=== pc_sequencer_flat ===
### src/rtl/pc_seq_pkg.sv
// Shared types and defaults for the program-counter sequencer.
package pc_seq_pkg;

    localparam int unsigned PC_W_DEF   = 10;
    localparam int unsigned CNT_W_DEF  = 16;
    localparam int unsigned LUT_IDX_W  = 4;
    localparam int unsigned LUT_OFF_W  = 11;

    localparam int unsigned START0_DEF = 0;
    localparam int unsigned START1_DEF = 256;
    localparam int unsigned START2_DEF = 512;
    localparam int unsigned START3_DEF = 768;

    typedef enum logic [1:0] {
        ST_IDLE = 2'd0,
        ST_RUN  = 2'd1,
        ST_DONE = 2'd2
    } state_e;

endpackage

### src/rtl/pc_sequencer_if.sv
// Control-decoder / lookup-table / imem signals seen by the PC sequencer.
interface pc_sequencer_if
    import pc_seq_pkg::*;
#(
    parameter int unsigned PC_W  = PC_W_DEF,
    parameter int unsigned CNT_W = CNT_W_DEF
) ();

    logic                 Start;
    logic [1:0]           ProgSel;
    logic                 Stall;
    logic                 BranchEn;
    logic                 Taken;
    logic [LUT_IDX_W-1:0] BrIndex;
    logic                 Halt;
    logic [LUT_IDX_W-1:0] LutIndex;
    logic [LUT_OFF_W-1:0] LutOut;
    logic [PC_W-1:0]      ProgCtr;
    logic                 Running;
    logic                 Done;
    logic [CNT_W-1:0]     InstrCount;

    modport master (
        output Start, ProgSel, Stall, BranchEn, Taken, BrIndex, Halt, LutOut,
        input  LutIndex, ProgCtr, Running, Done, InstrCount
    );

    modport slave (
        input  Start, ProgSel, Stall, BranchEn, Taken, BrIndex, Halt, LutOut,
        output LutIndex, ProgCtr, Running, Done, InstrCount
    );

endinterface

### src/rtl/instr_counter.sv
// Saturating retired-instruction counter with synchronous clear and enable.
module instr_counter #(
    parameter int unsigned W = 16
) (
    input  logic         clk_i,
    input  logic         rst_ni,
    input  logic         clr_i,
    input  logic         en_i,
    output logic [W-1:0] count_o
);

    localparam logic [W-1:0] MAX = '1;

    logic [W-1:0] count_q, count_d;

    always_comb begin
        count_d = count_q;
        if (clr_i) begin
            count_d = '0;
        end else if (en_i && (count_q != MAX)) begin
            count_d = count_q + W'(1);
        end
    end

    always_ff @(posedge clk_i) begin
        if (!rst_ni) begin
            count_q <= '0;
        end else begin
            count_q <= count_d;
        end
    end

    assign count_o = count_q;

endmodule

### src/rtl/pc_sequencer.sv
// PC register and IDLE/RUN/DONE sequencing FSM with relative branches via external LUT.
module pc_sequencer
    import pc_seq_pkg::*;
#(
    parameter int unsigned PC_W   = PC_W_DEF,
    parameter int unsigned CNT_W  = CNT_W_DEF,
    parameter int unsigned START0 = START0_DEF,
    parameter int unsigned START1 = START1_DEF,
    parameter int unsigned START2 = START2_DEF,
    parameter int unsigned START3 = START3_DEF
) (
    input  logic           Clk,
    input  logic           Reset,
    pc_sequencer_if.slave  bus
);

    // Wide enough for both the PC and the sign-extended offset.
    localparam int unsigned SUM_W = (PC_W > LUT_OFF_W) ? PC_W : LUT_OFF_W;

    state_e          state_q, state_d;
    logic [PC_W-1:0] pc_q, pc_d;
    logic [PC_W-1:0] start_addr;
    logic [PC_W-1:0] br_target;
    logic [SUM_W-1:0] off_ext;
    logic            cnt_clr;
    logic            cnt_inc;

    always_comb begin
        start_addr = PC_W'(START0);
        case (bus.ProgSel)
            2'd1:    start_addr = PC_W'(START1);
            2'd2:    start_addr = PC_W'(START2);
            2'd3:    start_addr = PC_W'(START3);
            default: start_addr = PC_W'(START0);
        endcase
    end

    assign off_ext   = SUM_W'($signed(bus.LutOut));
    assign br_target = PC_W'(SUM_W'(pc_q) + off_ext);

    always_comb begin
        state_d = state_q;
        pc_d    = pc_q;
        cnt_clr = 1'b0;
        cnt_inc = 1'b0;
        case (state_q)
            ST_IDLE, ST_DONE: begin
                if (bus.Start) begin
                    state_d = ST_RUN;
                    pc_d    = start_addr;
                    cnt_clr = 1'b1;
                end
            end
            ST_RUN: begin
                if (bus.Stall) begin
                    state_d = ST_RUN;
                end else if (bus.Halt) begin
                    state_d = ST_DONE;
                    cnt_inc = 1'b1;
                end else if (bus.BranchEn && bus.Taken) begin
                    pc_d    = br_target;
                    cnt_inc = 1'b1;
                end else begin
                    pc_d    = pc_q + PC_W'(1);
                    cnt_inc = 1'b1;
                end
            end
            default: state_d = ST_IDLE;
        endcase
    end

    always_ff @(posedge Clk) begin
        if (!Reset) begin
            state_q <= ST_IDLE;
            pc_q    <= '0;
        end else begin
            state_q <= state_d;
            pc_q    <= pc_d;
        end
    end

    instr_counter #(
        .W (CNT_W)
    ) u_instr_counter (
        .clk_i   (Clk),
        .rst_ni  (Reset),
        .clr_i   (cnt_clr),
        .en_i    (cnt_inc),
        .count_o (bus.InstrCount)
    );

    assign bus.LutIndex = bus.BrIndex;
    assign bus.ProgCtr  = pc_q;
    assign bus.Running  = (state_q == ST_RUN);
    assign bus.Done     = (state_q == ST_DONE);

endmodule

### src/flat_wrapper.sv
// flat-port wrapper written by rule: the top's interface ports become plain ports
module pc_sequencer_flat import pc_seq_pkg::*;
#(
    parameter int unsigned PC_W   = PC_W_DEF,
    parameter int unsigned CNT_W  = CNT_W_DEF,
    parameter int unsigned START0 = START0_DEF,
    parameter int unsigned START1 = START1_DEF,
    parameter int unsigned START2 = START2_DEF,
    parameter int unsigned START3 = START3_DEF
)
  (Clk, Reset, bus_Start, bus_ProgSel, bus_Stall, bus_BranchEn, bus_Taken, bus_BrIndex, bus_Halt, bus_LutOut, bus_LutIndex, bus_ProgCtr, bus_Running, bus_Done, bus_InstrCount);
  pc_sequencer_if #(.PC_W(PC_W), .CNT_W(CNT_W)) bus_i ();
  input  logic Clk;
  input  logic Reset;
  input wire logic [$bits(bus_i.Start)-1:0] bus_Start;
  input wire logic [$bits(bus_i.ProgSel)-1:0] bus_ProgSel;
  input wire logic [$bits(bus_i.Stall)-1:0] bus_Stall;
  input wire logic [$bits(bus_i.BranchEn)-1:0] bus_BranchEn;
  input wire logic [$bits(bus_i.Taken)-1:0] bus_Taken;
  input wire logic [$bits(bus_i.BrIndex)-1:0] bus_BrIndex;
  input wire logic [$bits(bus_i.Halt)-1:0] bus_Halt;
  input wire logic [$bits(bus_i.LutOut)-1:0] bus_LutOut;
  output wire logic [$bits(bus_i.LutIndex)-1:0] bus_LutIndex;
  output wire logic [$bits(bus_i.ProgCtr)-1:0] bus_ProgCtr;
  output wire logic [$bits(bus_i.Running)-1:0] bus_Running;
  output wire logic [$bits(bus_i.Done)-1:0] bus_Done;
  output wire logic [$bits(bus_i.InstrCount)-1:0] bus_InstrCount;
  assign bus_i.Start = bus_Start;
  assign bus_i.ProgSel = bus_ProgSel;
  assign bus_i.Stall = bus_Stall;
  assign bus_i.BranchEn = bus_BranchEn;
  assign bus_i.Taken = bus_Taken;
  assign bus_i.BrIndex = bus_BrIndex;
  assign bus_i.Halt = bus_Halt;
  assign bus_i.LutOut = bus_LutOut;
  assign bus_LutIndex = bus_i.LutIndex;
  assign bus_ProgCtr = bus_i.ProgCtr;
  assign bus_Running = bus_i.Running;
  assign bus_Done = bus_i.Done;
  assign bus_InstrCount = bus_i.InstrCount;
  pc_sequencer #(.PC_W(PC_W), .CNT_W(CNT_W), .START0(START0), .START1(START1), .START2(START2), .START3(START3)) u_core (.Clk(Clk), .Reset(Reset), .bus(bus_i));
endmodule
### config.mk
export PLATFORM = sky130hd
export DESIGN_NAME = pc_sequencer_flat
export DESIGN_NICKNAME = d
export VERILOG_FILES = /design/src/rtl/pc_seq_pkg.sv /design/src/rtl/pc_sequencer_if.sv /design/src/rtl/instr_counter.sv /design/src/rtl/pc_sequencer.sv /design/src/flat_wrapper.sv
export SDC_FILE = /design/constraint.sdc
export NUM_CORES = 1
export LEC_CHECK = 0
export ABC_AREA = 1
export CAP_MARGIN = 25
export CORE_UTILIZATION = 49
export DETAILED_ROUTE_END_ITERATION = 16
export GPL_ROUTABILITY_DRIVEN = 1
export PLACE_DENSITY_LB_ADDON = 0.05
export SLEW_MARGIN = 15
export SYNTH_ARGS = -nofsm -noshare
export SYNTH_HDL_FRONTEND = slang
export SYNTH_SLANG_ARGS = --single-unit
export TNS_END_PERCENT = 100
### constraint.sdc
create_clock -name Clk -period 2.4 [get_ports Clk]
set_input_delay 0.24 -clock Clk [delete_from_list [all_inputs] [get_ports Clk]]
set_output_delay 0.24 -clock Clk [all_outputs]
set_load 0.02 [all_outputs]
Figure 1. Metal layers overlaid (pc_sequencer_flat).
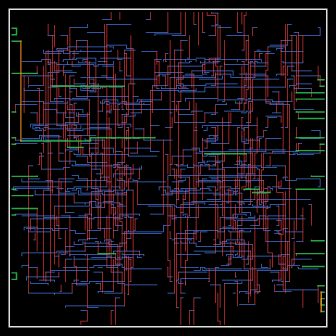
layer	color	wire length
metal 3	green	163 um
metal 1	blue	2,090 um
metal 4	orange	25.2 um
metal 2	red	2,260 um

Figure 2. Logic cells by family (pc_sequencer_flat).
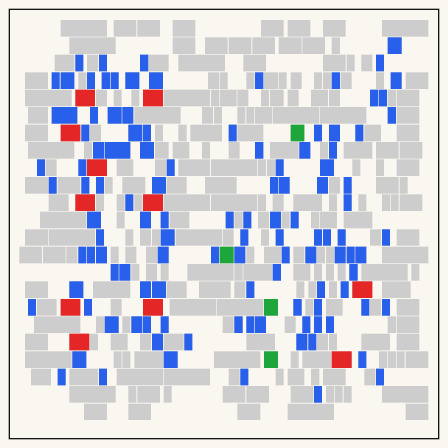
family	color	cells
XOR/XNOR gates	red	11
AND and OR gates	green	4
NAND gates	blue	114

==> results.json <==
{
  "yosys.area.top_type_share_pct": 27.3,
  "placed_cells": 403,
  "relSlewSlack_pct": 62.3,
  "route.layer.met1.wl_um": 2090,
  "vias": 2009,
  "timing.setup.critical_path_class": "in2reg",
  "fp-utilization_pct": 51.4,
  "final_nets": 393,
  "pin_count": 56,
  "via_count_normalized_by_instance_count": 4.94,
  "yosys.area_share.simple_pct": 35.5,
  "powerDensity_nw_per_um2": 371,
  "grt_util_met1_pct": 26.3,
  "postCtsResizedCells": 0,
  "p_clk_uw": 295,
  "worstSetupEndpointType": "flip-flop",
  "yosys-stat-cells": 308,
  "xor_area_share_pct": 4.69,
  "combPwrFrac_pct": 20.0,
  "synth-edff-count": 0,
  "fp_nets": 343,
  "critical-path-top-cell-by-count": "sky130_fd_sc_hd__nand2_1",
  "status": "complete, no violations",
  "h-tree-depth": 1,
  "die_area_sq_um": 4460,
  "post_cts_buffers": 0,
  "ys_types": 34,
  "maxClockFrequency_ghz": 0.475,
  "met3_wirelength_um": 162,
  "number_of_max_slew_violations_in_the_final_report": 0,
  "antenna_fix_cells": 0,
  "detail_route.drc_violations": 0,
  "period_used_pct": 87.8,
  "wl_met2_um": 2260,
  "cts_hold_repair.buffers": 0,
  "post_synth_fa_ha_maj_area_fraction_pct": 7.06,
  "dp_hpwl_um": 3600,
  "worst-path-buf-inv": 3,
  "place_ws_ns": -0.00643,
  "critical_path.max_stage_delay_ns": 0.50,
  "first_pass_iters": 4,
  "most_instantiated_library_cell_after_synthesis": "sky130_fd_sc_hd__nand2_1",
  "clkPwrFrac_pct": 30.4,
  "synthArstFlopShare_pct": 0,
  "report.power.total_uw": 971,
  "worst_clock_skew_ns": 0.00486,
  "bufs_on_longest_clock_path": 2,
  "max-cap-violations": 0,
  "numCtsBuffers": 3,
  "clk_latency_ns": 0.27,
  "powerSeq_uw": 482,
  "syn_area_sq_um": 2060,
  "p_seq_share_pct": 49.6,
  "synthesis.area_per_instance_sq_um": 6.67,
  "number_of_failing_setup_endpoints_in_the_final_timing_report": 0,
  "grt_antenna_before_repair": 0,
  "gp_routability_congestion": 0.879,
  "fill_cell_count": 398,
  "class_of_the_tightest_hold_or_removal_check": "in2out",
  "final_common_cell": "sky130_fd_sc_hd__nand2_1",
  "critPathLaunchType": "primary input",
  "gr-max-usage-layer": "met2",
  "use_met2_pct": 40.8,
  "num_clock_sinks": 28,
  "netlist_instances": 308,
  "worstPathMaxFanout": 4
}
final timing paths:
path / cells past startpoint / end / from / slack (ns)
max: 14 / u_core.bus.ProgCtr[6]$_SDFFE_PN0P_ / bus_BranchEn / 0.29
min: 0 / bus_LutIndex[2] / bus_BrIndex[2] / 0.48
max reg2reg: 9 / u_core.u_instr_counter.count_o[14]$_SDFFE_PP0P_ / u_core.u_instr_counter.count_o[0]$_SDFFE_PP0P_ / 0.52
min reg2reg: 2 / u_core.state_q[1]$_SDFFE_PN0P_ / u_core.state_q[1]$_SDFFE_PN0P_ / 0.48
layout make-up:
class | count | area, sq um | share of cell area [%]
Multi-Input combinational cell | 222 | 1230 | 47.0
Sequential cell | 28 | 561 | 21.4
Timing Repair Buffer | 55 | 528 | 20.2
Inverter | 48 | 180 | 6.89
Tap cell | 50 | 62.6 | 2.39
Clock buffer | 4 | 55.1 | 2.10
sequential cells by signal (all words and copies together) (netlist names):
signal                          cells
u_core.state_q                      2
u_core.bus.ProgCtr                 10
u_core.u_instr_counter.count_o     16

=== crc_16_trans ===
Figure 3. M2 wires (crc_16_trans).
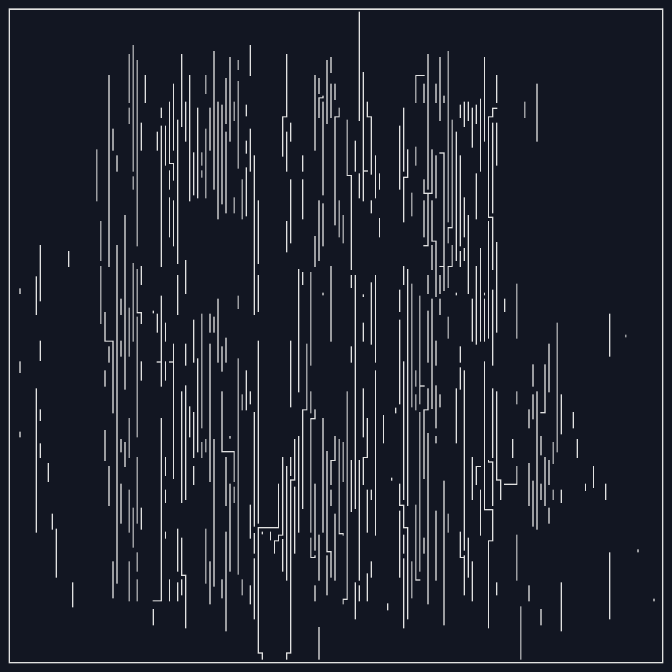
Figure 4. Logic cells by family (crc_16_trans).
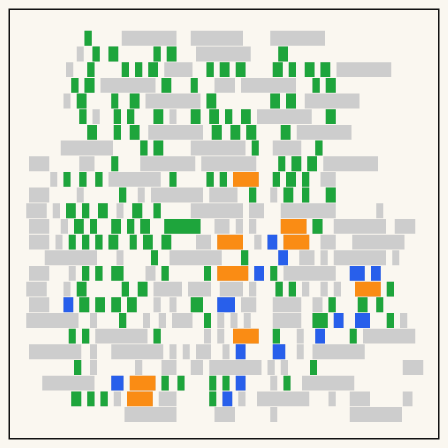
**config.mk**
```make
export PLATFORM = sky130hd
export DESIGN_NAME = crc_16_trans
export DESIGN_NICKNAME = d
export VERILOG_FILES = /design/src/rtl/usb4_sb_pkg.sv /design/src/rtl/crc_16_lfsr_step.sv /design/src/rtl/crc_16_trans.sv
export SDC_FILE = /design/constraint.sdc
export NUM_CORES = 1
export LEC_CHECK = 0
export ABC_AREA = 1
export CELL_PAD_IN_SITES_DETAIL_PLACEMENT = 1
export CELL_PAD_IN_SITES_GLOBAL_PLACEMENT = 1
export CORE_MARGIN = 2
export CORE_UTILIZATION = 43
export CTS_BUF_LIST = sky130_fd_sc_hd__clkbuf_8 sky130_fd_sc_hd__clkbuf_16
export CTS_CLUSTER_SIZE = 12
export DETAILED_ROUTE_END_ITERATION = 7
export MAX_ROUTING_LAYER = met4
export PLACE_DENSITY = 0.82
export SYNTH_ARGS = -nofsm -noshare
export SYNTH_HDL_FRONTEND = slang
export SYNTH_HIERARCHICAL = 1
export SYNTH_SLANG_ARGS = --single-unit
```
**constraint.sdc**
```tcl
create_clock -name sb_clk -period 1.95 [get_ports sb_clk]
set_input_delay 0.39 -clock sb_clk [delete_from_list [all_inputs] [get_ports sb_clk]]
set_output_delay 0.39 -clock sb_clk [all_outputs]
set_load 0.03 [all_outputs]
```
**src/rtl/usb4_sb_pkg.sv**
```systemverilog
// Shared sideband definitions: CRC-16 constants and the transmit FSM state type.
// The receive-side checker uses the same constants, so the LFSR seed and polynomial stay in step.
package usb4_sb_pkg;

  localparam logic [15:0] CRC16_POLY  = 16'h8005;
  localparam logic [15:0] CRC16_SEED  = 16'hFFFF;
  localparam logic [15:0] CRC16_CHECK = 16'hAEE7;

  typedef enum logic [1:0] {
    TX_IDLE = 2'd0,
    TX_DATA = 2'd1,
    TX_CRC  = 2'd2,
    TX_END  = 2'd3
  } tx_state_e;

endpackage

```
**src/rtl/crc_16_lfsr_step.sv**
```systemverilog
// One-bit CRC-16 LFSR advance, MSB-first, no reflection.
// Shared with the receiver so both sides compute identical residues.
module crc_16_lfsr_step
  import usb4_sb_pkg::*;
(
  input  logic [15:0] i_lfsr,
  input  logic        i_bit,
  output logic [15:0] o_lfsr
);

  logic w_fb;

  assign w_fb   = i_bit ^ i_lfsr[15];
  assign o_lfsr = {i_lfsr[14:0], 1'b0} ^ (w_fb ? CRC16_POLY : 16'h0000);

endmodule

```
**src/rtl/crc_16_trans.sv**
```systemverilog
// Sideband transmit CRC-16 serializer: bytes in over valid/ready, payload then CRC out MSB-first.
// state   | meaning
// IDLE    | waiting for first byte, LFSR at seed, ready high
// DATA    | shifting payload bits; ready only on the last bit of a byte
// CRC     | shifting the 16 CRC bits out of the LFSR
// END     | one crc_en-low gap cycle; raises done or abort
module crc_16_trans
  import usb4_sb_pkg::*;
#(
  parameter logic [15:0] SEED = CRC16_SEED
) (
  input  logic       sb_clk,
  input  logic       rst,
  input  logic [7:0] i_data_in,
  input  logic       i_data_valid,
  input  logic       i_data_last,
  output logic       o_data_ready,
  output logic       o_trans_ser,
  output logic       o_crc_en,
  output logic       o_done,
  output logic       o_abort
);

  tx_state_e   r_state;
  logic [7:0]  r_sh;
  logic [2:0]  r_bit_cnt;
  logic [3:0]  r_crc_cnt;
  logic        r_last;
  logic        r_underrun;
  logic [15:0] r_lfsr;
  logic [15:0] w_lfsr_next;
  logic        w_boundary;
  logic        w_accept;

  crc_16_lfsr_step u_lfsr_step (
    .i_lfsr (r_lfsr),
    .i_bit  (r_sh[7]),
    .o_lfsr (w_lfsr_next)
  );

  // Ready on the final bit of a byte lets the next byte load with no bubble.
  assign w_boundary   = (r_state == TX_DATA) && (r_bit_cnt == 3'd0);
  assign o_data_ready = (r_state == TX_IDLE) || (w_boundary && !r_last);
  assign w_accept     = i_data_valid && o_data_ready;

  always_ff @(posedge sb_clk or negedge rst) begin
    if (!rst) begin
      r_state     <= TX_IDLE;
      r_sh        <= 8'h00;
      r_bit_cnt   <= 3'd0;
      r_crc_cnt   <= 4'd0;
      r_last      <= 1'b0;
      r_underrun  <= 1'b0;
      r_lfsr      <= SEED;
      o_trans_ser <= 1'b0;
      o_crc_en    <= 1'b0;
      o_done      <= 1'b0;
      o_abort     <= 1'b0;
    end else begin
      o_done  <= 1'b0;
      o_abort <= 1'b0;
      case (r_state)
        TX_IDLE: begin
          o_trans_ser <= 1'b0;
          o_crc_en    <= 1'b0;
          r_lfsr      <= SEED;
          r_underrun  <= 1'b0;
          if (w_accept) begin
            r_sh      <= i_data_in;
            r_last    <= i_data_last;
            r_bit_cnt <= 3'd7;
            r_state   <= TX_DATA;
          end
        end
        TX_DATA: begin
          o_trans_ser <= r_sh[7];
          o_crc_en    <= 1'b1;
          r_lfsr      <= w_lfsr_next;
          r_sh        <= {r_sh[6:0], 1'b0};
          r_bit_cnt   <= r_bit_cnt - 3'd1;
          if (r_bit_cnt == 3'd0) begin
            if (r_last) begin
              r_crc_cnt <= 4'd15;
              r_state   <= TX_CRC;
            end else if (w_accept) begin
              r_sh      <= i_data_in;
              r_last    <= i_data_last;
              r_bit_cnt <= 3'd7;
            end else begin
              r_underrun <= 1'b1;
              r_state    <= TX_END;
            end
          end
        end
        TX_CRC: begin
          o_trans_ser <= r_lfsr[15];
          o_crc_en    <= 1'b1;
          r_lfsr      <= {r_lfsr[14:0], 1'b0};
          r_crc_cnt   <= r_crc_cnt - 4'd1;
          if (r_crc_cnt == 4'd0) r_state <= TX_END;
        end
        TX_END: begin
          o_trans_ser <= 1'b0;
          o_crc_en    <= 1'b0;
          r_lfsr      <= SEED;
          o_done      <= !r_underrun;
          o_abort     <= r_underrun;
          r_state     <= TX_IDLE;
        end
        default: r_state <= TX_IDLE;
      endcase
    end
  end

endmodule

```
==> results.json <==
{
  "initialDrtViolationCount": 114,
  "h-tree-depth": 2,
  "critical_path.reg2reg.endpoint": "r_state[1]$_DFFE_PN0P_",
  "dp_hpwl_um": 3340,
  "wire_length_of_the_first_global_routing_pass_um": 8080,
  "core-area_sq_um": 4750,
  "yosys-stat-cells": 268,
  "met3_wirelength_um": 127,
  "layout-area-overhead-vs-synth_pct": 12.8,
  "grt_antenna_before_repair": 0,
  "ys.flop_type": "sky130_fd_sc_hd__dfrtp_1",
  "worstPathMaxFanout": 4,
  "timing.setup.critical_path_class": "reg2out",
  "period_used_pct": 93.9,
  "top_cells_by_count": "sky130_fd_sc_hd__nand2_1 (72), sky130_fd_sc_hd__nand3_1 (52), sky130_fd_sc_hd__inv_1 (37)",
  "largest_register": "r_lfsr",
  "synthArstFlopShare_pct": 100,
  "final_common_cell": "sky130_fd_sc_hd__nand2_1",
  "post_cts_buffers": 2,
  "worst_slew_pin_slew_ns": 0.537,
  "antenna_fix_cells": 0,
  "via_count_normalized_by_instance_count": 4.98,
  "grt_util_met1_pct": 25.4,
  "finalCoreUtilization_pct": 50.4,
  "setup_tns_ns": 0,
  "final-comb-area_sq_um": 846,
  "maxClockFrequency_ghz": 0.546,
  "required_ns": 1.56,
  "final_cell_mix": "sky130_fd_sc_hd__nand2_1 (72), sky130_fd_sc_hd__nand3_1 (52), sky130_fd_sc_hd__inv_1 (36), sky130_fd_sc_hd__dfrtp_1 (23), sky130_fd_sc_hd__dfstp_2 (16)",
  "critical_path.max_stage_delay_ns": 0.39,
  "gr-total-overflow": 0,
  "tool_warnings": 32,
  "main_area_contributors": "sky130_fd_sc_hd__dfrtp_1 (27%), sky130_fd_sc_hd__dfstp_2 (20%), sky130_fd_sc_hd__nand2_1 (13%), sky130_fd_sc_hd__nand3_1 (12%), sky130_fd_sc_hd__inv_1 (6.5%)",
  "highest-signal-layer": "met4",
  "largest_register_ff_count": 16,
  "data_arrival_time_of_the_critical_path_ns": 1.44,
  "cp.depth": 7,
  "crit-reg2reg-launch": "r_state[1]$_DFFE_PN0P_",
  "final_nets": 300,
  "wl_met2_um": 2330,
  "vdd.ir_drop.worst_v": 0.000617,
  "number_of_failing_setup_endpoints_in_the_final_timing_report": 0,
  "syn_area_sq_um": 2120,
  "gp_routability_congestion": 0.807,
  "synth-edff-count": 0,
  "postCtsResizedCells": 1,
  "number_of_max_slew_violations_in_the_final_report": 0,
  "setup.worst_path.start": "r_state[1]$_DFFE_PN0P_",
  "fp-utilization_pct": 44.7,
  "status": "complete, no violations",
  "post_drt_wl_per_cell_um": 13.6,
  "number_of_standard_cell_rows_in_the_floorplan": 25,
  "class_of_the_tightest_hold_or_removal_check": "in2async"
}
About Figure 3:
main direction	vertical
nets with wire on the layer	246
share of all routed wire	49%

About Figure 4:
family	color	cells
adder and majority cells	orange	9
inverting AOI/OAI gates	blue	15
NAND gates	green	128

## power breakdown
| part | internal, mW | leakage (nW) | switching, mW | total [mW] |
|---|---|---|---|---|
| sequential | 1.36 | 0.434 | 0.249 | 1.60 |
| clock | 0.281 | 0.0524 | 0.293 | 0.574 |
| combinational | 0.792 | 0.720 | 1.45 | 2.24 |
| total | 2.43 | 1.21 | 1.99 | 4.42 |
## logic make-up after synthesis
| group | share of synthesized area, % |
|---|---|
| XOR/XNOR | 0.413 |
| adder cells (fa/ha/maj) | 5.30 |
| flip-flops | 46.9 |
| AND/OR/NAND/NOR | 29.8 |
| buffers and inverters | 13.5 |
| AND-OR/OR-AND | 4.07 |
## layout make-up
cell class,count,area share (%)
multi-input combinational,168,35.3
timing repair buffer,26,9.67
inverter,39,6.11
clock inverter,2,0.366
clock buffer,6,3.45
tap,67,3.50
sequential,39,41.6
## through the flow
step           area, sq um  std cells  power (mW)
5_1_grt               2390        347        4.84
3_3_place_gp          2270        336        3.67
4_1_cts               2380        346        4.43
6_report              2390        347        4.42
3_5_place_dp          2270        336        3.80
2_1_floorplan         2120        268        3.33

=== bcd_addsub_seq ===
Figure 5. Metal layers overlaid (bcd_addsub_seq).
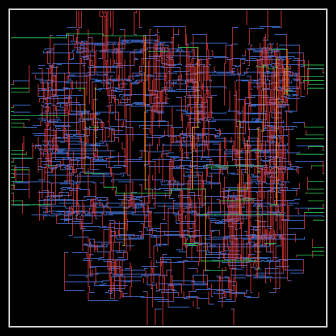
Figure 6. M2 wires (bcd_addsub_seq).
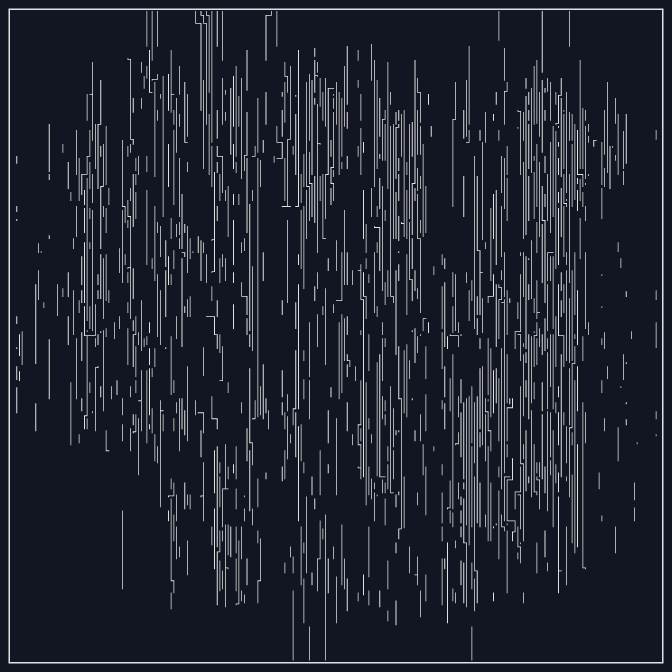
Figure 7. Logic cells by family (bcd_addsub_seq).
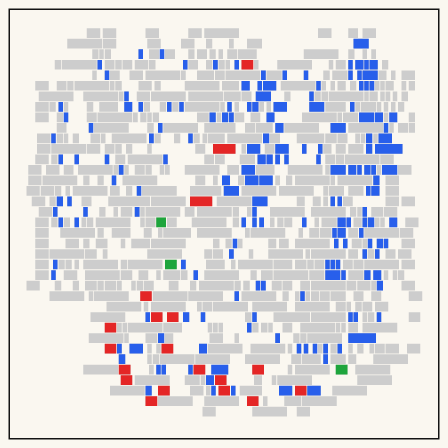
[src/rtl/bcd_addsub_seq.sv]
// Digit-serial packed-BCD adder/subtractor with a multiplexed common-anode
// seven-segment driver that scans the held result plus a carry/sign position.
module bcd_addsub_seq #(
    parameter int DIGITS       = 4,
    parameter int REFRESH_BITS = 18
) (
    input  logic                clk,
    input  logic                rst_n,
    input  logic                start,
    input  logic                mode,
    input  logic [4*DIGITS-1:0] a,
    input  logic [4*DIGITS-1:0] b,
    input  logic                cin,
    output logic                busy,
    output logic                done,
    output logic [4*DIGITS-1:0] result,
    output logic                cout,
    output logic                err,
    output logic [6:0]          seg,
    output logic [DIGITS:0]     an
);

    localparam int W  = 4 * DIGITS;
    localparam int IW = (DIGITS > 1) ? $clog2(DIGITS) : 1;
    localparam int PW = $clog2(DIGITS + 1);

    typedef enum logic [1:0] {S_IDLE, S_ADD, S_DONE} state_t;

    state_t state, state_nxt;

    logic [W-1:0]  a_sh, b_sh, work, work_nxt;
    logic [IW-1:0] idx;
    logic          carry, sub_q, err_int, res_sub;
    logic          last_digit, any_bad, c_nxt;
    logic [3:0]    bd, dig;
    logic [4:0]    s, sm10;

    logic [REFRESH_BITS-1:0] presc;
    logic [PW-1:0]           pos;
    logic [3:0]              cur_digit;

    assign last_digit = (idx == IW'(DIGITS - 1));

    always_ff @(posedge clk or negedge rst_n) begin
        if (!rst_n) state <= S_IDLE;
        else        state <= state_nxt;
    end

    always_comb begin
        state_nxt = state;
        case (state)
            S_IDLE:  if (start) state_nxt = S_ADD;
            S_ADD:   if (last_digit) state_nxt = S_DONE;
            S_DONE:  state_nxt = S_IDLE;
            default: state_nxt = S_IDLE;
        endcase
    end

    always_comb begin
        busy = (state != S_IDLE);
        done = (state == S_DONE);
    end

    always_comb begin
        any_bad = 1'b0;
        for (int unsigned k = 0; k < DIGITS; k++) begin
            if (a[4*k +: 4] > 4'd9 || b[4*k +: 4] > 4'd9) any_bad = 1'b1;
        end
    end

    // Operands shift right so the digit being processed is always in [3:0].
    always_comb begin
        bd    = sub_q ? (4'd9 - b_sh[3:0]) : b_sh[3:0];
        s     = {1'b0, a_sh[3:0]} + {1'b0, bd} + {4'b0, carry};
        sm10  = s - 5'd10;
        if (s > 5'd9) begin
            dig   = sm10[3:0];
            c_nxt = 1'b1;
        end else begin
            dig   = s[3:0];
            c_nxt = 1'b0;
        end
        work_nxt = (work >> 4) | (W'(dig) << (W - 4));
    end

    // The result is committed on the last digit edge so it is already valid
    // during the DONE cycle alongside the done pulse.
    always_ff @(posedge clk or negedge rst_n) begin
        if (!rst_n) begin
            a_sh    <= '0;
            b_sh    <= '0;
            work    <= '0;
            idx     <= '0;
            carry   <= 1'b0;
            sub_q   <= 1'b0;
            err_int <= 1'b0;
            result  <= '0;
            cout    <= 1'b0;
            err     <= 1'b0;
            res_sub <= 1'b0;
        end else begin
            case (state)
                S_IDLE: if (start) begin
                    a_sh    <= a;
                    b_sh    <= b;
                    sub_q   <= mode;
                    carry   <= mode ? 1'b1 : cin;
                    idx     <= '0;
                    err_int <= any_bad;
                end
                S_ADD: begin
                    a_sh  <= a_sh >> 4;
                    b_sh  <= b_sh >> 4;
                    work  <= work_nxt;
                    carry <= c_nxt;
                    idx   <= idx + 1'b1;
                    if (last_digit) begin
                        result  <= err_int ? '0 : work_nxt;
                        cout    <= err_int ? 1'b0 : (sub_q ? ~c_nxt : c_nxt);
                        err     <= err_int;
                        res_sub <= sub_q;
                    end
                end
                default: ;
            endcase
        end
    end

    always_ff @(posedge clk or negedge rst_n) begin
        if (!rst_n) begin
            presc <= '0;
            pos   <= '0;
        end else begin
            presc <= presc + 1'b1;
            if (presc == '1) begin
                if (pos == PW'(DIGITS)) pos <= '0;
                else                    pos <= pos + 1'b1;
            end
        end
    end

    always_comb begin
        cur_digit = 4'd0;
        for (int unsigned k = 0; k < DIGITS; k++) begin
            if (pos == PW'(k)) cur_digit = result[4*k +: 4];
        end
        for (int unsigned k = 0; k <= DIGITS; k++) begin
            an[k] = (pos != PW'(k));
        end
    end

    always_comb begin
        seg = 7'b1111111;
        if (err) begin
            seg = 7'b0110000;
        end else if (pos == PW'(DIGITS)) begin
            if (cout) seg = res_sub ? 7'b1111110 : 7'b1001111;
        end else begin
            case (cur_digit)
                4'd0:    seg = 7'b0000001;
                4'd1:    seg = 7'b1001111;
                4'd2:    seg = 7'b0010010;
                4'd3:    seg = 7'b0000110;
                4'd4:    seg = 7'b1001100;
                4'd5:    seg = 7'b0100100;
                4'd6:    seg = 7'b0100000;
                4'd7:    seg = 7'b0001111;
                4'd8:    seg = 7'b0000000;
                4'd9:    seg = 7'b0000100;
                default: seg = 7'b1111111;
            endcase
        end
    end

endmodule

[config.mk]
export PLATFORM = sky130hd
export DESIGN_NAME = bcd_addsub_seq
export DESIGN_NICKNAME = d
export VERILOG_FILES = /design/src/rtl/bcd_addsub_seq.sv
export SDC_FILE = /design/constraint.sdc
export NUM_CORES = 1
export LEC_CHECK = 0
export ABC_AREA = 1
export CAP_MARGIN = 5
export CORE_MARGIN = 4
export CORE_UTILIZATION = 45
export CTS_CLUSTER_DIAMETER = 60
export DETAILED_ROUTE_END_ITERATION = 10
export PLACE_DENSITY_LB_ADDON = 0.2
export SLEW_MARGIN = 20
export SYNTH_ARGS = -nofsm -noshare
export SYNTH_HDL_FRONTEND = slang
export SYNTH_SLANG_ARGS = --single-unit
[constraint.sdc]
create_clock -name clk -period 2.25 [get_ports clk]
set_input_delay 0.45 -clock clk [delete_from_list [all_inputs] [get_ports clk]]
set_output_delay 0.45 -clock clk [all_outputs]
set_load 0.005 [all_outputs]
==> results.json <==
{
  "status": "finished with violations",
  "violations_in_the_final_reports": "setup timing",
  "initialDrtViolationCount": 224,
  "ys.flops": 91,
  "post_cts_buffers": 9,
  "cts_hold_repair.buffers": 1,
  "clock_network_area_share_pct": 3.07,
  "critPathSlowestCell": "sky130_fd_sc_hd__dfrtp_2",
  "seq_area_frac_synth_pct": 48.0,
  "holdPathEnd": "presc[15]$_DFF_PN0_",
  "layout-area-overhead-vs-synth_pct": 37.4,
  "worst_hold_path_stage_count": 1,
  "vias": 4144,
  "placed_cells": 794,
  "worst_path_dominant_cell_family": "simple AND/OR/NAND/NOR gates",
  "vdd.ir_drop.worst_v": 0.000738,
  "netlist_instances": 562,
  "r2r_cells": 13,
  "relSlewSlack_pct": 61.8,
  "finalCoreUtilization_pct": 63.2,
  "num_clock_sinks": 91,
  "synthArstFlopShare_pct": 100,
  "timing.setup.critical_path_class": "reg2out",
  "area.share.sequential_pct": 34.9,
  "ys_types": 38,
  "ff2ff_setup_slack_ns": -0.16,
  "final_layout_size_suffix_gt1_share_pct": 25.5,
  "place.port_buffers": 68,
  "powerDensity_nw_per_um2": 1390,
  "yosys-stat-cells": 562,
  "antenna_fix_cells": 0,
  "final_antenna_net_count": 0,
  "fp-utilization_pct": 46.0,
  "fin_ws_ns": -0.673,
  "combAreaFraction_pct": 36.3,
  "min_cycle_time_layout_ns": 2.92,
  "number_of_failing_setup_endpoints_in_the_final_timing_report": 16,
  "final-comb-area_sq_um": 2370,
  "worst_clock_skew_ns": 0.0138,
  "detail_route.drc_violations": 0,
  "top_logic_kind": "simple AND/OR/NAND/NOR gates",
  "layout.nonclk_buf_share_pct": 17.7,
  "via_count_normalized_by_instance_count": 5.02,
  "wire_length_of_the_first_global_routing_pass_um": 19500,
  "total_leakage_power_nw": 3.07,
  "yosys_warnings": 0,
  "critical_path.max_stage_delay_ns": 0.48
}
Notes on Figure 5 above:
layer	color	wire length
metal 2	red	5,710 um
metal 3	green	508 um
metal 1	blue	5,020 um
metal 4	orange	389 um

Notes on Figure 6 above:
share of all routed wire	49%
wire length on this layer	5,710 um
nets with wire on the layer	629
main direction	vertical
longest straight run	43.9 um

Notes on Figure 7 above:
family	color	cells
AND-OR and OR-AND gates	green	3
XOR/XNOR gates	red	19
NAND gates	blue	170

## flip-flops by register name, summed over array words and instances, names as in the netlist
signal   flops
err          1
a_sh        16
b_sh        16
sub_q        1
state        2
carry        1
presc       18
res_sub      1
work        12
err_int      1
idx          2
pos          3
result      16
cout         1
## power by group
group,total (mW),switching [mW],internal [mW]
Sequential,2.45,0.254,2.19
Combinational,5.45,3.00,2.45
Clock,1.15,0.624,0.521
## how the worst max path moves through the flow
stage,from,to,cells past startpoint
after floorplan,sub_q$_DFFE_PN0P_,work[13]$_DFFE_PN0P_,12
after global placement,pos[1]$_DFFE_PN0N_,seg[3],16
after detailed placement,pos[0]$_DFFE_PN0N_,seg[1],18
after CTS,pos[0]$_DFFE_PN0N_,seg[2],17
after global routing,pos[0]$_DFFE_PN0N_,seg[3],17
final,pos[0]$_DFFE_PN0N_,seg[0],18
## routing by layer
| metal | GRT usage, % | up-vias | wire, um |
|---|---|---|---|
| met2 | 33.4 | 116 | 5710 |
| met3 | 3.38 | 31 | 507 |
| met5 | 0 | - | 0 |
| li1 | - | 2038 | - |
| met4 | 10.0 | 0 | 388 |
| met1 | 23.6 | 1959 | 5020 |

=== pll_reset_sequencer ===
File: src/rtl/pll_reset_sequencer.sv
// Synchronizes the PLL reset request and releases N downstream reset domains
// in order, with a 16-bit Avalon slave for status readback and software reset.
module pll_reset_sequencer #(
   parameter int unsigned N_DOMAINS     = 3,
   parameter int unsigned SYNC_STAGES   = 2,
   parameter int unsigned STABLE_CYCLES = 16,
   parameter int unsigned GAP_CYCLES    = 8,
   parameter int unsigned CNT_W         = 8
) (
   input  logic                 clk,
   input  logic                 areset_n,
   input  logic                 pll_resetrequest,
   input  logic [2:0]           address,
   input  logic                 chipselect,
   input  logic                 read,
   input  logic                 write,
   input  logic [15:0]          writedata,
   output logic [15:0]          readdata,
   output logic [N_DOMAINS-1:0] rst_out_n,
   output logic                 done
);

   localparam int unsigned IDX_W = (N_DOMAINS > 1) ? $clog2(N_DOMAINS) : 1;
   localparam int unsigned RC_W  = 8;

   localparam logic [CNT_W-1:0] STABLE_LAST = CNT_W'(STABLE_CYCLES - 1);
   localparam logic [CNT_W-1:0] GAP_LAST    = CNT_W'(GAP_CYCLES - 1);
   localparam logic [IDX_W-1:0] IDX_LAST    = IDX_W'(N_DOMAINS - 1);
   localparam logic [RC_W-1:0]  RC_MAX      = '1;

   typedef enum logic [1:0] {
      ASSERT      = 2'd0,
      WAIT_STABLE = 2'd1,
      RELEASE     = 2'd2,
      RUN         = 2'd3
   } state_e;

   state_e                 state_q;
   logic [SYNC_STAGES-1:0] sync_q;
   logic [CNT_W-1:0]       cnt_q;
   logic [IDX_W-1:0]       idx_q;
   logic [N_DOMAINS-1:0]   rst_q;
   logic                   done_q;
   logic [RC_W-1:0]        reassert_q, reassert_d;
   logic [15:0]            readdata_q, readdata_d;

   logic rr_sync;
   logic ctrl_wr;
   logic sw_req;
   logic cnt_clr;
   logic reset_src;
   logic reassert_inc;
   logic unused_wd;

   assign rr_sync      = sync_q[SYNC_STAGES-1];
   assign ctrl_wr      = write && chipselect && (address == 3'd1);
   assign sw_req       = ctrl_wr && writedata[0];
   assign cnt_clr      = ctrl_wr && writedata[1];
   assign reset_src    = rr_sync || sw_req;
   assign reassert_inc = reset_src && ((state_q == RELEASE) || (state_q == RUN));
   assign unused_wd    = ^writedata[15:2];

   // Request synchronizer; resets to "request asserted"
   always_ff @(posedge clk or negedge areset_n) begin
      if (!areset_n) begin
         sync_q <= '1;
      end else begin
         sync_q <= {sync_q[SYNC_STAGES-2:0], pll_resetrequest};
      end
   end

   // Sequencing FSM: reset assertion overrides every other transition
   always_ff @(posedge clk or negedge areset_n) begin
      if (!areset_n) begin
         state_q <= ASSERT;
         cnt_q   <= '0;
         idx_q   <= '0;
         rst_q   <= '0;
         done_q  <= 1'b0;
      end else if (reset_src) begin
         state_q <= ASSERT;
         cnt_q   <= '0;
         idx_q   <= '0;
         rst_q   <= '0;
         done_q  <= 1'b0;
      end else begin
         case (state_q)
            ASSERT: begin
               state_q <= WAIT_STABLE;
               cnt_q   <= '0;
            end
            WAIT_STABLE: begin
               if (cnt_q == STABLE_LAST) begin
                  state_q <= RELEASE;
                  cnt_q   <= '0;
                  idx_q   <= '0;
                  rst_q   <= N_DOMAINS'(1);
               end else begin
                  cnt_q <= cnt_q + CNT_W'(1);
               end
            end
            RELEASE: begin
               if (cnt_q == GAP_LAST) begin
                  cnt_q <= '0;
                  if (idx_q == IDX_LAST) begin
                     state_q <= RUN;
                     done_q  <= 1'b1;
                  end else begin
                     idx_q <= idx_q + IDX_W'(1);
                     // rst_q is a thermometer code, so shifting in a 1 releases the next bit
                     rst_q <= (rst_q << 1) | N_DOMAINS'(1);
                  end
               end else begin
                  cnt_q <= cnt_q + CNT_W'(1);
               end
            end
            RUN: begin
               state_q <= RUN;
            end
            default: begin
               state_q <= ASSERT;
            end
         endcase
      end
   end

   // Re-assertion counter; a software clear beats a same-cycle increment
   always_comb begin
      reassert_d = reassert_q;
      if (cnt_clr) begin
         reassert_d = '0;
      end else if (reassert_inc && (reassert_q != RC_MAX)) begin
         reassert_d = reassert_q + RC_W'(1);
      end
   end

   // Registered read data, held between reads
   always_comb begin
      readdata_d = readdata_q;
      if (read && chipselect) begin
         if (address == 3'd0) begin
            readdata_d = {reassert_q, 5'b0, 2'(state_q), done_q};
         end else begin
            readdata_d = '0;
         end
      end
   end

   always_ff @(posedge clk or negedge areset_n) begin
      if (!areset_n) begin
         reassert_q <= '0;
         readdata_q <= '0;
      end else begin
         reassert_q <= reassert_d;
         readdata_q <= readdata_d;
      end
   end

   assign rst_out_n = rst_q;
   assign done      = done_q;
   assign readdata  = readdata_q;

endmodule

File: config.mk
export PLATFORM = sky130hd
export DESIGN_NAME = pll_reset_sequencer
export DESIGN_NICKNAME = d
export VERILOG_FILES = /design/src/rtl/pll_reset_sequencer.sv
export SDC_FILE = /design/constraint.sdc
export NUM_CORES = 1
export LEC_CHECK = 0
export CORE_ASPECT_RATIO = 1.5
export CORE_MARGIN = 2
export CORE_UTILIZATION = 40
export CTS_CLUSTER_SIZE = 14
export DETAILED_ROUTE_END_ITERATION = 7
export PLACE_DENSITY = 0.73
export SYNTH_ARGS = -nofsm -noshare
export SYNTH_HDL_FRONTEND = slang
export SYNTH_SLANG_ARGS = --single-unit
File: constraint.sdc
create_clock -name clk -period 2.6 [get_ports clk]
set_clock_uncertainty 0.1 [all_clocks]
set_input_delay 0.52 -clock clk [delete_from_list [all_inputs] [get_ports clk]]
set_output_delay 0.52 -clock clk [all_outputs]
set_load 0.01 [all_outputs]
Figure 8. Metal layers overlaid (pll_reset_sequencer).
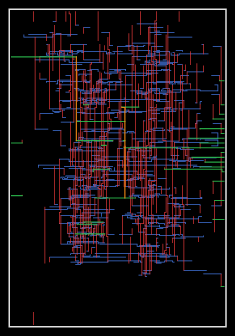
layer	color	wire length
metal 2	red	2,150 um
metal 1	blue	1,640 um
metal 4	orange	50.6 um
metal 3	green	199 um

Figure 9. Track usage over the die (pll_reset_sequencer).
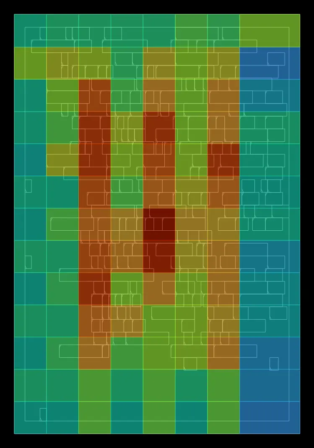
met1 Usage GRT: 20.3%
most congested layer reported by global routing: met2

Figure 10. Cell area per tile (pll_reset_sequencer).
6 x 9 tiles, from white (low) to dark blue (high), 0 to 100% covered.
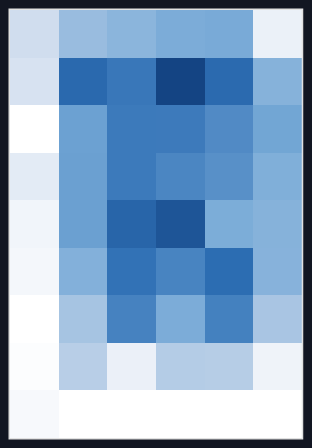
fullest tile	92%
densest ninth of the die	center
nearly empty tiles	15%
mean over tiles	41%

[cells in the final DEF (no fill, tap or decap), drive strengths merged, types with 2 or more instances in the layout]
| cell type | instances |
|---|---|
| o31ai | 5 |
| dfstp | 2 |
| o21ai | 10 |
| ha | 7 |
| dfrtp | 35 |
| buf | 4 |
| inv | 10 |
| or3 | 3 |
| nor4 | 2 |
| o22ai | 2 |
| o211ai | 3 |
| clkinv | 2 |
| clkdlybuf4s50 | 24 |
| nor2 | 14 |
| a31oi | 8 |
| a22oi | 3 |
| and3 | 2 |
| nand3 | 9 |
| or4 | 6 |
| conb | 5 |
| nor3 | 4 |
| a21oi | 10 |
| and2 | 2 |
| clkbuf | 5 |
| a22o | 11 |
| and4 | 3 |
| nand2 | 10 |
[cell usage after synthesis, drive strengths merged, types with 2 or more instances]
cell / instances
a22oi: 3
a21oi: 10
nand3: 9
buf: 10
nor2: 14
or3: 3
and4: 3
and3: 2
dfstp: 2
or4: 6
nor4: 2
o211ai: 3
nand2: 10
o21ai: 10
a31oi: 8
ha: 7
o22ai: 2
and2: 2
dfrtp: 35
clkbuf: 3
inv: 10
nor3: 4
a22o: 11
o31ai: 5
==> results.json <==
{
  "status": "complete, no violations",
  "cp.depth": 6,
  "n_multi_input_combinational_cell": 134,
  "postCtsResizedCells": 0,
  "required_ns": 2.71,
  "total_leakage_power_nw": 0.949,
  "gr-total-overflow": 0,
  "report.power.total_mw": 1.32,
  "largestClassByArea": "multi-input combinational cells",
  "class_of_the_tightest_hold_or_removal_check": "in2async",
  "final_layout_size_suffix_gt1_share_pct": 11.5,
  "dp_hpwl_um": 2830,
  "h-tree-depth": 2,
  "layout.non_clock_buffers": 28,
  "yosys-stat-cells": 190,
  "area.sequential_sq_um": 928,
  "yosys_warnings": 0,
  "ys.flops": 37,
  "post_cts_buffers": 0,
  "min_cycle_time_layout_ns": 2.12,
  "clock_network_area_share_pct": 3.70,
  "grt_util_overall_pct": 16.6,
  "combPwrFrac_pct": 18.8,
  "crit-reg2reg-launch": "state_q[0]$_DFFE_PN0P_",
  "gp_routability_congestion": 0.807,
  "ff2ff_setup_slack_ns": 0.48,
  "maxClockFrequency_ghz": 0.472,
  "clk_pin_slew_worst_paths_ns": 0.08,
  "tool_warnings": 43,
  "place_ws_ns": 0.240
}

=== enemy_motion ===
Figure 11. Metal layers overlaid (enemy_motion).
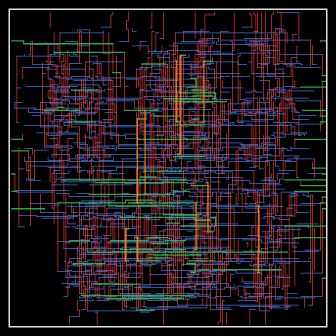
Figure 12. Track usage over the die (enemy_motion).
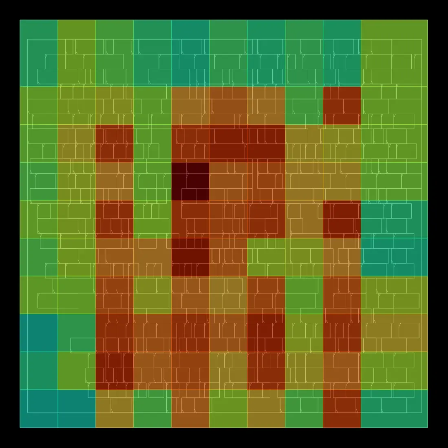
Figure 13. Cell area per tile (enemy_motion).
7 x 7 tiles, from white (low) to dark blue (high), 0 to 100% covered.
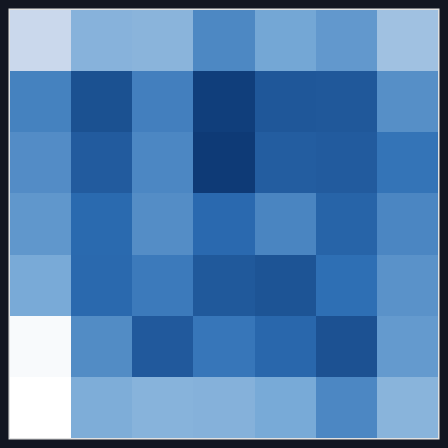
--- config.mk ---
export PLATFORM = sky130hd
export DESIGN_NAME = enemy_motion
export DESIGN_NICKNAME = d
export VERILOG_FILES = /design/src/rtl/enemy_motion_pkg.sv /design/src/rtl/enemy_hit_test.sv /design/src/rtl/enemy_motion.sv
export SDC_FILE = /design/constraint.sdc
export NUM_CORES = 1
export LEC_CHECK = 0
export CORE_UTILIZATION = 59
export DETAILED_ROUTE_END_ITERATION = 8
export HOLD_SLACK_MARGIN = 0.05
export PLACE_DENSITY = 0.87
export SLEW_MARGIN = 20
export SYNTH_ARGS = -nofsm -noshare
export SYNTH_HDL_FRONTEND = slang
export SYNTH_SLANG_ARGS = --single-unit
export TNS_END_PERCENT = 30
--- constraint.sdc ---
create_clock -name pixclk -period 7.31 [get_ports pixclk]
set_input_delay 0.731 -clock pixclk [delete_from_list [all_inputs] [get_ports pixclk]]
set_output_delay 0.731 -clock pixclk [all_outputs]
set_load 0.02 [all_outputs]
--- src/rtl/enemy_motion_pkg.sv ---
// Shared constants and encodings for the enemy motion block and its helpers.
package enemy_motion_pkg;

    // Sprite box size; hit bounds are inclusive, so the box spans WIDTH+1 pixels.
    localparam logic [10:0] ENEMY_WIDTH   = 11'd64;
    localparam logic [9:0]  ENEMY_HEIGHT  = 10'd64;
    localparam logic [10:0] SCREEN_WIDTH  = 11'd1280;
    localparam logic [9:0]  SCREEN_HEIGHT = 10'd720;

    typedef enum logic [1:0] {
        ST_ALIVE = 2'd0,
        ST_DYING = 2'd1,
        ST_DEAD  = 2'd2
    } state_e;

    typedef enum logic {
        DIR_RIGHT = 1'b0,
        DIR_LEFT  = 1'b1
    } dir_e;

    // Last counter value of a phase lasting 'frames' ticks; zero is treated as one.
    function automatic logic [7:0] last_frame(input logic [7:0] frames);
        return (frames == 8'd0) ? 8'd0 : frames - 8'd1;
    endfunction

endpackage

--- src/rtl/enemy_hit_test.sv ---
// Combinational box-contains-point test with inclusive bounds.
// Widened sums keep the upper bounds from wrapping near the screen edge.
module enemy_hit_test
    import enemy_motion_pkg::*;
#(
    parameter logic [10:0] BOX_W = ENEMY_WIDTH,
    parameter logic [9:0]  BOX_H = ENEMY_HEIGHT
) (
    input  logic        pt_valid,
    input  logic [10:0] box_x,
    input  logic [9:0]  box_y,
    input  logic [10:0] pt_x,
    input  logic [9:0]  pt_y,
    output logic        hit
);

    logic [11:0] x_hi;
    logic [10:0] y_hi;
    logic        in_x;
    logic        in_y;

    assign x_hi = {1'b0, box_x} + {1'b0, BOX_W};
    assign y_hi = {1'b0, box_y} + {1'b0, BOX_H};
    assign in_x = (pt_x >= box_x) && ({1'b0, pt_x} <= x_hi);
    assign in_y = (pt_y >= box_y) && ({1'b0, pt_y} <= y_hi);
    assign hit  = pt_valid && in_x && in_y;

endmodule

--- src/rtl/enemy_motion.sv ---
// Per-enemy movement and life-cycle controller feeding the sprite draw stage.
// Position only moves on frame ticks so the drawn sprite never tears.
module enemy_motion
    import enemy_motion_pkg::*;
#(
    parameter logic [10:0] X_START        = 11'd100,
    parameter logic [9:0]  Y_START        = 10'd50,
    parameter logic [10:0] X_MIN          = 11'd0,
    parameter logic [10:0] X_MAX          = 11'd1216,
    parameter logic [9:0]  Y_LIMIT        = 10'd700,
    parameter logic [10:0] DX             = 11'd4,
    parameter logic [9:0]  DY             = 10'd16,
    parameter logic [7:0]  DYING_FRAMES   = 8'd16,
    parameter logic [7:0]  RESPAWN_FRAMES = 8'd60
) (
    input  logic        pixclk,
    input  logic        rst_n,
    input  logic        frame_tick,
    input  logic        bullet_valid,
    input  logic [10:0] bullet_x,
    input  logic [9:0]  bullet_y,
    output logic [10:0] enemy_pos_x,
    output logic [9:0]  enemy_pos_y,
    output logic        killed,
    output logic        hit_ack,
    output logic        breach
);

    state_e      state_q, state_d;
    dir_e        dir_q, dir_d;
    logic [10:0] pos_x_q, pos_x_d;
    logic [9:0]  pos_y_q, pos_y_d;
    logic [7:0]  cnt_q, cnt_d;
    logic        killed_q, killed_d;
    logic        hit_ack_q, hit_ack_d;
    logic        breach_q, breach_d;

    logic        hit;
    logic        do_drop;
    logic [11:0] x_right_sum;
    logic [11:0] x_left_thresh;
    logic [10:0] y_drop_sum;

    enemy_hit_test #(
        .BOX_W (ENEMY_WIDTH),
        .BOX_H (ENEMY_HEIGHT)
    ) u_hit_test (
        .pt_valid (bullet_valid),
        .box_x    (pos_x_q),
        .box_y    (pos_y_q),
        .pt_x     (bullet_x),
        .pt_y     (bullet_y),
        .hit      (hit)
    );

    assign x_right_sum   = {1'b0, pos_x_q} + {1'b0, DX};
    assign x_left_thresh = {1'b0, X_MIN} + {1'b0, DX};
    assign y_drop_sum    = {1'b0, pos_y_q} + {1'b0, DY};

    // Next-state: hit beats movement; bounces drop a row and may breach.
    always_comb begin
        state_d   = state_q;
        dir_d     = dir_q;
        pos_x_d   = pos_x_q;
        pos_y_d   = pos_y_q;
        cnt_d     = cnt_q;
        hit_ack_d = 1'b0;
        breach_d  = 1'b0;
        do_drop   = 1'b0;

        case (state_q)
            ST_ALIVE: begin
                if (hit) begin
                    state_d   = ST_DYING;
                    cnt_d     = 8'd0;
                    hit_ack_d = 1'b1;
                end else if (frame_tick) begin
                    if (dir_q == DIR_RIGHT) begin
                        if (x_right_sum >= {1'b0, X_MAX}) begin
                            pos_x_d = X_MAX;
                            dir_d   = DIR_LEFT;
                            do_drop = 1'b1;
                        end else begin
                            pos_x_d = x_right_sum[10:0];
                        end
                    end else begin
                        if ({1'b0, pos_x_q} <= x_left_thresh) begin
                            pos_x_d = X_MIN;
                            dir_d   = DIR_RIGHT;
                            do_drop = 1'b1;
                        end else begin
                            pos_x_d = pos_x_q - DX;
                        end
                    end
                    if (do_drop) begin
                        if (y_drop_sum > {1'b0, Y_LIMIT}) begin
                            breach_d = 1'b1;
                            pos_x_d  = X_START;
                            pos_y_d  = Y_START;
                            dir_d    = DIR_RIGHT;
                        end else begin
                            pos_y_d = y_drop_sum[9:0];
                        end
                    end
                end
            end
            ST_DYING: begin
                if (frame_tick) begin
                    if (cnt_q >= last_frame(DYING_FRAMES)) begin
                        state_d = ST_DEAD;
                        cnt_d   = 8'd0;
                    end else begin
                        cnt_d = cnt_q + 8'd1;
                    end
                end
            end
            ST_DEAD: begin
                if (frame_tick) begin
                    if (cnt_q >= last_frame(RESPAWN_FRAMES)) begin
                        state_d = ST_ALIVE;
                        cnt_d   = 8'd0;
                        pos_x_d = X_START;
                        pos_y_d = Y_START;
                        dir_d   = DIR_RIGHT;
                    end else begin
                        cnt_d = cnt_q + 8'd1;
                    end
                end
            end
            default: begin
                state_d = ST_ALIVE;
                cnt_d   = 8'd0;
            end
        endcase

        killed_d = (state_d != ST_ALIVE);
    end

    // State and registered outputs; synchronous active-low reset.
    always_ff @(posedge pixclk) begin
        if (!rst_n) begin
            state_q   <= ST_ALIVE;
            dir_q     <= DIR_RIGHT;
            pos_x_q   <= X_START;
            pos_y_q   <= Y_START;
            cnt_q     <= 8'd0;
            killed_q  <= 1'b0;
            hit_ack_q <= 1'b0;
            breach_q  <= 1'b0;
        end else begin
            state_q   <= state_d;
            dir_q     <= dir_d;
            pos_x_q   <= pos_x_d;
            pos_y_q   <= pos_y_d;
            cnt_q     <= cnt_d;
            killed_q  <= killed_d;
            hit_ack_q <= hit_ack_d;
            breach_q  <= breach_d;
        end
    end

    assign enemy_pos_x = pos_x_q;
    assign enemy_pos_y = pos_y_q;
    assign killed      = killed_q;
    assign hit_ack     = hit_ack_q;
    assign breach      = breach_q;

endmodule

==> results.json <==
{
  "postLayoutCellArea_sq_um": 3610,
  "vias": 3178,
  "setup_tns_ns": 0,
  "floorplan.die.height_um": 74.2,
  "status": "complete, no violations",
  "ys_types": 70,
  "die_width_um": 74.2,
  "hold_viol_final": 0,
  "yosys.area.top_type_share_pct": 20.8,
  "setup.worst_path.end": "enemy_pos_y[1]$_SDFFE_PN1P_",
  "worstPathMaxFanout": 12,
  "required_ns": 7.49,
  "met3_wirelength_um": 643,
  "r2r_cells": 10,
  "synthArstFlopShare_pct": 0,
  "bufs_on_longest_clock_path": 2,
  "max-cap-violations": 0,
  "switching_share_pct": 31.2,
  "cp.depth": 9,
  "p_clk_uw": 141,
  "clk_latency_ns": 0.29
}
About Figure 11:
layer	color	wire length
metal 1	blue	3,590 um
metal 3	green	643 um
metal 4	orange	142 um
metal 2	red	3,760 um

About Figure 12:
post-route core utilization: 74.0%
GRT Util Overall: 30.5%

About Figure 13:
mean over tiles	64%
emptiest ninth of the die	south-west
tiles over 75% full	35%
fullest tile	96%
nearly empty tiles	2.0%

synth_stat cells (all sizes together) (4+ instances only):
master and number:
a31oi 9, clkbuf 10, nand2 29, o22ai 5
o211ai 8, a32oi 4, dfxtp 32, o22a 4
buf 11, nor2 25, nand4 6, nand3 20
and3 13, nor3 10, ha 40, nand4b 4
o21a 4, inv 27, mux2i 4, nor4 4
and2 7, o311ai 4, a21oi 16, o21ai 17
xnor2 4, or3 6, o31ai 4, a21o 7
cell type report:
cell class | count | area [sq um]
fill | 387 | 1270
clock inverter | 2 | 10.0
timing repair buffer | 45 | 450
tap | 67 | 83.8
clock buffer | 6 | 82.6
multi-input combinational | 309 | 2240
sequential | 32 | 641
inverter | 28 | 105
routing by layer:
layer | global-route usage (%) | up-vias
met5 | 0 | -
li1 | - | 1543
met1 | 41.2 | 1463
met4 | 8.60 | 0
met3 | 6.64 | 20
met2 | 49.1 | 152
cell families after synthesis:
family          count (synthesis)  synth area share, %
simple gates                  137                 23.4
other cells                     1                0.122
buf+inv                        49                 6.67
flops                          32                 20.8
xor+xnor                        5                 1.42
mux                             4                 1.30
compound gates                120                 30.0
fa+ha+maj                      40                 16.3

=== uart_tx_fifo ===
Figure 14. Cell area per tile (uart_tx_fifo).
9 x 9 tiles, from white (low) to dark blue (high), 0 to 100% covered.
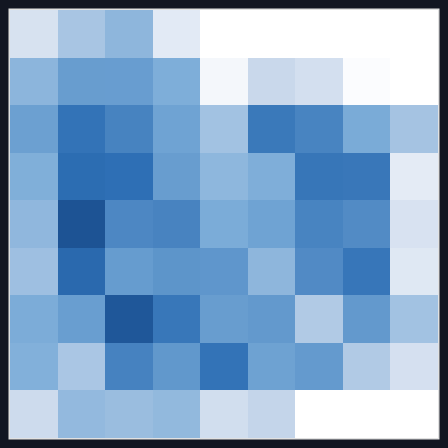
Figure 15. Track usage over the die (uart_tx_fifo).
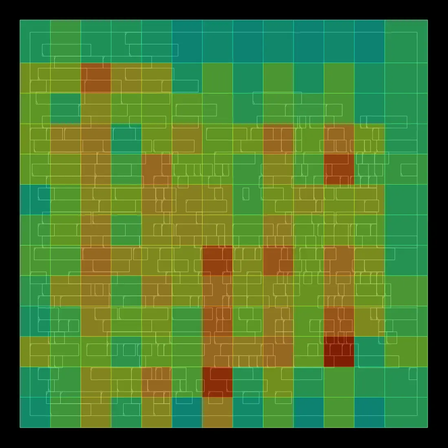
Figure 16. Logic cells by family (uart_tx_fifo).
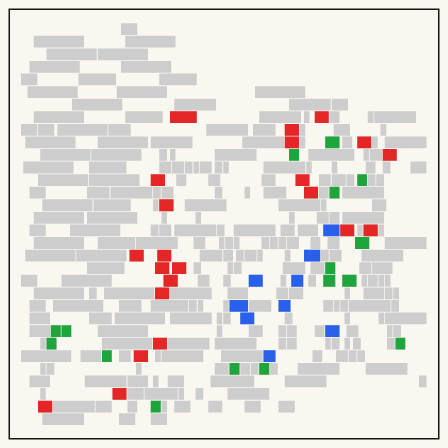
### src/rtl/uart_pkg.sv
// Shared types and helpers for the UART blocks (TX now, RX later).
package uart_pkg;

    // Transmitter FSM states.
    typedef enum logic [2:0] {
        ST_IDLE,
        ST_START,
        ST_DATA,
        ST_PARITY,
        ST_STOP
    } state_t;

    // Parity selection values used by the PARITY parameter.
    typedef enum int {
        PAR_NONE = 0,
        PAR_ODD  = 1,
        PAR_EVEN = 2
    } parity_t;

    // Clock cycles per bit; integer division truncates toward zero.
    function automatic int calc_div(input int freq, input int speed);
        return freq / speed;
    endfunction

endpackage

### src/rtl/uart_fifo.sv
// Synchronous FIFO with occupancy count. A push while full and a pop while
// empty are ignored, so callers can drive raw requests.
module uart_fifo
    import uart_pkg::*;
#(
    parameter int WIDTH = 8,
    parameter int DEPTH = 4
) (
    input  logic                         Clk,
    input  logic                         Rst_n,
    input  logic                         Push,
    input  logic [WIDTH-1:0]             Push_Data,
    input  logic                         Pop,
    output logic [WIDTH-1:0]             Pop_Data,
    output logic                         Full,
    output logic                         Empty,
    output logic [$clog2(DEPTH+1)-1:0]   Level
);

    localparam int AW = (DEPTH > 1) ? $clog2(DEPTH) : 1;
    localparam int LW = $clog2(DEPTH + 1);

    if (DEPTH < 2 || (DEPTH & (DEPTH - 1)) != 0) begin : g_bad_depth
        $error("uart_fifo: DEPTH must be a power of 2 and at least 2");
    end

    logic [WIDTH-1:0] mem_q [DEPTH];
    logic [AW-1:0]    wr_ptr_q, wr_ptr_d;
    logic [AW-1:0]    rd_ptr_q, rd_ptr_d;
    logic [LW-1:0]    level_q, level_d;
    logic             push_ok;
    logic             pop_ok;

    // Full is judged before any same-cycle pop, so a write while full is
    // always dropped even if space opens on that edge.
    assign Full     = (level_q == LW'(DEPTH));
    assign Empty    = (level_q == '0);
    assign Level    = level_q;
    assign Pop_Data = mem_q[rd_ptr_q];
    assign push_ok  = Push && !Full;
    assign pop_ok   = Pop && !Empty;

    // Next pointer and occupancy values; pointers wrap naturally at DEPTH.
    always_comb begin
        wr_ptr_d = wr_ptr_q;
        rd_ptr_d = rd_ptr_q;
        level_d  = level_q;
        if (push_ok) wr_ptr_d = wr_ptr_q + 1'b1;
        if (pop_ok)  rd_ptr_d = rd_ptr_q + 1'b1;
        case ({push_ok, pop_ok})
            2'b10:   level_d = level_q + 1'b1;
            2'b01:   level_d = level_q - 1'b1;
            default: level_d = level_q;
        endcase
    end

    // Pointer and occupancy registers; reset discards all queued data.
    always_ff @(posedge Clk or negedge Rst_n) begin
        if (!Rst_n) begin
            wr_ptr_q <= '0;
            rd_ptr_q <= '0;
            level_q  <= '0;
        end else begin
            wr_ptr_q <= wr_ptr_d;
            rd_ptr_q <= rd_ptr_d;
            level_q  <= level_d;
        end
    end

    // Storage array; contents need no reset since the pointers gate reads.
    always_ff @(posedge Clk) begin
        if (push_ok) mem_q[wr_ptr_q] <= Push_Data;
    end

endmodule

### src/rtl/uart_tx_fifo.sv
// UART transmitter with configurable frame format fed by an input FIFO.
// Frames are sent back-to-back while the FIFO holds data.
//
//   state      | meaning
//   -----------+------------------------------------------------------
//   ST_IDLE    | line high, waiting for the FIFO to become non-empty
//   ST_START   | start bit (low) for one bit time
//   ST_DATA    | DATA_BITS data bits, LSB first
//   ST_PARITY  | parity bit, only when PARITY != PAR_NONE
//   ST_STOP    | STOP_BITS stop bits (high); EOT on the last cycle
module uart_tx_fifo
    import uart_pkg::*;
#(
    parameter int FREQ_CLK   = 100000000,
    parameter int TX_SPEED   = 115200,
    parameter int DATA_BITS  = 8,
    parameter int PARITY     = 0,
    parameter int STOP_BITS  = 1,
    parameter int FIFO_DEPTH = 4
) (
    input  logic                              Clk,
    input  logic                              Rst_n,
    input  logic                              Wr_En,
    input  logic [DATA_BITS-1:0]              Wr_Data,
    output logic                              Full,
    output logic [$clog2(FIFO_DEPTH+1)-1:0]   Level,
    output logic                              Busy,
    output logic                              EOT,
    output logic                              TX
);

    localparam int DIV     = calc_div(FREQ_CLK, TX_SPEED);
    localparam int CNT_W   = (DIV > 2) ? $clog2(DIV) : 1;
    localparam int BIT_W   = 4;
    localparam bit HAS_PAR = (PARITY != PAR_NONE);

    if (DIV < 2) begin : g_bad_div
        $error("uart_tx_fifo: FREQ_CLK/TX_SPEED must be at least 2");
    end
    if (DATA_BITS < 5 || DATA_BITS > 9) begin : g_bad_data_bits
        $error("uart_tx_fifo: DATA_BITS must be in 5..9");
    end
    if (PARITY != PAR_NONE && PARITY != PAR_ODD && PARITY != PAR_EVEN) begin : g_bad_parity
        $error("uart_tx_fifo: PARITY must be 0, 1 or 2");
    end
    if (STOP_BITS != 1 && STOP_BITS != 2) begin : g_bad_stop_bits
        $error("uart_tx_fifo: STOP_BITS must be 1 or 2");
    end

    state_t               state_q, state_d;
    logic [CNT_W-1:0]     cnt_q, cnt_d;
    logic [BIT_W-1:0]     bit_q, bit_d;
    logic [DATA_BITS-1:0] shift_q, shift_d;
    logic                 par_q, par_d;
    logic                 tx_q;
    logic                 busy_q;
    logic                 eot_q;

    logic [DATA_BITS-1:0] fifo_data;
    logic                 fifo_empty;
    logic                 fifo_pop;
    logic                 tick;
    logic                 last_data;
    logic                 last_stop;
    logic                 frame_end;

    // Odd parity makes the total count of ones odd, hence the XNOR.
    function automatic logic calc_parity(input logic [DATA_BITS-1:0] d);
        return (PARITY == PAR_EVEN) ? ^d : ~^d;
    endfunction

    function automatic logic tx_decode(input state_t st, input logic lsb, input logic par);
        case (st)
            ST_START:  return 1'b0;
            ST_DATA:   return lsb;
            ST_PARITY: return par;
            default:   return 1'b1;
        endcase
    endfunction

    uart_fifo #(
        .WIDTH (DATA_BITS),
        .DEPTH (FIFO_DEPTH)
    ) u_fifo (
        .Clk       (Clk),
        .Rst_n     (Rst_n),
        .Push      (Wr_En),
        .Push_Data (Wr_Data),
        .Pop       (fifo_pop),
        .Pop_Data  (fifo_data),
        .Full      (Full),
        .Empty     (fifo_empty),
        .Level     (Level)
    );

    assign tick      = (cnt_q == CNT_W'(DIV - 1));
    assign last_data = (bit_q == BIT_W'(DATA_BITS - 1));
    assign last_stop = (bit_q == BIT_W'(STOP_BITS - 1));
    assign frame_end = (state_q == ST_STOP) && tick && last_stop;
    assign fifo_pop  = !fifo_empty && ((state_q == ST_IDLE) || frame_end);

    // Next-state logic: bit period counter, bit counter, shifter and parity.
    always_comb begin
        state_d = state_q;
        cnt_d   = cnt_q;
        bit_d   = bit_q;
        shift_d = shift_q;
        par_d   = par_q;
        if (state_q != ST_IDLE) cnt_d = tick ? '0 : cnt_q + 1'b1;
        case (state_q)
            ST_IDLE: begin
                if (!fifo_empty) begin
                    state_d = ST_START;
                    cnt_d   = '0;
                    bit_d   = '0;
                    shift_d = fifo_data;
                    par_d   = calc_parity(fifo_data);
                end
            end
            ST_START: begin
                if (tick) begin
                    state_d = ST_DATA;
                    bit_d   = '0;
                end
            end
            ST_DATA: begin
                if (tick) begin
                    shift_d = shift_q >> 1;
                    if (last_data) begin
                        bit_d   = '0;
                        state_d = HAS_PAR ? ST_PARITY : ST_STOP;
                    end else begin
                        bit_d = bit_q + 1'b1;
                    end
                end
            end
            ST_PARITY: begin
                if (tick) begin
                    state_d = ST_STOP;
                    bit_d   = '0;
                end
            end
            ST_STOP: begin
                if (tick) begin
                    if (last_stop) begin
                        bit_d = '0;
                        if (!fifo_empty) begin
                            state_d = ST_START;
                            shift_d = fifo_data;
                            par_d   = calc_parity(fifo_data);
                        end else begin
                            state_d = ST_IDLE;
                        end
                    end else begin
                        bit_d = bit_q + 1'b1;
                    end
                end
            end
            default: begin
                state_d = ST_IDLE;
                cnt_d   = '0;
                bit_d   = '0;
            end
        endcase
    end

    // FSM registers; outputs are decoded from the next state so TX comes
    // straight from a flop (glitch-free) without adding a cycle of latency.
    always_ff @(posedge Clk or negedge Rst_n) begin
        if (!Rst_n) begin
            state_q <= ST_IDLE;
            cnt_q   <= '0;
            bit_q   <= '0;
            shift_q <= '0;
            par_q   <= 1'b0;
            tx_q    <= 1'b1;
            busy_q  <= 1'b0;
            eot_q   <= 1'b0;
        end else begin
            state_q <= state_d;
            cnt_q   <= cnt_d;
            bit_q   <= bit_d;
            shift_q <= shift_d;
            par_q   <= par_d;
            tx_q    <= tx_decode(state_d, shift_d[0], par_d);
            busy_q  <= (state_d != ST_IDLE);
            eot_q   <= (state_d == ST_STOP) && (cnt_d == CNT_W'(DIV - 1))
                       && (bit_d == BIT_W'(STOP_BITS - 1));
        end
    end

    assign TX   = tx_q;
    assign Busy = busy_q;
    assign EOT  = eot_q;

endmodule
### config.mk
export PLATFORM = sky130hd
export DESIGN_NAME = uart_tx_fifo
export DESIGN_NICKNAME = d
export VERILOG_FILES = /design/src/rtl/uart_pkg.sv /design/src/rtl/uart_fifo.sv /design/src/rtl/uart_tx_fifo.sv
export SDC_FILE = /design/constraint.sdc
export NUM_CORES = 1
export LEC_CHECK = 0
export CORE_MARGIN = 2
export CORE_UTILIZATION = 43
export DETAILED_ROUTE_END_ITERATION = 10
export SLEW_MARGIN = 10
export SYNTH_ARGS = -nofsm -noshare
export SYNTH_HDL_FRONTEND = slang
export SYNTH_SLANG_ARGS = --single-unit
### constraint.sdc
create_clock -name Clk -period 4.2 [get_ports Clk]
set_input_delay 0.63 -clock Clk [delete_from_list [all_inputs] [get_ports Clk]]
set_output_delay 0.63 -clock Clk [all_outputs]
set_load 0.005 [all_outputs]
==> results.json <==
{
  "h-tree-depth": 3,
  "placedInstanceArea_sq_um": 3590,
  "rsz0062_at_grt": "false",
  "synth.mux.area_fraction_pct": 6.24,
  "min_cycle_time_layout_ns": 3.49,
  "clkPwrFrac_pct": 25.9,
  "class_of_the_tightest_hold_or_removal_check": "in2async",
  "vias": 2124,
  "number_of_max_slew_violations_in_the_final_report": 0,
  "final_common_cell": "sky130_fd_sc_hd__dfrtp_1",
  "num_clock_sinks": 68,
  "gp_routability_congestion": 0.801,
  "status": "complete, no violations",
  "main_area_contributors": "sky130_fd_sc_hd__edfxtp_1 (29%), sky130_fd_sc_hd__dfrtp_1 (26%), sky130_fd_sc_hd__mux4_2 (5.3%), sky130_fd_sc_hd__xnor2_1 (3.6%), sky130_fd_sc_hd__ha_1 (3.0%)",
  "number_of_failing_setup_endpoints_in_the_final_timing_report": 0,
  "ff2ff_setup_slack_ns": 0.71,
  "synth.yosys.chip_area_sq_um": 3370,
  "pin_count": 18,
  "post_layout_nonfiller_instances": 401,
  "final_antenna_net_count": 0
}
## Picture notes: Figure 14
tiles over 75% full	4.9%
nearly empty tiles	12%
emptiest ninth of the die	north-east
densest ninth of the die	west
mean over tiles	43%
fullest tile	86%

## Picture notes: Figure 15
GR Util met2: 24.8%
GRT Util Overall: 15.6%
most congested layer reported by global routing: met2
met1 Usage GRT: 20.9%

## Picture notes: Figure 16
family	color	cells
AND and OR gates	green	16
AND-OR and OR-AND gates	blue	9
XOR/XNOR gates	red	22

[sequential cells by signal, indices dropped and copies added, names as in the netlist]
name	cells
shift_q	8
u_fifo.mem_q	32
par_q	1
u_fifo.Level	3
cnt_q	10
state_q	3
Busy	1
u_fifo.rd_ptr_q	2
u_fifo.wr_ptr_q	2
TX	1
bit_q	4
EOT	1
[worst register-to-register path, delay by kind of cell (launching register included)]
kind            cells  cell delay [ns]
fa+ha+maj           3             0.76
buf+inv             3             0.37
flops               1             0.43
compound gates      1             0.56
xor+xnor            2             0.29
simple gates        3             1.01
[routing by layer]
metal	part of all wire, %	GRT usage (%)	wire, um	up-vias
met5	0	0	0	-
met4	1.5	6.72	88	0
met3	2.8	3.09	167	9
met2	48	24.8	2830	33
met1	48	20.9	2860	1041
li1	-	-	-	1041
[cell type report]
class | instances | share of cell area, %
tap | 102 | 3.35
sequential | 68 | 48.9
clock inverter | 7 | 2.59
multi-input combinational | 178 | 35.6
inverter | 20 | 1.97
timing repair buffer | 17 | 4.33
clock buffer | 9 | 3.25

=== mem_port_arbiter ===
--- config.mk ---
export PLATFORM = sky130hd
export DESIGN_NAME = mem_port_arbiter
export DESIGN_NICKNAME = d
export VERILOG_FILES = /design/src/rtl/mem_port_arbiter.sv
export SDC_FILE = /design/constraint.sdc
export NUM_CORES = 1
export LEC_CHECK = 0
export CAP_MARGIN = 25
export CORE_MARGIN = 10
export CORE_UTILIZATION = 28
export DETAILED_ROUTE_END_ITERATION = 10
export PLACE_DENSITY = 0.95
export SLEW_MARGIN = 20
export SYNTH_ARGS = -nofsm -noshare
export SYNTH_HDL_FRONTEND = slang
export SYNTH_SLANG_ARGS = --single-unit
--- constraint.sdc ---
create_clock -name clk -period 4.47 [get_ports clk]
set_clock_uncertainty 0.2 [all_clocks]
set_input_delay 0.6705 -clock clk [delete_from_list [all_inputs] [get_ports clk]]
set_output_delay 0.6705 -clock clk [all_outputs]
set_load 0.01 [all_outputs]
--- src/rtl/mem_port_arbiter.sv ---
// ============================================================================
// Module  : mem_port_arbiter
// Brief   : Shares one single-port memory between an instruction-fetch reader
//           and a load/store unit, LS-first with bounded IF starvation.
// Rev     : 1.0  initial release
// ============================================================================
`default_nettype none

module mem_port_arbiter #(
    parameter int ADDR_W     = 8,
    parameter int DATA_W     = 32,
    parameter int STARVE_MAX = 4,
    parameter int TIMEOUT    = 15
) (
    input  logic              clk,
    input  logic              rst,
    input  logic              i_if_req,
    input  logic [ADDR_W-1:0] i_if_addr,
    output logic              o_if_gnt,
    output logic              o_if_rvalid,
    output logic [DATA_W-1:0] o_if_rdata,
    input  logic              i_ls_req,
    input  logic              i_ls_we_re,
    input  logic [3:0]        i_ls_mask,
    input  logic [ADDR_W-1:0] i_ls_addr,
    input  logic [DATA_W-1:0] i_ls_wdata,
    output logic              o_ls_gnt,
    output logic              o_ls_rvalid,
    output logic [DATA_W-1:0] o_ls_rdata,
    output logic              o_mem_request,
    output logic              o_mem_we_re,
    output logic [3:0]        o_mem_mask,
    output logic [ADDR_W-1:0] o_mem_address,
    output logic [DATA_W-1:0] o_mem_data_in,
    input  logic              i_mem_valid,
    input  logic [DATA_W-1:0] i_mem_data_out,
    output logic              o_err_timeout
);

    typedef enum logic [0:0] {
        S_IDLE = 1'b0,
        S_WAIT = 1'b1
    } state_t;

    localparam logic [3:0] c_STARVE_MAX   = 4'(STARVE_MAX);
    localparam logic [7:0] c_TIMEOUT_LAST = 8'(TIMEOUT - 1);

    state_t       r_state;
    state_t       w_state_nxt;
    logic         r_owner_ls;
    logic         w_owner_nxt;
    logic [3:0]   r_streak;
    logic [3:0]   w_streak_nxt;
    logic [7:0]   r_wait_cnt;
    logic [7:0]   w_wait_cnt_nxt;
    logic         w_window;
    logic         w_issue;
    logic         w_pick_ls;
    logic         w_resp;
    logic         w_timeout;

    always_ff @(posedge clk) begin
        if (!rst) begin
            r_state    <= S_IDLE;
            r_owner_ls <= 1'b0;
            r_streak   <= 4'd0;
            r_wait_cnt <= 8'd0;
        end else begin
            r_state    <= w_state_nxt;
            r_owner_ls <= w_owner_nxt;
            r_streak   <= w_streak_nxt;
            r_wait_cnt <= w_wait_cnt_nxt;
        end
    end

    always_comb begin
        w_state_nxt    = r_state;
        w_owner_nxt    = r_owner_ls;
        w_streak_nxt   = r_streak;
        w_wait_cnt_nxt = r_wait_cnt;
        w_window       = 1'b0;
        w_resp         = 1'b0;
        w_timeout      = 1'b0;

        case (r_state)
            S_IDLE: begin
                w_window = 1'b1;
            end
            S_WAIT: begin
                if (i_mem_valid) begin
                    w_window    = 1'b1;
                    w_resp      = 1'b1;
                    w_state_nxt = S_IDLE;
                end else if (r_wait_cnt == c_TIMEOUT_LAST) begin
                    w_timeout   = 1'b1;
                    w_state_nxt = S_IDLE;
                end else begin
                    w_wait_cnt_nxt = r_wait_cnt + 8'd1;
                end
            end
            default: begin
                w_state_nxt = S_IDLE;
            end
        endcase

        // LS keeps priority until it has won STARVE_MAX times in a row over a waiting IF
        w_pick_ls = i_ls_req && (!i_if_req || (r_streak != c_STARVE_MAX));
        w_issue   = w_window && (i_if_req || i_ls_req);

        if (w_issue) begin
            w_state_nxt    = S_WAIT;
            w_owner_nxt    = w_pick_ls;
            w_wait_cnt_nxt = 8'd0;
            if (w_pick_ls && i_if_req) begin
                w_streak_nxt = (r_streak == c_STARVE_MAX) ? r_streak : r_streak + 4'd1;
            end else begin
                w_streak_nxt = 4'd0;
            end
        end
    end

    // Everything below is forced to zero while reset is held
    assign o_if_gnt      = rst && w_issue && !w_pick_ls;
    assign o_ls_gnt      = rst && w_issue && w_pick_ls;
    assign o_mem_request = rst && w_issue;
    assign o_mem_we_re   = o_ls_gnt && i_ls_we_re;
    assign o_mem_mask    = o_ls_gnt ? i_ls_mask : (o_if_gnt ? 4'hF : 4'h0);
    assign o_mem_address = o_ls_gnt ? i_ls_addr : (o_if_gnt ? i_if_addr : '0);
    assign o_mem_data_in = o_ls_gnt ? i_ls_wdata : '0;

    assign o_if_rvalid   = rst && w_resp && !r_owner_ls;
    assign o_ls_rvalid   = rst && w_resp && r_owner_ls;
    assign o_if_rdata    = o_if_rvalid ? i_mem_data_out : '0;
    assign o_ls_rdata    = o_ls_rvalid ? i_mem_data_out : '0;
    assign o_err_timeout = rst && w_timeout;

endmodule

`default_nettype wire
Figure 17. Cell area per tile (mem_port_arbiter).
9 x 9 tiles, from white (low) to dark blue (high), 0 to 100% covered.
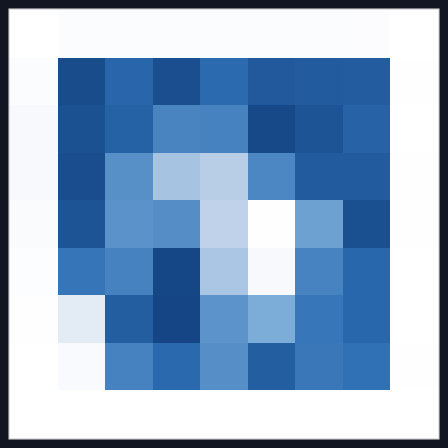
emptiest ninth of the die	south-west
tiles over 75% full	30%
fullest tile	91%
mean over tiles	40%
nearly empty tiles	33%

==> results.json <==
{
  "final_layout_clock_buffer_total": 4,
  "cellInternalPower_uw": 344,
  "ff2ff_setup_slack_ns": 2.52,
  "grt_max_degree": 38,
  "core-area_sq_um": 5440,
  "die_area_sq_um": 8950,
  "synthesis.area_per_instance_sq_um": 6.95,
  "worst_hold_path_stage_count": 2,
  "ys.flop_type": "sky130_fd_sc_hd__dfxtp_1",
  "fp_nets": 318,
  "maxClockFrequency_ghz": 0.270,
  "floorplan.die.height_um": 94.6,
  "setup.worst_path.start": "i_mem_valid",
  "use_met2_pct": 33.2,
  "total_leakage_power_nw": 1.43,
  "worst-path-buf-inv": 2,
  "vdd.ir_drop.worst_v": 0.000110,
  "syn_area_sq_um": 1560,
  "final_layout_size_suffix_gt1_share_pct": 2.38,
  "class_of_the_tightest_hold_or_removal_check": "reg2reg",
  "number_of_standard_cell_rows_in_the_floorplan": 27,
  "cts_tree": "done",
  "cp.depth": 5,
  "pin_count": 205,
  "via_count_normalized_by_instance_count": 4.49,
  "area.share.sequential_pct": 7.56,
  "worstPathMaxFanout": 37,
  "clock_tree.root_cell": "sky130_fd_sc_hd__clkbuf_8",
  "xor_area_share_pct": 2.25,
  "place.port_buffers": 204,
  "status": "complete, no violations",
  "switching_share_pct": 26.4,
  "area.sequential_sq_um": 280,
  "combPwrFrac_pct": 45.5,
  "gp_routability_congestion": 0.828,
  "layout.non_clock_buffers": 206,
  "clkPwrFrac_pct": 26.6,
  "relSlewSlack_pct": 63.9,
  "max-cap-violations": 0,
  "largestClassByArea": "buffers",
  "initialDrtViolationCount": 62,
  "critical_path.max_stage_delay_ns": 0.61,
  "number_of_max_slew_violations_in_the_final_report": 0,
  "clock_network_area_share_pct": 1.49,
  "gr-total-overflow": 0,
  "final_common_cell": "sky130_fd_sc_hd__clkdlybuf4s50_1",
  "grt_util_overall_pct": 17.2,
  "layout-area-overhead-vs-synth_pct": 138,
  "critPathSlowestCell": "sky130_fd_sc_hd__and4_2",
  "crit-reg2reg-launch": "r_streak[0]$_SDFFE_PN0P_",
  "critical-path-top-cell-by-count": "sky130_fd_sc_hd__clkdlybuf4s50_1",
  "fin_ws_ns": 0.764,
  "wire_length_of_the_first_global_routing_pass_um": 12400,
  "numCtsBuffers": 3,
  "worst_path_dominant_cell_family": "buffers and inverters",
  "min_cycle_time_layout_ns": 3.71,
  "pg_comb_uw": 213,
  "post_synth_fa_ha_maj_area_fraction_pct": 3.21,
  "ys.flops": 14,
  "dp_hpwl_um": 7540,
  "drt-total-wl_um": 8650,
  "worstSetupEndpointType": "output pin",
  "antenna_fix_cells": 0,
  "top_logic_kind": "simple AND/OR/NAND/NOR gates",
  "crit_chain": "clkdlybuf4s50_1 -> or2b_1 -> and4_2 -> and2_1 -> clkdlybuf4s50_1"
}
Figure 18. Metal layers overlaid (mem_port_arbiter).
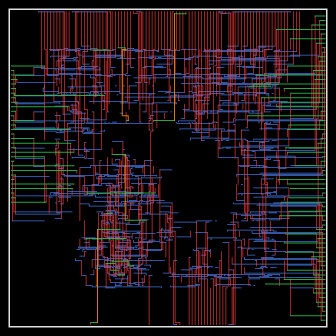
layer	color	wire length
metal 3	green	797 um
metal 2	red	4,510 um
metal 1	blue	3,230 um
metal 4	orange	104 um

==> sequential cells by signal, indices dropped and copies added, names as in the netlist <==
signal      cells
r_state         1
r_owner_ls      1
r_streak        4
r_wait_cnt      8
==> cells in the mapped netlist (all sizes together), types with 2 or more instances <==
cell type,number,share of area (%)
or4,2,0.96
o21ai,5,1.8
xor2,3,1.7
o211ai,3,1.4
and4,3,1.8
nand2,10,2.4
nand3,6,1.9
ha,4,3.2
mux2i,8,5.1
and2,99,40
a21o,2,0.96
inv,7,1.7
clkbuf,10,2.4
or3,2,0.80
a211oi,2,0.96
nand4,2,0.80
dfxtp,14,18
a21oi,6,1.9
nor2,21,5.1
buf,3,1.4
==> layer usage <==
layer  part of all wire (%)  vias to the layer above
li1                       -                     1130
met1                     37                      951
met2                     52                      127
met3                    9.2                        8
met4                    1.2                        0
met5                      0                        -
==> per-stage QoR <==
stage	power, mW	std cells	area, sq um
floorplan	0.197	224	1560
global placement	0.343	489	3650
detailed placement	0.347	489	3650
CTS	0.472	493	3710
global route	0.493	493	3710
finish	0.467	493	3710

=== isa_io_responder_flat ===
Figure 19. M2 wires (isa_io_responder_flat).
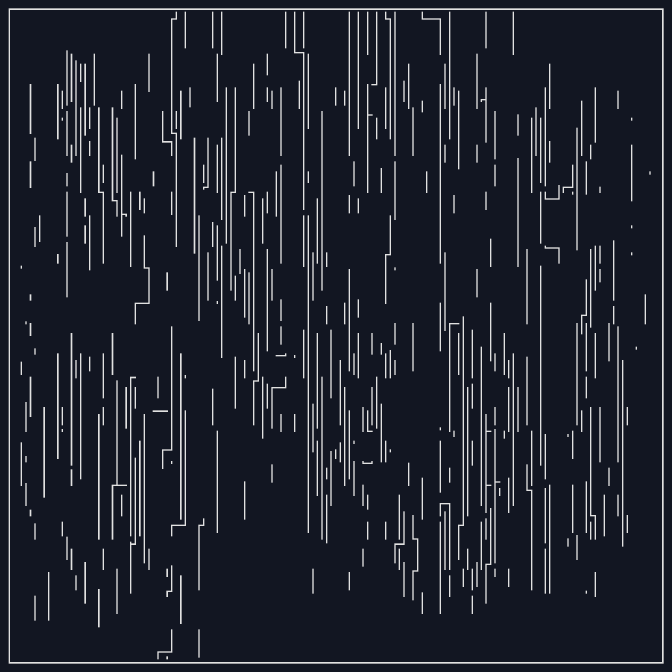
Figure 20. Track usage over the die (isa_io_responder_flat).
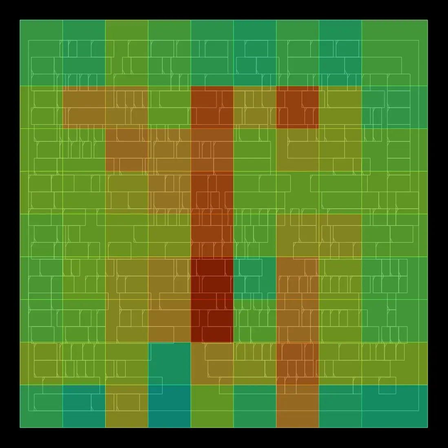
Figure 21. Metal layers overlaid (isa_io_responder_flat).
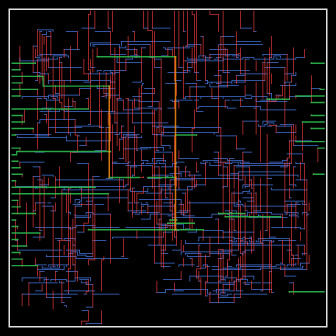
**config.mk**
```make
export PLATFORM = sky130hd
export DESIGN_NAME = isa_io_responder_flat
export DESIGN_NICKNAME = d
export VERILOG_FILES = /design/src/rtl/isa_io_responder_pkg.sv /design/src/rtl/isa_io_responder_if.sv /design/src/rtl/isa_io_responder_strobe_sync.sv /design/src/rtl/isa_io_responder.sv /design/src/flat_wrapper.sv
export SDC_FILE = /design/constraint.sdc
export NUM_CORES = 1
export LEC_CHECK = 0
export ABC_AREA = 1
export CORE_UTILIZATION = 50
export DETAILED_ROUTE_END_ITERATION = 10
export PLACE_DENSITY_LB_ADDON = 0.3
export SLEW_MARGIN = 30
export SYNTH_ARGS = -nofsm -noshare
export SYNTH_HDL_FRONTEND = slang
export SYNTH_SLANG_ARGS = --single-unit
```
**constraint.sdc**
```tcl
create_clock -name isa_clk -period 4.4 [get_ports isa_clk]
set_input_delay 0.66 -clock isa_clk [delete_from_list [all_inputs] [get_ports isa_clk]]
set_output_delay 0.66 -clock isa_clk [all_outputs]
set_load 0.005 [all_outputs]
```
**src/rtl/isa_io_responder_pkg.sv**
```systemverilog
// Shared definitions for the SM2201 ISA I/O responder: decode defaults,
// FSM state encoding and the value returned on a timed-out read.
package sm2201_isa_pkg;

   localparam logic [9:0]  BASE_ADDR_DEF   = 10'h100;
   localparam int unsigned WINDOW_BITS_DEF = 6;
   localparam int unsigned WINDOW_SIZE     = 1 << WINDOW_BITS_DEF;
   localparam logic [7:0]  TIMEOUT_RD_DATA = 8'hFF;

   typedef enum logic [1:0] {
      ST_IDLE,
      ST_REQ,
      ST_WAIT_ACK,
      ST_HOLD
   } isa_state_e;

   // True when addr lies in the window of 2**wbits bytes starting at base.
   function automatic logic addr_hit(input logic [9:0]  addr,
                                     input logic [9:0]  base,
                                     input int unsigned wbits);
      logic [9:0] mask;
      mask = '1;
      mask = mask << wbits;
      return (addr & mask) == (base & mask);
   endfunction

endpackage

```
**src/rtl/isa_io_responder_if.sv**
```systemverilog
// ISA I/O bus plus back-end register port of the responder, bundled as one interface.
interface isa_io_responder_if #(
   parameter int unsigned WINDOW_BITS = 6
);
   logic [9:0]             isa_addr;
   logic                   isa_ale;
   logic                   isa_aen;
   logic                   isa_ior;
   logic                   isa_iow;
   logic [7:0]             isa_data_in;
   logic [7:0]             isa_data_out;
   logic                   isa_data_oe;
   logic                   isa_chrdy;
   logic [WINDOW_BITS-1:0] reg_addr;
   logic [7:0]             reg_wr_data;
   logic                   reg_wr;
   logic                   reg_rd;
   logic [7:0]             reg_rd_data;
   logic                   reg_ack;
   logic                   cycle_error;

   modport slave (
      input  isa_addr, isa_ale, isa_aen, isa_ior, isa_iow, isa_data_in,
             reg_rd_data, reg_ack,
      output isa_data_out, isa_data_oe, isa_chrdy, reg_addr, reg_wr_data,
             reg_wr, reg_rd, cycle_error
   );

   modport master (
      output isa_addr, isa_ale, isa_aen, isa_ior, isa_iow, isa_data_in,
             reg_rd_data, reg_ack,
      input  isa_data_out, isa_data_oe, isa_chrdy, reg_addr, reg_wr_data,
             reg_wr, reg_rd, cycle_error
   );
endinterface

```
**src/rtl/isa_io_responder_strobe_sync.sv**
```systemverilog
// Two-flop synchronisers for the active-low IOR/IOW strobes plus falling-edge detect.
module isa_strobe_sync (
   input  logic i_clk,
   input  logic i_rst_n,
   input  logic i_ior_n,
   input  logic i_iow_n,
   output logic o_rd_act,
   output logic o_wr_act,
   output logic o_rd_edge,
   output logic o_wr_edge
);

   logic [1:0] r_s1;
   logic [1:0] r_s2;
   logic [1:0] r_s3;

   // Reset to the "active" level: a strobe held low across reset must not be
   // seen as a fresh edge, so no request is issued when reset is released.
   always_ff @(posedge i_clk or negedge i_rst_n) begin
      if (!i_rst_n) begin
         r_s1 <= '0;
         r_s2 <= '0;
         r_s3 <= '0;
      end else begin
         r_s1 <= {i_iow_n, i_ior_n};
         r_s2 <= r_s1;
         r_s3 <= r_s2;
      end
   end

   assign o_rd_act  = ~r_s2[0];
   assign o_wr_act  = ~r_s2[1];
   assign o_rd_edge = ~r_s2[0] & r_s3[0];
   assign o_wr_edge = ~r_s2[1] & r_s3[1];

endmodule

```
**src/rtl/isa_io_responder.sv**
```systemverilog
// ISA I/O target: decodes the I/O window, stretches the cycle with CHRDY while
// the back-end register port completes a req/ack transfer, returns read data.
module isa_io_responder
   import sm2201_isa_pkg::*;
#(
   parameter logic [9:0]  BASE_ADDR   = BASE_ADDR_DEF,
   parameter int unsigned WINDOW_BITS = WINDOW_BITS_DEF,
   parameter int unsigned MAX_WAIT    = 16
) (
   input  logic isa_clk,
   input  logic isa_reset_n,
   isa_io_responder_if.slave bus
);

   localparam logic [7:0] CNT_LAST = 8'(MAX_WAIT - 1);

   logic w_rd_act, w_wr_act, w_rd_edge, w_wr_edge;
   logic w_edge, w_both, w_hit;

   isa_state_e             r_state, w_state_nxt;
   logic                   r_chrdy, w_chrdy_nxt;
   logic                   r_is_rd, w_is_rd_nxt;
   logic                   r_reg_rd, w_reg_rd_nxt;
   logic                   r_reg_wr, w_reg_wr_nxt;
   logic                   r_err, w_err_nxt;
   logic [7:0]             r_cnt, w_cnt_nxt;
   logic [7:0]             r_dout, w_dout_nxt;
   logic [WINDOW_BITS-1:0] r_reg_addr, w_reg_addr_nxt;
   logic [7:0]             r_wdata, w_wdata_nxt;

   isa_strobe_sync u_sync (
      .i_clk     (isa_clk),
      .i_rst_n   (isa_reset_n),
      .i_ior_n   (bus.isa_ior),
      .i_iow_n   (bus.isa_iow),
      .o_rd_act  (w_rd_act),
      .o_wr_act  (w_wr_act),
      .o_rd_edge (w_rd_edge),
      .o_wr_edge (w_wr_edge)
   );

   assign w_edge = w_rd_edge | w_wr_edge;
   assign w_both = w_rd_act & w_wr_act;
   assign w_hit  = addr_hit(bus.isa_addr, BASE_ADDR, WINDOW_BITS)
                   && !bus.isa_aen && !bus.isa_ale;

   always_comb begin
      w_state_nxt    = r_state;
      w_chrdy_nxt    = r_chrdy;
      w_is_rd_nxt    = r_is_rd;
      w_reg_rd_nxt   = 1'b0;
      w_reg_wr_nxt   = 1'b0;
      w_err_nxt      = 1'b0;
      w_cnt_nxt      = r_cnt;
      w_dout_nxt     = r_dout;
      w_reg_addr_nxt = r_reg_addr;
      w_wdata_nxt    = r_wdata;

      case (r_state)
         ST_IDLE: begin
            if (w_edge) begin
               if (w_both) begin
                  w_err_nxt   = 1'b1;
                  w_is_rd_nxt = 1'b0;
                  w_state_nxt = ST_HOLD;
               end else if (w_hit) begin
                  w_chrdy_nxt    = 1'b0;
                  w_is_rd_nxt    = w_rd_act;
                  w_reg_rd_nxt   = w_rd_act;
                  w_reg_wr_nxt   = w_wr_act;
                  w_reg_addr_nxt = bus.isa_addr[WINDOW_BITS-1:0];
                  if (w_wr_act) w_wdata_nxt = bus.isa_data_in;
                  w_state_nxt    = ST_REQ;
               end
            end
         end
         ST_REQ: begin
            w_cnt_nxt   = '0;
            w_state_nxt = ST_WAIT_ACK;
         end
         ST_WAIT_ACK: begin
            // Ack is tested first so an ack coinciding with the timeout wins.
            if (bus.reg_ack) begin
               if (r_is_rd) w_dout_nxt = bus.reg_rd_data;
               w_chrdy_nxt = 1'b1;
               w_state_nxt = ST_HOLD;
            end else if (r_cnt == CNT_LAST) begin
               if (r_is_rd) w_dout_nxt = TIMEOUT_RD_DATA;
               w_chrdy_nxt = 1'b1;
               w_err_nxt   = 1'b1;
               w_state_nxt = ST_HOLD;
            end else begin
               w_cnt_nxt = r_cnt + 8'd1;
            end
         end
         ST_HOLD: begin
            if (!w_rd_act && !w_wr_act) w_state_nxt = ST_IDLE;
         end
         default: w_state_nxt = ST_IDLE;
      endcase
   end

   always_ff @(posedge isa_clk or negedge isa_reset_n) begin
      if (!isa_reset_n) begin
         r_state    <= ST_IDLE;
         r_chrdy    <= 1'b1;
         r_is_rd    <= 1'b0;
         r_reg_rd   <= 1'b0;
         r_reg_wr   <= 1'b0;
         r_err      <= 1'b0;
         r_cnt      <= '0;
         r_dout     <= '0;
         r_reg_addr <= '0;
         r_wdata    <= '0;
      end else begin
         r_state    <= w_state_nxt;
         r_chrdy    <= w_chrdy_nxt;
         r_is_rd    <= w_is_rd_nxt;
         r_reg_rd   <= w_reg_rd_nxt;
         r_reg_wr   <= w_reg_wr_nxt;
         r_err      <= w_err_nxt;
         r_cnt      <= w_cnt_nxt;
         r_dout     <= w_dout_nxt;
         r_reg_addr <= w_reg_addr_nxt;
         r_wdata    <= w_wdata_nxt;
      end
   end

   // The driver enable follows the synced strobe directly so it drops as soon
   // as the release is seen, without waiting for the return to IDLE.
   assign bus.isa_data_oe  = (r_state == ST_HOLD) && r_is_rd && w_rd_act;
   assign bus.isa_data_out = r_dout;
   assign bus.isa_chrdy    = r_chrdy;
   assign bus.reg_addr     = r_reg_addr;
   assign bus.reg_wr_data  = r_wdata;
   assign bus.reg_wr       = r_reg_wr;
   assign bus.reg_rd       = r_reg_rd;
   assign bus.cycle_error  = r_err;

endmodule
```
**src/flat_wrapper.sv**
```systemverilog
// flat-port wrapper written by rule: the top's interface ports become plain ports
module isa_io_responder_flat import sm2201_isa_pkg::*;
#(
   parameter logic [9:0]  BASE_ADDR   = BASE_ADDR_DEF,
   parameter int unsigned WINDOW_BITS = WINDOW_BITS_DEF,
   parameter int unsigned MAX_WAIT    = 16
)
  (isa_clk, isa_reset_n, bus_isa_addr, bus_isa_ale, bus_isa_aen, bus_isa_ior, bus_isa_iow, bus_isa_data_in, bus_reg_rd_data, bus_reg_ack, bus_isa_data_out, bus_isa_data_oe, bus_isa_chrdy, bus_reg_addr, bus_reg_wr_data, bus_reg_wr, bus_reg_rd, bus_cycle_error);
  isa_io_responder_if #(.WINDOW_BITS(WINDOW_BITS)) bus_i ();
  input  logic isa_clk;
  input  logic isa_reset_n;
  input wire logic [$bits(bus_i.isa_addr)-1:0] bus_isa_addr;
  input wire logic [$bits(bus_i.isa_ale)-1:0] bus_isa_ale;
  input wire logic [$bits(bus_i.isa_aen)-1:0] bus_isa_aen;
  input wire logic [$bits(bus_i.isa_ior)-1:0] bus_isa_ior;
  input wire logic [$bits(bus_i.isa_iow)-1:0] bus_isa_iow;
  input wire logic [$bits(bus_i.isa_data_in)-1:0] bus_isa_data_in;
  input wire logic [$bits(bus_i.reg_rd_data)-1:0] bus_reg_rd_data;
  input wire logic [$bits(bus_i.reg_ack)-1:0] bus_reg_ack;
  output wire logic [$bits(bus_i.isa_data_out)-1:0] bus_isa_data_out;
  output wire logic [$bits(bus_i.isa_data_oe)-1:0] bus_isa_data_oe;
  output wire logic [$bits(bus_i.isa_chrdy)-1:0] bus_isa_chrdy;
  output wire logic [$bits(bus_i.reg_addr)-1:0] bus_reg_addr;
  output wire logic [$bits(bus_i.reg_wr_data)-1:0] bus_reg_wr_data;
  output wire logic [$bits(bus_i.reg_wr)-1:0] bus_reg_wr;
  output wire logic [$bits(bus_i.reg_rd)-1:0] bus_reg_rd;
  output wire logic [$bits(bus_i.cycle_error)-1:0] bus_cycle_error;
  assign bus_i.isa_addr = bus_isa_addr;
  assign bus_i.isa_ale = bus_isa_ale;
  assign bus_i.isa_aen = bus_isa_aen;
  assign bus_i.isa_ior = bus_isa_ior;
  assign bus_i.isa_iow = bus_isa_iow;
  assign bus_i.isa_data_in = bus_isa_data_in;
  assign bus_i.reg_rd_data = bus_reg_rd_data;
  assign bus_i.reg_ack = bus_reg_ack;
  assign bus_isa_data_out = bus_i.isa_data_out;
  assign bus_isa_data_oe = bus_i.isa_data_oe;
  assign bus_isa_chrdy = bus_i.isa_chrdy;
  assign bus_reg_addr = bus_i.reg_addr;
  assign bus_reg_wr_data = bus_i.reg_wr_data;
  assign bus_reg_wr = bus_i.reg_wr;
  assign bus_reg_rd = bus_i.reg_rd;
  assign bus_cycle_error = bus_i.cycle_error;
  isa_io_responder #(.BASE_ADDR(BASE_ADDR), .WINDOW_BITS(WINDOW_BITS), .MAX_WAIT(MAX_WAIT)) u_core (.isa_clk(isa_clk), .isa_reset_n(isa_reset_n), .bus(bus_i));
endmodule
```
==> results.json <==
{
  "via_count_normalized_by_instance_count": 4.93,
  "yosys_warnings": 0,
  "core-area_sq_um": 3770,
  "numCtsBuffers": 5,
  "netlist_instances": 235,
  "netSwitchingPower_uw": 391,
  "p_clk_uw": 240,
  "status": "complete, no violations",
  "critical_path.reg2reg.endpoint": "u_core.r_cnt[5]$_DFFE_PN0P_",
  "worst_slew_pin_slew_ns": 0.521,
  "h-tree-depth": 2,
  "grt_max_degree": 44,
  "gr-total-overflow": 0,
  "wire_length_of_the_first_global_routing_pass_um": 6640,
  "top_cells_by_count": "sky130_fd_sc_hd__nand2_1 (84), sky130_fd_sc_hd__dfrtp_1 (42), sky130_fd_sc_hd__nor2_1 (28)",
  "number_of_max_slew_violations_in_the_final_report": 0,
  "seq_area_frac_synth_pct": 52.9,
  "powerSeq_uw": 523,
  "synth.yosys.chip_area_sq_um": 2040,
  "antenna_fix_cells": 0,
  "synthArstFlopShare_pct": 100,
  "detail_route.drc_violations": 0,
  "ys.flop_type": "sky130_fd_sc_hd__dfrtp_1",
  "final_antenna_net_count": 0,
  "worst_path_dominant_cell_family": "buffers and inverters",
  "synth-edff-count": 0,
  "period_used_pct": 50.9,
  "clk_latency_ns": 0.29,
  "clkPwrFrac_pct": 20.0,
  "final_cell_mix": "sky130_fd_sc_hd__nand2_1 (84), sky130_fd_sc_hd__clkdlybuf4s50_1 (58), sky130_fd_sc_hd__dfrtp_1 (42), sky130_fd_sc_hd__nor2_1 (28), sky130_fd_sc_hd__nand3_1 (20)",
  "yosys-stat-cells": 235,
  "maxClockFrequency_ghz": 0.447,
  "main_area_contributors": "sky130_fd_sc_hd__dfrtp_1 (52%), sky130_fd_sc_hd__nand2_1 (15%), sky130_fd_sc_hd__nor2_1 (5.2%), sky130_fd_sc_hd__nand3_1 (4.9%), sky130_fd_sc_hd__ha_1 (3.7%)",
  "layout-area-overhead-vs-synth_pct": 34.9,
  "grt_antenna_before_repair": 0
}
## Picture notes: Figure 19
wire length on this layer	1,820 um
main direction	vertical
share of all routed wire	48%
longest straight run	32.0 um
nets with wire on the layer	274

## Picture notes: Figure 20
post-route core utilization: 72.9%
met3 routing resource usage after global routing: 6.72%
GRT Util Overall: 20.6%
met1 Usage GRT: 24.8%
DR WL/cell: 11.0 um

## Picture notes: Figure 21
layer	color	wire length
metal 1	blue	1,670 um
metal 4	orange	55.1 um
metal 2	red	1,820 um
metal 3	green	281 um

==> kinds of logic after synthesis <==
| family | synth area share (%) |
|---|---|
| AOI/OAI and AO/OA | 7.12 |
| xor gates and xnor gates | 1.29 |
| adders and majority gates | 3.68 |
| buffers and inverters | 4.67 |
| DFF | 52.9 |
| and+or+nand+nor | 30.4 |
==> routing by layer <==
layer / global-route usage [%] / part of all wire [%] / vias up / routed length, um
met3: 6.72 / 7.3 / 6 / 280
met5: 0 / 0 / - / 0
li1: - / - / 868 / -
met1: 24.8 / 44 / 785 / 1670
met2: 34.2 / 48 / 57 / 1820
met4: 7.34 / 1.4 / 0 / 55
==> sequential cells by signal (all words and copies together) (netlist names), 2 cells and up <==
register                 count
u_core.bus.isa_data_out      8
u_core.bus.reg_wr_data       8
u_core.r_cnt                 8
u_core.bus.reg_addr          6
u_core.r_state               2
u_core.u_sync.r_s1           2
u_core.u_sync.r_s2           2
u_core.u_sync.r_s3           2
==> cell type report <==
class	instances	area, sq um
timing repair buffer	59	588
tap	48	60.1
clock buffer	6	72.6
clock inverter	2	12.5
fill	298	1020
multi-input combinational	172	866
inverter	18	72.6
sequential	43	1080

=== game_timer_flat ===
Figure 22. Cell area per tile (game_timer_flat).
9 x 9 tiles, from white (low) to dark blue (high), 0 to 100% covered.
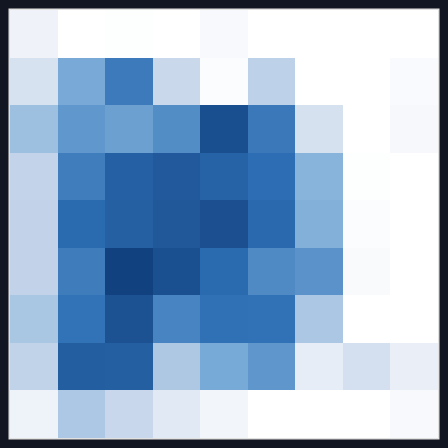
Figure 23. Metal layers overlaid (game_timer_flat).
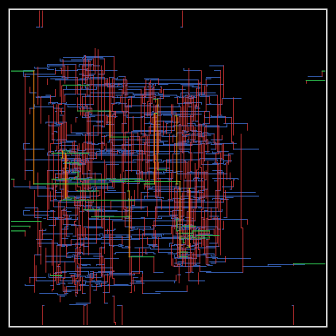
===== src/rtl/game_pkg.sv =====
// Shared types and seven-segment constants for the guessing-game timer.
// Segment patterns are active-low, bit order gfedcba.
package game_pkg;

    typedef enum logic [1:0] {
        IDLE = 2'd0,
        RUN  = 2'd1,
        DONE = 2'd2
    } state_t;

    localparam logic [6:0] SEG_BLANK = 7'h7F;

    localparam logic [6:0] SEG_0 = 7'h40;
    localparam logic [6:0] SEG_1 = 7'h79;
    localparam logic [6:0] SEG_2 = 7'h24;
    localparam logic [6:0] SEG_3 = 7'h30;
    localparam logic [6:0] SEG_4 = 7'h19;
    localparam logic [6:0] SEG_5 = 7'h12;
    localparam logic [6:0] SEG_6 = 7'h02;
    localparam logic [6:0] SEG_7 = 7'h78;
    localparam logic [6:0] SEG_8 = 7'h00;
    localparam logic [6:0] SEG_9 = 7'h10;
    localparam logic [6:0] SEG_A = 7'h08;
    localparam logic [6:0] SEG_B = 7'h03;
    localparam logic [6:0] SEG_C = 7'h46;
    localparam logic [6:0] SEG_D = 7'h21;
    localparam logic [6:0] SEG_E = 7'h06;
    localparam logic [6:0] SEG_F = 7'h0E;

endpackage


===== src/rtl/game_timer_if.sv =====
// Request/status bundle between the game FSM (master) and game_timer (slave).
interface game_timer_if;

    logic       start;
    logic       clear;
    logic       seg3;
    logic       running;
    logic [3:0] remaining;
    logic [6:0] hex;

    modport master (
        output start, clear,
        input  seg3, running, remaining, hex
    );

    modport slave (
        input  start, clear,
        output seg3, running, remaining, hex
    );

endinterface


===== src/rtl/seg7_decoder.sv =====
// Combinational hex digit to active-low gfedcba decoder.
// Only compiled when GAME_TIMER_SEG7_EN is defined; nothing uses it otherwise.
`ifdef GAME_TIMER_SEG7_EN
module seg7_decoder
    import game_pkg::*;
(
    input  logic [3:0] digit,
    output logic [6:0] seg
);

    always_comb begin
        seg = SEG_BLANK;
        case (digit)
            4'h0: seg = SEG_0;
            4'h1: seg = SEG_1;
            4'h2: seg = SEG_2;
            4'h3: seg = SEG_3;
            4'h4: seg = SEG_4;
            4'h5: seg = SEG_5;
            4'h6: seg = SEG_6;
            4'h7: seg = SEG_7;
            4'h8: seg = SEG_8;
            4'h9: seg = SEG_9;
            4'hA: seg = SEG_A;
            4'hB: seg = SEG_B;
            4'hC: seg = SEG_C;
            4'hD: seg = SEG_D;
            4'hE: seg = SEG_E;
            4'hF: seg = SEG_F;
        endcase
    end

endmodule
`endif


===== src/rtl/game_timer.sv =====
// Whole-second countdown that raises and holds seg3 on expiry for the game FSM.
// Define GAME_TIMER_SEG7_EN to get a registered seven-segment view of `remaining` on hex.
module game_timer
    import game_pkg::*;
#(
    parameter int CLK_HZ  = 50_000_000,
    parameter int SECONDS = 3
) (
    input  logic          clk,
    input  logic          reset,
    game_timer_if.slave   bus
);

    localparam int         PW       = (CLK_HZ > 1) ? $clog2(CLK_HZ) : 1;
    localparam logic [3:0] SEC_LOAD = 4'(SECONDS);

    state_t        state_q, state_d;
    logic [PW-1:0] presc_q, presc_d;
    logic [3:0]    rem_q,   rem_d;
    logic          seg3_q,  seg3_d;
    logic          run_q,   run_d;
    logic          wrap;

    // Full-width compare so no CLK_HZ value can alias to a shorter period.
    assign wrap = (32'(presc_q) == 32'(CLK_HZ - 1));

    always_comb begin
        // NOTE: every output of this block gets a default first so no path infers a latch.
        state_d = state_q;
        presc_d = presc_q;
        rem_d   = rem_q;
        seg3_d  = seg3_q;
        run_d   = run_q;

        if (bus.clear) begin
            state_d = IDLE;
            presc_d = '0;
            rem_d   = '0;
            seg3_d  = 1'b0;
            run_d   = 1'b0;
        end else if (bus.start) begin
            state_d = RUN;
            presc_d = '0;
            rem_d   = SEC_LOAD;
            seg3_d  = 1'b0;
            run_d   = 1'b1;
        end else begin
            case (state_q)
                RUN: begin
                    if (wrap) begin
                        presc_d = '0;
                        // Treating 0 like 1 keeps remaining from ever wrapping below zero.
                        if (rem_q <= 4'd1) begin
                            rem_d   = '0;
                            seg3_d  = 1'b1;
                            run_d   = 1'b0;
                            state_d = DONE;
                        end else begin
                            rem_d = rem_q - 4'd1;
                        end
                    end else begin
                        presc_d = presc_q + PW'(1);
                    end
                end
                DONE:    ;
                IDLE:    ;
                default: state_d = IDLE;
            endcase
        end
    end

    always_ff @(posedge clk or negedge reset) begin
        if (!reset) begin
            state_q <= IDLE;
            presc_q <= '0;
            rem_q   <= '0;
            seg3_q  <= 1'b0;
            run_q   <= 1'b0;
        end else begin
            // NOTE: non-blocking so every register samples pre-edge values, like real flops.
            state_q <= state_d;
            presc_q <= presc_d;
            rem_q   <= rem_d;
            seg3_q  <= seg3_d;
            run_q   <= run_d;
        end
    end

    assign bus.seg3      = seg3_q;
    assign bus.running   = run_q;
    assign bus.remaining = rem_q;

`ifdef GAME_TIMER_SEG7_EN
    logic [6:0] seg_pat;
    logic [6:0] hex_q;

    seg7_decoder u_seg7 (
        .digit (rem_q),
        .seg   (seg_pat)
    );

    always_ff @(posedge clk or negedge reset) begin
        if (!reset) hex_q <= SEG_BLANK;
        else        hex_q <= seg_pat;
    end

    assign bus.hex = hex_q;
`else
    assign bus.hex = SEG_BLANK;
`endif

endmodule


===== src/flat_wrapper.sv =====
// flat-port wrapper written by rule: the top's interface ports become plain ports
module game_timer_flat import game_pkg::*;
#(
    parameter int CLK_HZ  = 50_000_000,
    parameter int SECONDS = 3
)
  (clk, reset, bus_start, bus_clear, bus_seg3, bus_running, bus_remaining, bus_hex);
  game_timer_if bus_i ();
  input  logic clk;
  input  logic reset;
  input wire logic [$bits(bus_i.start)-1:0] bus_start;
  input wire logic [$bits(bus_i.clear)-1:0] bus_clear;
  output wire logic [$bits(bus_i.seg3)-1:0] bus_seg3;
  output wire logic [$bits(bus_i.running)-1:0] bus_running;
  output wire logic [$bits(bus_i.remaining)-1:0] bus_remaining;
  output wire logic [$bits(bus_i.hex)-1:0] bus_hex;
  assign bus_i.start = bus_start;
  assign bus_i.clear = bus_clear;
  assign bus_seg3 = bus_i.seg3;
  assign bus_running = bus_i.running;
  assign bus_remaining = bus_i.remaining;
  assign bus_hex = bus_i.hex;
  game_timer #(.CLK_HZ(CLK_HZ), .SECONDS(SECONDS)) u_core (.clk(clk), .reset(reset), .bus(bus_i));
endmodule

===== config.mk =====
export PLATFORM = sky130hd
export DESIGN_NAME = game_timer_flat
export DESIGN_NICKNAME = d
export VERILOG_FILES = /design/src/rtl/game_pkg.sv /design/src/rtl/game_timer_if.sv /design/src/rtl/seg7_decoder.sv /design/src/rtl/game_timer.sv /design/src/flat_wrapper.sv
export SDC_FILE = /design/constraint.sdc
export NUM_CORES = 1
export LEC_CHECK = 0
export ABC_CLOCK_PERIOD_IN_PS = 1860
export CORE_MARGIN = 4
export CORE_UTILIZATION = 30
export CTS_CLUSTER_SIZE = 30
export DETAILED_ROUTE_END_ITERATION = 8
export SLEW_MARGIN = 20
export SYNTH_ARGS = -nofsm -noshare
export SYNTH_HDL_FRONTEND = slang
export SYNTH_HIERARCHICAL = 1
export SYNTH_SLANG_ARGS = --single-unit

===== constraint.sdc =====
create_clock -name clk -period 1.86 [get_ports clk]
set_input_delay 0.558 -clock clk [delete_from_list [all_inputs] [get_ports clk]]
set_output_delay 0.558 -clock clk [all_outputs]
set_load 0.02 [all_outputs]

==> results.json <==
{
  "bufs_on_longest_clock_path": 2,
  "seq_area_frac_synth_pct": 40.7,
  "yosys.area.top_type_share_pct": 40.7,
  "class_of_the_tightest_hold_or_removal_check": "reg2reg",
  "number_of_max_slew_violations_in_the_final_report": 0,
  "yosys.area_share.simple_pct": 31.3,
  "place.port_buffers": 9,
  "grt_util_met1_pct": 20.0,
  "clk_latency_ns": 0.29,
  "fin_ws_ns": -0.114,
  "die_area_sq_um": 8370,
  "critical_path.max_stage_delay_ns": 0.43,
  "hold_viol_final": 0,
  "tool_warnings": 30,
  "fp-utilization_pct": 30.8,
  "synth.largest_area_cell": "sky130_fd_sc_hd__dfrtp_1",
  "wl_met2_um": 3030,
  "postLayoutCellArea_sq_um": 3140,
  "numCtsBuffers": 5,
  "ff2ff_setup_slack_ns": -0.11,
  "largestClassByArea": "multi-input combinational cells",
  "die_width_um": 91.5,
  "synth.yosys.chip_area_sq_um": 2090,
  "final_antenna_net_count": 0,
  "synth-edff-count": 0,
  "max-cap-violations": 0,
  "met3_wirelength_um": 253,
  "critical_path.reg2reg.endpoint": "u_core/bus.remaining[3]$_DFFE_PN0P_",
  "use_met2_pct": 25.1,
  "n_multi_input_combinational_cell": 187,
  "aoi_share_pct": 17.2,
  "violations_in_the_final_reports": "setup timing",
  "timing.setup.critical_path_class": "reg2reg",
  "grt_antenna_before_repair": 0,
  "rsz0062_at_grt": "true",
  "core-area_sq_um": 6790,
  "final_common_cell": "sky130_fd_sc_hd__buf_4",
  "syn_area_sq_um": 2090,
  "cts_hold_repair.buffers": 0,
  "critPathLaunchType": "flip-flop",
  "layout.non_clock_inverters": 8,
  "post_cts_buffers": 4,
  "gr-max-usage-layer": "met2",
  "via_count_normalized_by_instance_count": 5.25,
  "critPathSlowestCell": "sky130_fd_sc_hd__or3b_4",
  "maxClockFrequency_ghz": 0.507,
  "period_used_pct": 106,
  "ys.flops": 34,
  "postCtsResizedCells": 17,
  "min_cycle_time_layout_ns": 1.97,
  "fill_cell_count": 636,
  "worst_hold_startpoint": "u_core/presc_q[17]$_DFFE_PN0P_",
  "yosys_warnings": 6,
  "number_of_failing_setup_endpoints_in_the_final_timing_report": 13,
  "status": "finished with violations",
  "placed_cells": 400,
  "clock_tree.root_cell": "sky130_fd_sc_hd__clkbuf_8",
  "gr-total-overflow": 0,
  "cp.depth": 6,
  "total_leakage_power_nw": 1.35,
  "highest-signal-layer": "met4",
  "crit-reg2reg-launch": "u_core/presc_q[24]$_DFFE_PN0P_",
  "worst_clock_skew_ns": 0.00937,
  "first_pass_iters": 5,
  "sequential_cell_total": 34,
  "antenna_fix_cells": 0
}
## Picture notes: Figure 22
tiles over 75% full	20%
nearly empty tiles	26%
fullest tile	93%

## Picture notes: Figure 23
layer	color	wire length
metal 3	green	253 um
metal 2	red	3,030 um
metal 1	blue	2,740 um
metal 4	orange	173 um

-- flip-flops by register name, indices dropped and copies added, names as in the netlist --
signal / count
u_core/presc_q: 26
u_core/bus.seg3: 1
u_core/bus.remaining: 4
u_core/state_q: 2
u_core/bus.running: 1
-- Yosys cell counts (5+ instances only) --
cell / count
sky130_fd_sc_hd__nor3_1: 8
sky130_fd_sc_hd__o21ai_0: 12
sky130_fd_sc_hd__nor4_1: 6
sky130_fd_sc_hd__a32o_1: 5
sky130_fd_sc_hd__a21oi_1: 19
sky130_fd_sc_hd__inv_1: 8
sky130_fd_sc_hd__o22ai_1: 6
sky130_fd_sc_hd__nand4_1: 10
sky130_fd_sc_hd__nand2_1: 27
sky130_fd_sc_hd__nand3_1: 12
sky130_fd_sc_hd__dfrtp_1: 34
sky130_fd_sc_hd__or3_1: 7
sky130_fd_sc_hd__nor2_1: 19
sky130_fd_sc_hd__buf_4: 8
sky130_fd_sc_hd__clkbuf_1: 8
-- where the power goes --
group	switching [mW]	leakage, nW	internal (mW)
Combinational	0.113	0.826	0.0627
Clock	0.276	0.0575	0.374
Sequential	0.00672	0.469	0.746
Total	0.396	1.35	1.18

=== tpu_instr_dispatcher ===
==> config.mk <==
export PLATFORM = sky130hd
export DESIGN_NAME = tpu_instr_dispatcher
export DESIGN_NICKNAME = d
export VERILOG_FILES = /design/src/rtl/tpu_instr_dispatcher.sv
export SDC_FILE = /design/constraint.sdc
export NUM_CORES = 1
export LEC_CHECK = 0
export ABC_AREA = 1
export ABC_CLOCK_PERIOD_IN_PS = 1440
export CAP_MARGIN = 0
export CORE_UTILIZATION = 36
export DETAILED_ROUTE_END_ITERATION = 7
export MAX_ROUTING_LAYER = met4
export PLACE_DENSITY_LB_ADDON = 0.12
export SLEW_MARGIN = 20
export SYNTH_ARGS = -nofsm -noshare
export SYNTH_HDL_FRONTEND = slang
export SYNTH_SLANG_ARGS = --single-unit
==> constraint.sdc <==
create_clock -name clk -period 1.44 [get_ports clk]
set_clock_uncertainty 0.05 [all_clocks]
set_input_delay 0.36 -clock clk [delete_from_list [all_inputs] [get_ports clk]]
set_output_delay 0.36 -clock clk [all_outputs]
set_load 0.005 [all_outputs]
==> src/rtl/tpu_instr_dispatcher.sv <==
// Single-issue dispatcher: accepts host instructions, gates them on unit busy flags,
// and forwards each to its owning execution unit over valid/ready; handles SYNC/HALT.
module tpu_instr_dispatcher #(
    parameter logic [7:0] NOP_OP         = 8'h00,
    parameter logic [7:0] LOAD_WEIGHT_OP = 8'h01,
    parameter logic [7:0] MATMUL_OP      = 8'h02,
    parameter logic [7:0] ACTIVATE_OP    = 8'h04,
    parameter logic [7:0] SYNC_OP        = 8'hFE,
    parameter logic [7:0] HALT_OP        = 8'hFF
) (
    input  logic        clk,
    input  logic        rst_n,
    input  logic [79:0] instr_i,
    input  logic        instr_valid_i,
    output logic        instr_ready_o,
    output logic [79:0] weight_instr_o,
    output logic        weight_valid_o,
    input  logic        weight_ready_i,
    input  logic        weight_busy_i,
    output logic [79:0] matmul_instr_o,
    output logic        matmul_valid_o,
    input  logic        matmul_ready_i,
    input  logic        matmul_busy_i,
    output logic [79:0] act_instr_o,
    output logic        act_valid_o,
    input  logic        act_ready_i,
    input  logic        act_busy_i,
    output logic        sync_done_o,
    output logic        halted_o,
    output logic        illegal_o,
    output logic [31:0] retired_cnt_o
);

    typedef enum logic [2:0] {
        StIdle,
        StDispatch,
        StIssue,
        StWaitIdle,
        StHalted
    } state_t;

    state_t      state_q;
    logic [79:0] instr_q;
    logic        weight_valid_q;
    logic        matmul_valid_q;
    logic        act_valid_q;
    logic        illegal_q;
    logic [31:0] retired_cnt_q;

    logic [7:0]  opcode;
    logic        all_idle;

    assign opcode   = instr_q[7:0];
    assign all_idle = !weight_busy_i && !matmul_busy_i && !act_busy_i;

    always_ff @(posedge clk or negedge rst_n) begin
        if (!rst_n) begin
            state_q        <= StIdle;
            instr_q        <= '0;
            weight_valid_q <= 1'b0;
            matmul_valid_q <= 1'b0;
            act_valid_q    <= 1'b0;
            illegal_q      <= 1'b0;
            retired_cnt_q  <= '0;
        end else begin
            case (state_q)
                StIdle: begin
                    if (instr_valid_i) begin
                        instr_q <= instr_i;
                        state_q <= StDispatch;
                    end
                end
                // Gates are checked here too so a free unit sees valid two cycles after accept.
                StDispatch: begin
                    case (opcode)
                        NOP_OP: begin
                            retired_cnt_q <= retired_cnt_q + 32'd1;
                            state_q       <= StIdle;
                        end
                        LOAD_WEIGHT_OP: begin
                            weight_valid_q <= 1'b1;
                            state_q        <= StIssue;
                        end
                        MATMUL_OP: begin
                            matmul_valid_q <= !weight_busy_i;
                            state_q        <= StIssue;
                        end
                        ACTIVATE_OP: begin
                            act_valid_q <= !matmul_busy_i;
                            state_q     <= StIssue;
                        end
                        SYNC_OP, HALT_OP: begin
                            state_q <= StWaitIdle;
                        end
                        default: begin
                            illegal_q <= 1'b1;
                            state_q   <= StIdle;
                        end
                    endcase
                end
                // Once raised, a valid ignores the gate until the handshake completes.
                StIssue: begin
                    if (opcode == LOAD_WEIGHT_OP) begin
                        if (weight_valid_q && weight_ready_i) begin
                            weight_valid_q <= 1'b0;
                            retired_cnt_q  <= retired_cnt_q + 32'd1;
                            state_q        <= StIdle;
                        end else begin
                            weight_valid_q <= 1'b1;
                        end
                    end else if (opcode == MATMUL_OP) begin
                        if (matmul_valid_q && matmul_ready_i) begin
                            matmul_valid_q <= 1'b0;
                            retired_cnt_q  <= retired_cnt_q + 32'd1;
                            state_q        <= StIdle;
                        end else if (!weight_busy_i) begin
                            matmul_valid_q <= 1'b1;
                        end
                    end else begin
                        if (act_valid_q && act_ready_i) begin
                            act_valid_q   <= 1'b0;
                            retired_cnt_q <= retired_cnt_q + 32'd1;
                            state_q       <= StIdle;
                        end else if (!matmul_busy_i) begin
                            act_valid_q <= 1'b1;
                        end
                    end
                end
                StWaitIdle: begin
                    if (all_idle) begin
                        retired_cnt_q <= retired_cnt_q + 32'd1;
                        state_q       <= (opcode == HALT_OP) ? StHalted : StIdle;
                    end
                end
                StHalted: begin
                    state_q <= StHalted;
                end
                default: begin
                    state_q <= StIdle;
                end
            endcase
        end
    end

    assign instr_ready_o  = (state_q == StIdle);
    assign halted_o       = (state_q == StHalted);
    assign illegal_o      = illegal_q;
    assign retired_cnt_o  = retired_cnt_q;
    assign weight_valid_o = weight_valid_q;
    assign matmul_valid_o = matmul_valid_q;
    assign act_valid_o    = act_valid_q;
    // Weight address is {buffer_addr, acc_addr}, which lines up bit-for-bit with instr_q.
    assign weight_instr_o = instr_q;
    assign matmul_instr_o = instr_q;
    assign act_instr_o    = instr_q;
    assign sync_done_o    = (state_q == StWaitIdle) && (opcode == SYNC_OP) && all_idle;

endmodule

Figure 24. Track usage over the die (tpu_instr_dispatcher).
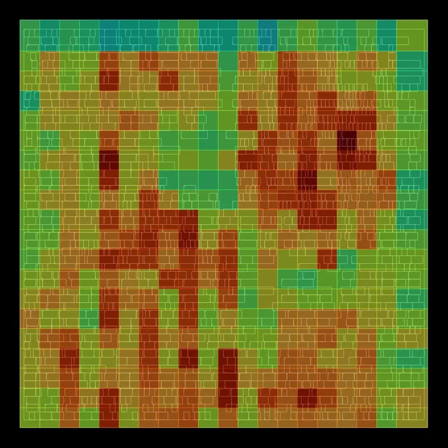
met3 routing resource usage after global routing: 6.18%
met1 Usage GRT: 30.8%
post-route core utilization: 74.0%
most congested layer reported by global routing: met2

Figure 25. Cell area per tile (tpu_instr_dispatcher).
14 x 14 tiles, from white (low) to dark blue (high), 0 to 100% covered.
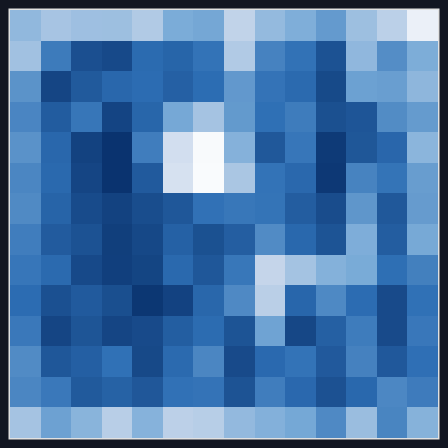
densest ninth of the die	west
tiles over 75% full	46%
fullest tile	99%
mean over tiles	68%

==> results.json <==
{
  "critical_path.max_stage_delay_ns": 0.38,
  "main_area_contributors": "sky130_fd_sc_hd__dfrtp_1 (42%), sky130_fd_sc_hd__buf_4 (17%), sky130_fd_sc_hd__nand2_1 (11%), sky130_fd_sc_hd__mux2_2 (7.4%), sky130_fd_sc_hd__mux2_4 (6.0%)",
  "status": "finished with violations",
  "vias": 7294,
  "ys_types": 30,
  "netlist_instances": 779,
  "maxClockFrequency_ghz": 0.529,
  "gp_routability_congestion": 0.870,
  "ys.flop_type": "sky130_fd_sc_hd__dfrtp_1",
  "clock_tree.root_cell": "sky130_fd_sc_hd__clkbuf_16",
  "critPathLaunchType": "flip-flop",
  "ys.flops": 119,
  "die_width_um": 142,
  "final_antenna_net_count": 0,
  "cts_tree": "done",
  "place.port_buffers": 367,
  "switching_share_pct": 33.8,
  "syn_area_sq_um": 7050,
  "fin_ws_ns": -0.450,
  "grt_antenna_before_repair": 0,
  "critical_path.reg2reg.endpoint": "retired_cnt_o[12]$_DFFE_PN0P_",
  "fp-utilization_pct": 37.2,
  "worstPathMaxFanout": 2,
  "initialDrtViolationCount": 322,
  "clk_latency_ns": 0.42,
  "grt_max_degree": 28,
  "required_ns": 1.03,
  "hold_viol_final": 0,
  "synthArstFlopShare_pct": 100,
  "core-area_sq_um": 19000,
  "number_of_failing_setup_endpoints_in_the_final_timing_report": 315,
  "top_logic_kind": "simple AND/OR/NAND/NOR gates",
  "violations_in_the_final_reports": "setup timing",
  "max-cap-violations": 0,
  "number_of_standard_cell_rows_in_the_floorplan": 50,
  "number_of_max_slew_violations_in_the_final_report": 0,
  "gr-total-overflow": 0,
  "critPathSlowestCell": "sky130_fd_sc_hd__dfrtp_1",
  "p_seq_share_pct": 18.7,
  "cellInternalPower_mw": 20.5,
  "final_common_cell": "sky130_fd_sc_hd__buf_6",
  "first_pass_iters": 4,
  "final-comb-area_sq_um": 3230,
  "area.sequential_sq_um": 2990,
  "dp_hpwl_um": 16300,
  "xor_area_share_pct": 1.74,
  "crit-reg2reg-launch": "act_instr_o[0]$_DFFE_PN0P_",
  "yosys.area_share.simple_pct": 20.6,
  "timing.setup.critical_path_class": "reg2out",
  "worstSetupEndpointType": "output pin",
  "grt_util_overall_pct": 27.9,
  "yosys_warnings": 0
}
Figure 26. Logic cells by family (tpu_instr_dispatcher).
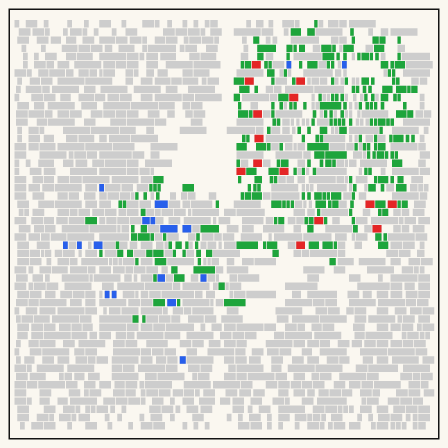
family	color	cells
NAND gates	green	266
inverting AOI/OAI gates	blue	17
XOR/XNOR gates	red	14

[repair_timing]
action,CTS,global route
cloned,18,2
hold endpoints to repair,21,0
endpoints found under the setup margin,398,322
hold buffers,1,0
setup buffers,190,75
pin swaps,24,73
resized,1223,332
[power by group through the flow]
stage	clock network, mW	logic (mW)	registers, mW
finish	4.79	20.4	5.79
global route	4.99	21.4	5.91
CTS	4.87	17.7	5.60
detailed placement	0	12.6	6.02
global placement	0	12.6	6.03
floorplan	0	6.66	5.92
[cell type report]
cell class / instances / share of cell area (%)
multi-input combinational: 456 / 23.0
sequential: 119 / 21.3
clock inverter: 14 / 1.61
timing repair buffer: 696 / 47.8
tap: 260 / 2.32
inverter: 30 / 0.874
clock buffer: 18 / 3.06
[per-stage QoR]
| step | instances | setup TNS, ns | utilization (%) |
|---|---|---|---|
| detailed placement | 1322 | -48.68 | 55.7 |
| floorplan | 779 | -3.51 | - |
| finish | 1593 | -53.71 | 74.0 |
| global placement | 1322 | -47.39 | 55.7 |
| global route | 1593 | -68.35 | 74.0 |
| CTS | 1559 | -60.72 | 70.0 |


## Gallery

Cell area per tile.
picture 1
11 x 11 tiles, from white (low) to dark blue (high), 0 to 100% covered.
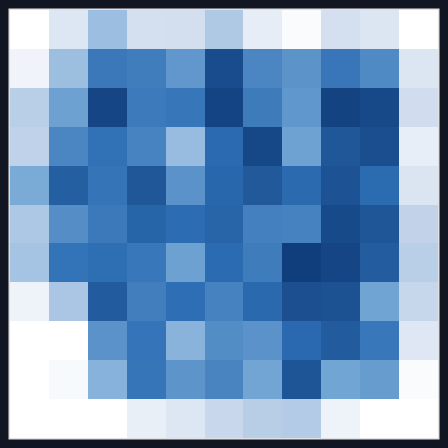
picture 2
7 x 7 tiles, from white (low) to dark blue (high), 0 to 100% covered.
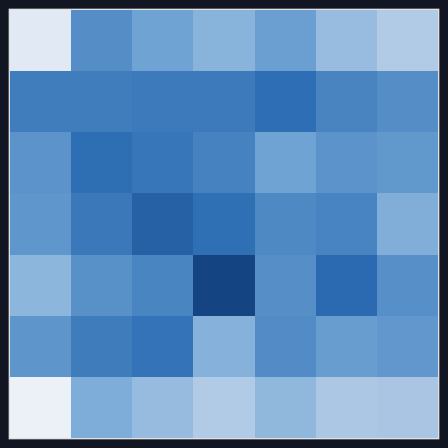
picture 3
7 x 7 tiles, from white (low) to dark blue (high), 0 to 100% covered.
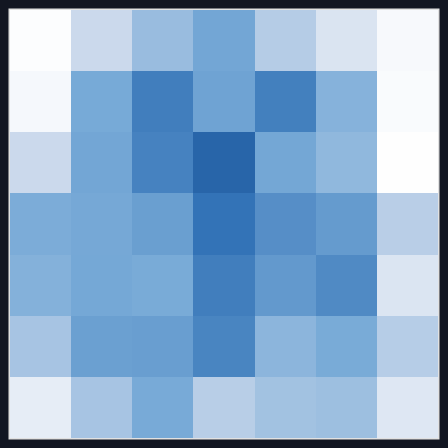
picture 4
7 x 7 tiles, from white (low) to dark blue (high), 0 to 100% covered.
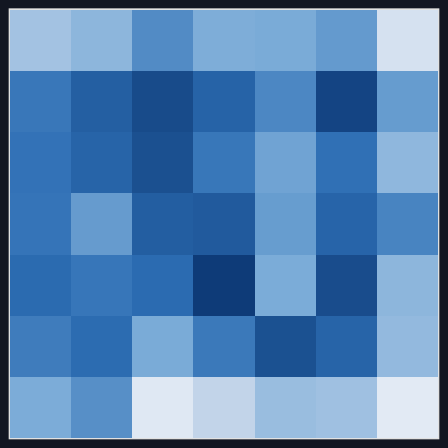
The one with the lowest utilization is picture 3.
| from | picture |
|---|---|
| pc_sequencer_flat | picture 2 |
| bcd_addsub_seq | picture 1 |
| isa_io_responder_flat | picture 4 |
| crc_16_trans | picture 3 |


==> gallery <==
Logic cells by family.
image #1
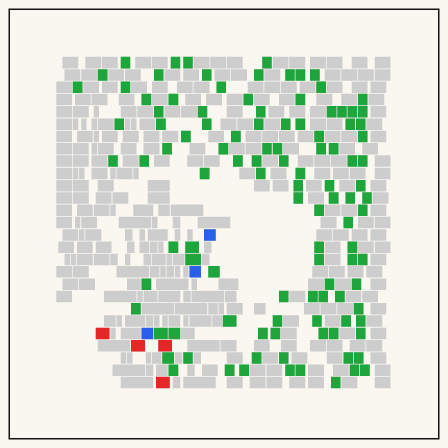
image #2
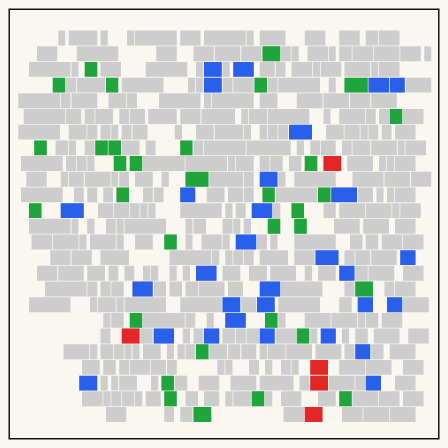
image #3
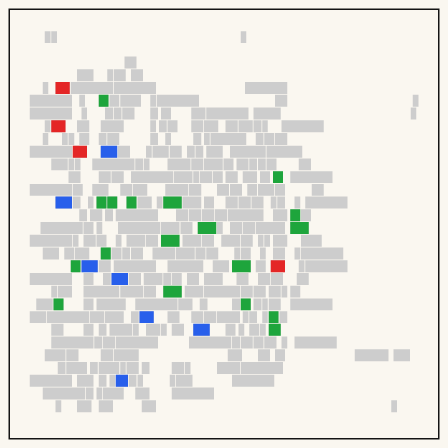
image #4
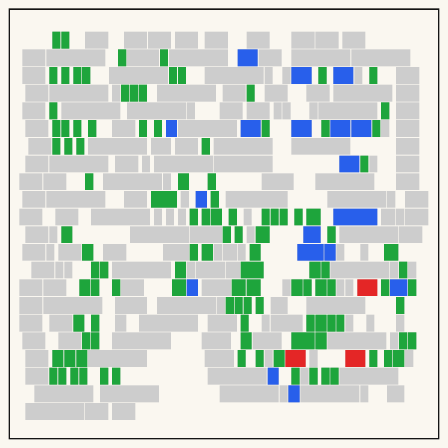
image #5
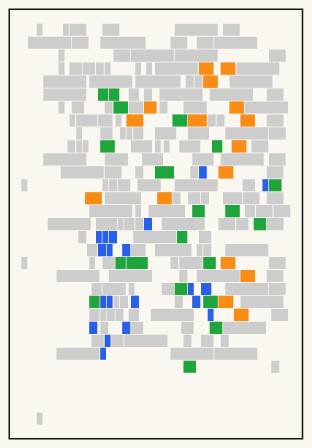
Image #1 comes from mem_port_arbiter.
Image #5 comes from pll_reset_sequencer.
Image #3 comes from game_timer_flat.
Image #2 comes from enemy_motion.
Image #4 comes from isa_io_responder_flat.
Of these, fewest cells: image #5

Key to image #5:
family	color	cells
AND-OR and OR-AND gates	orange	16
NAND gates	blue	20
AND and OR gates	green	20

Power is estimated from default activity; no workload was simulated.
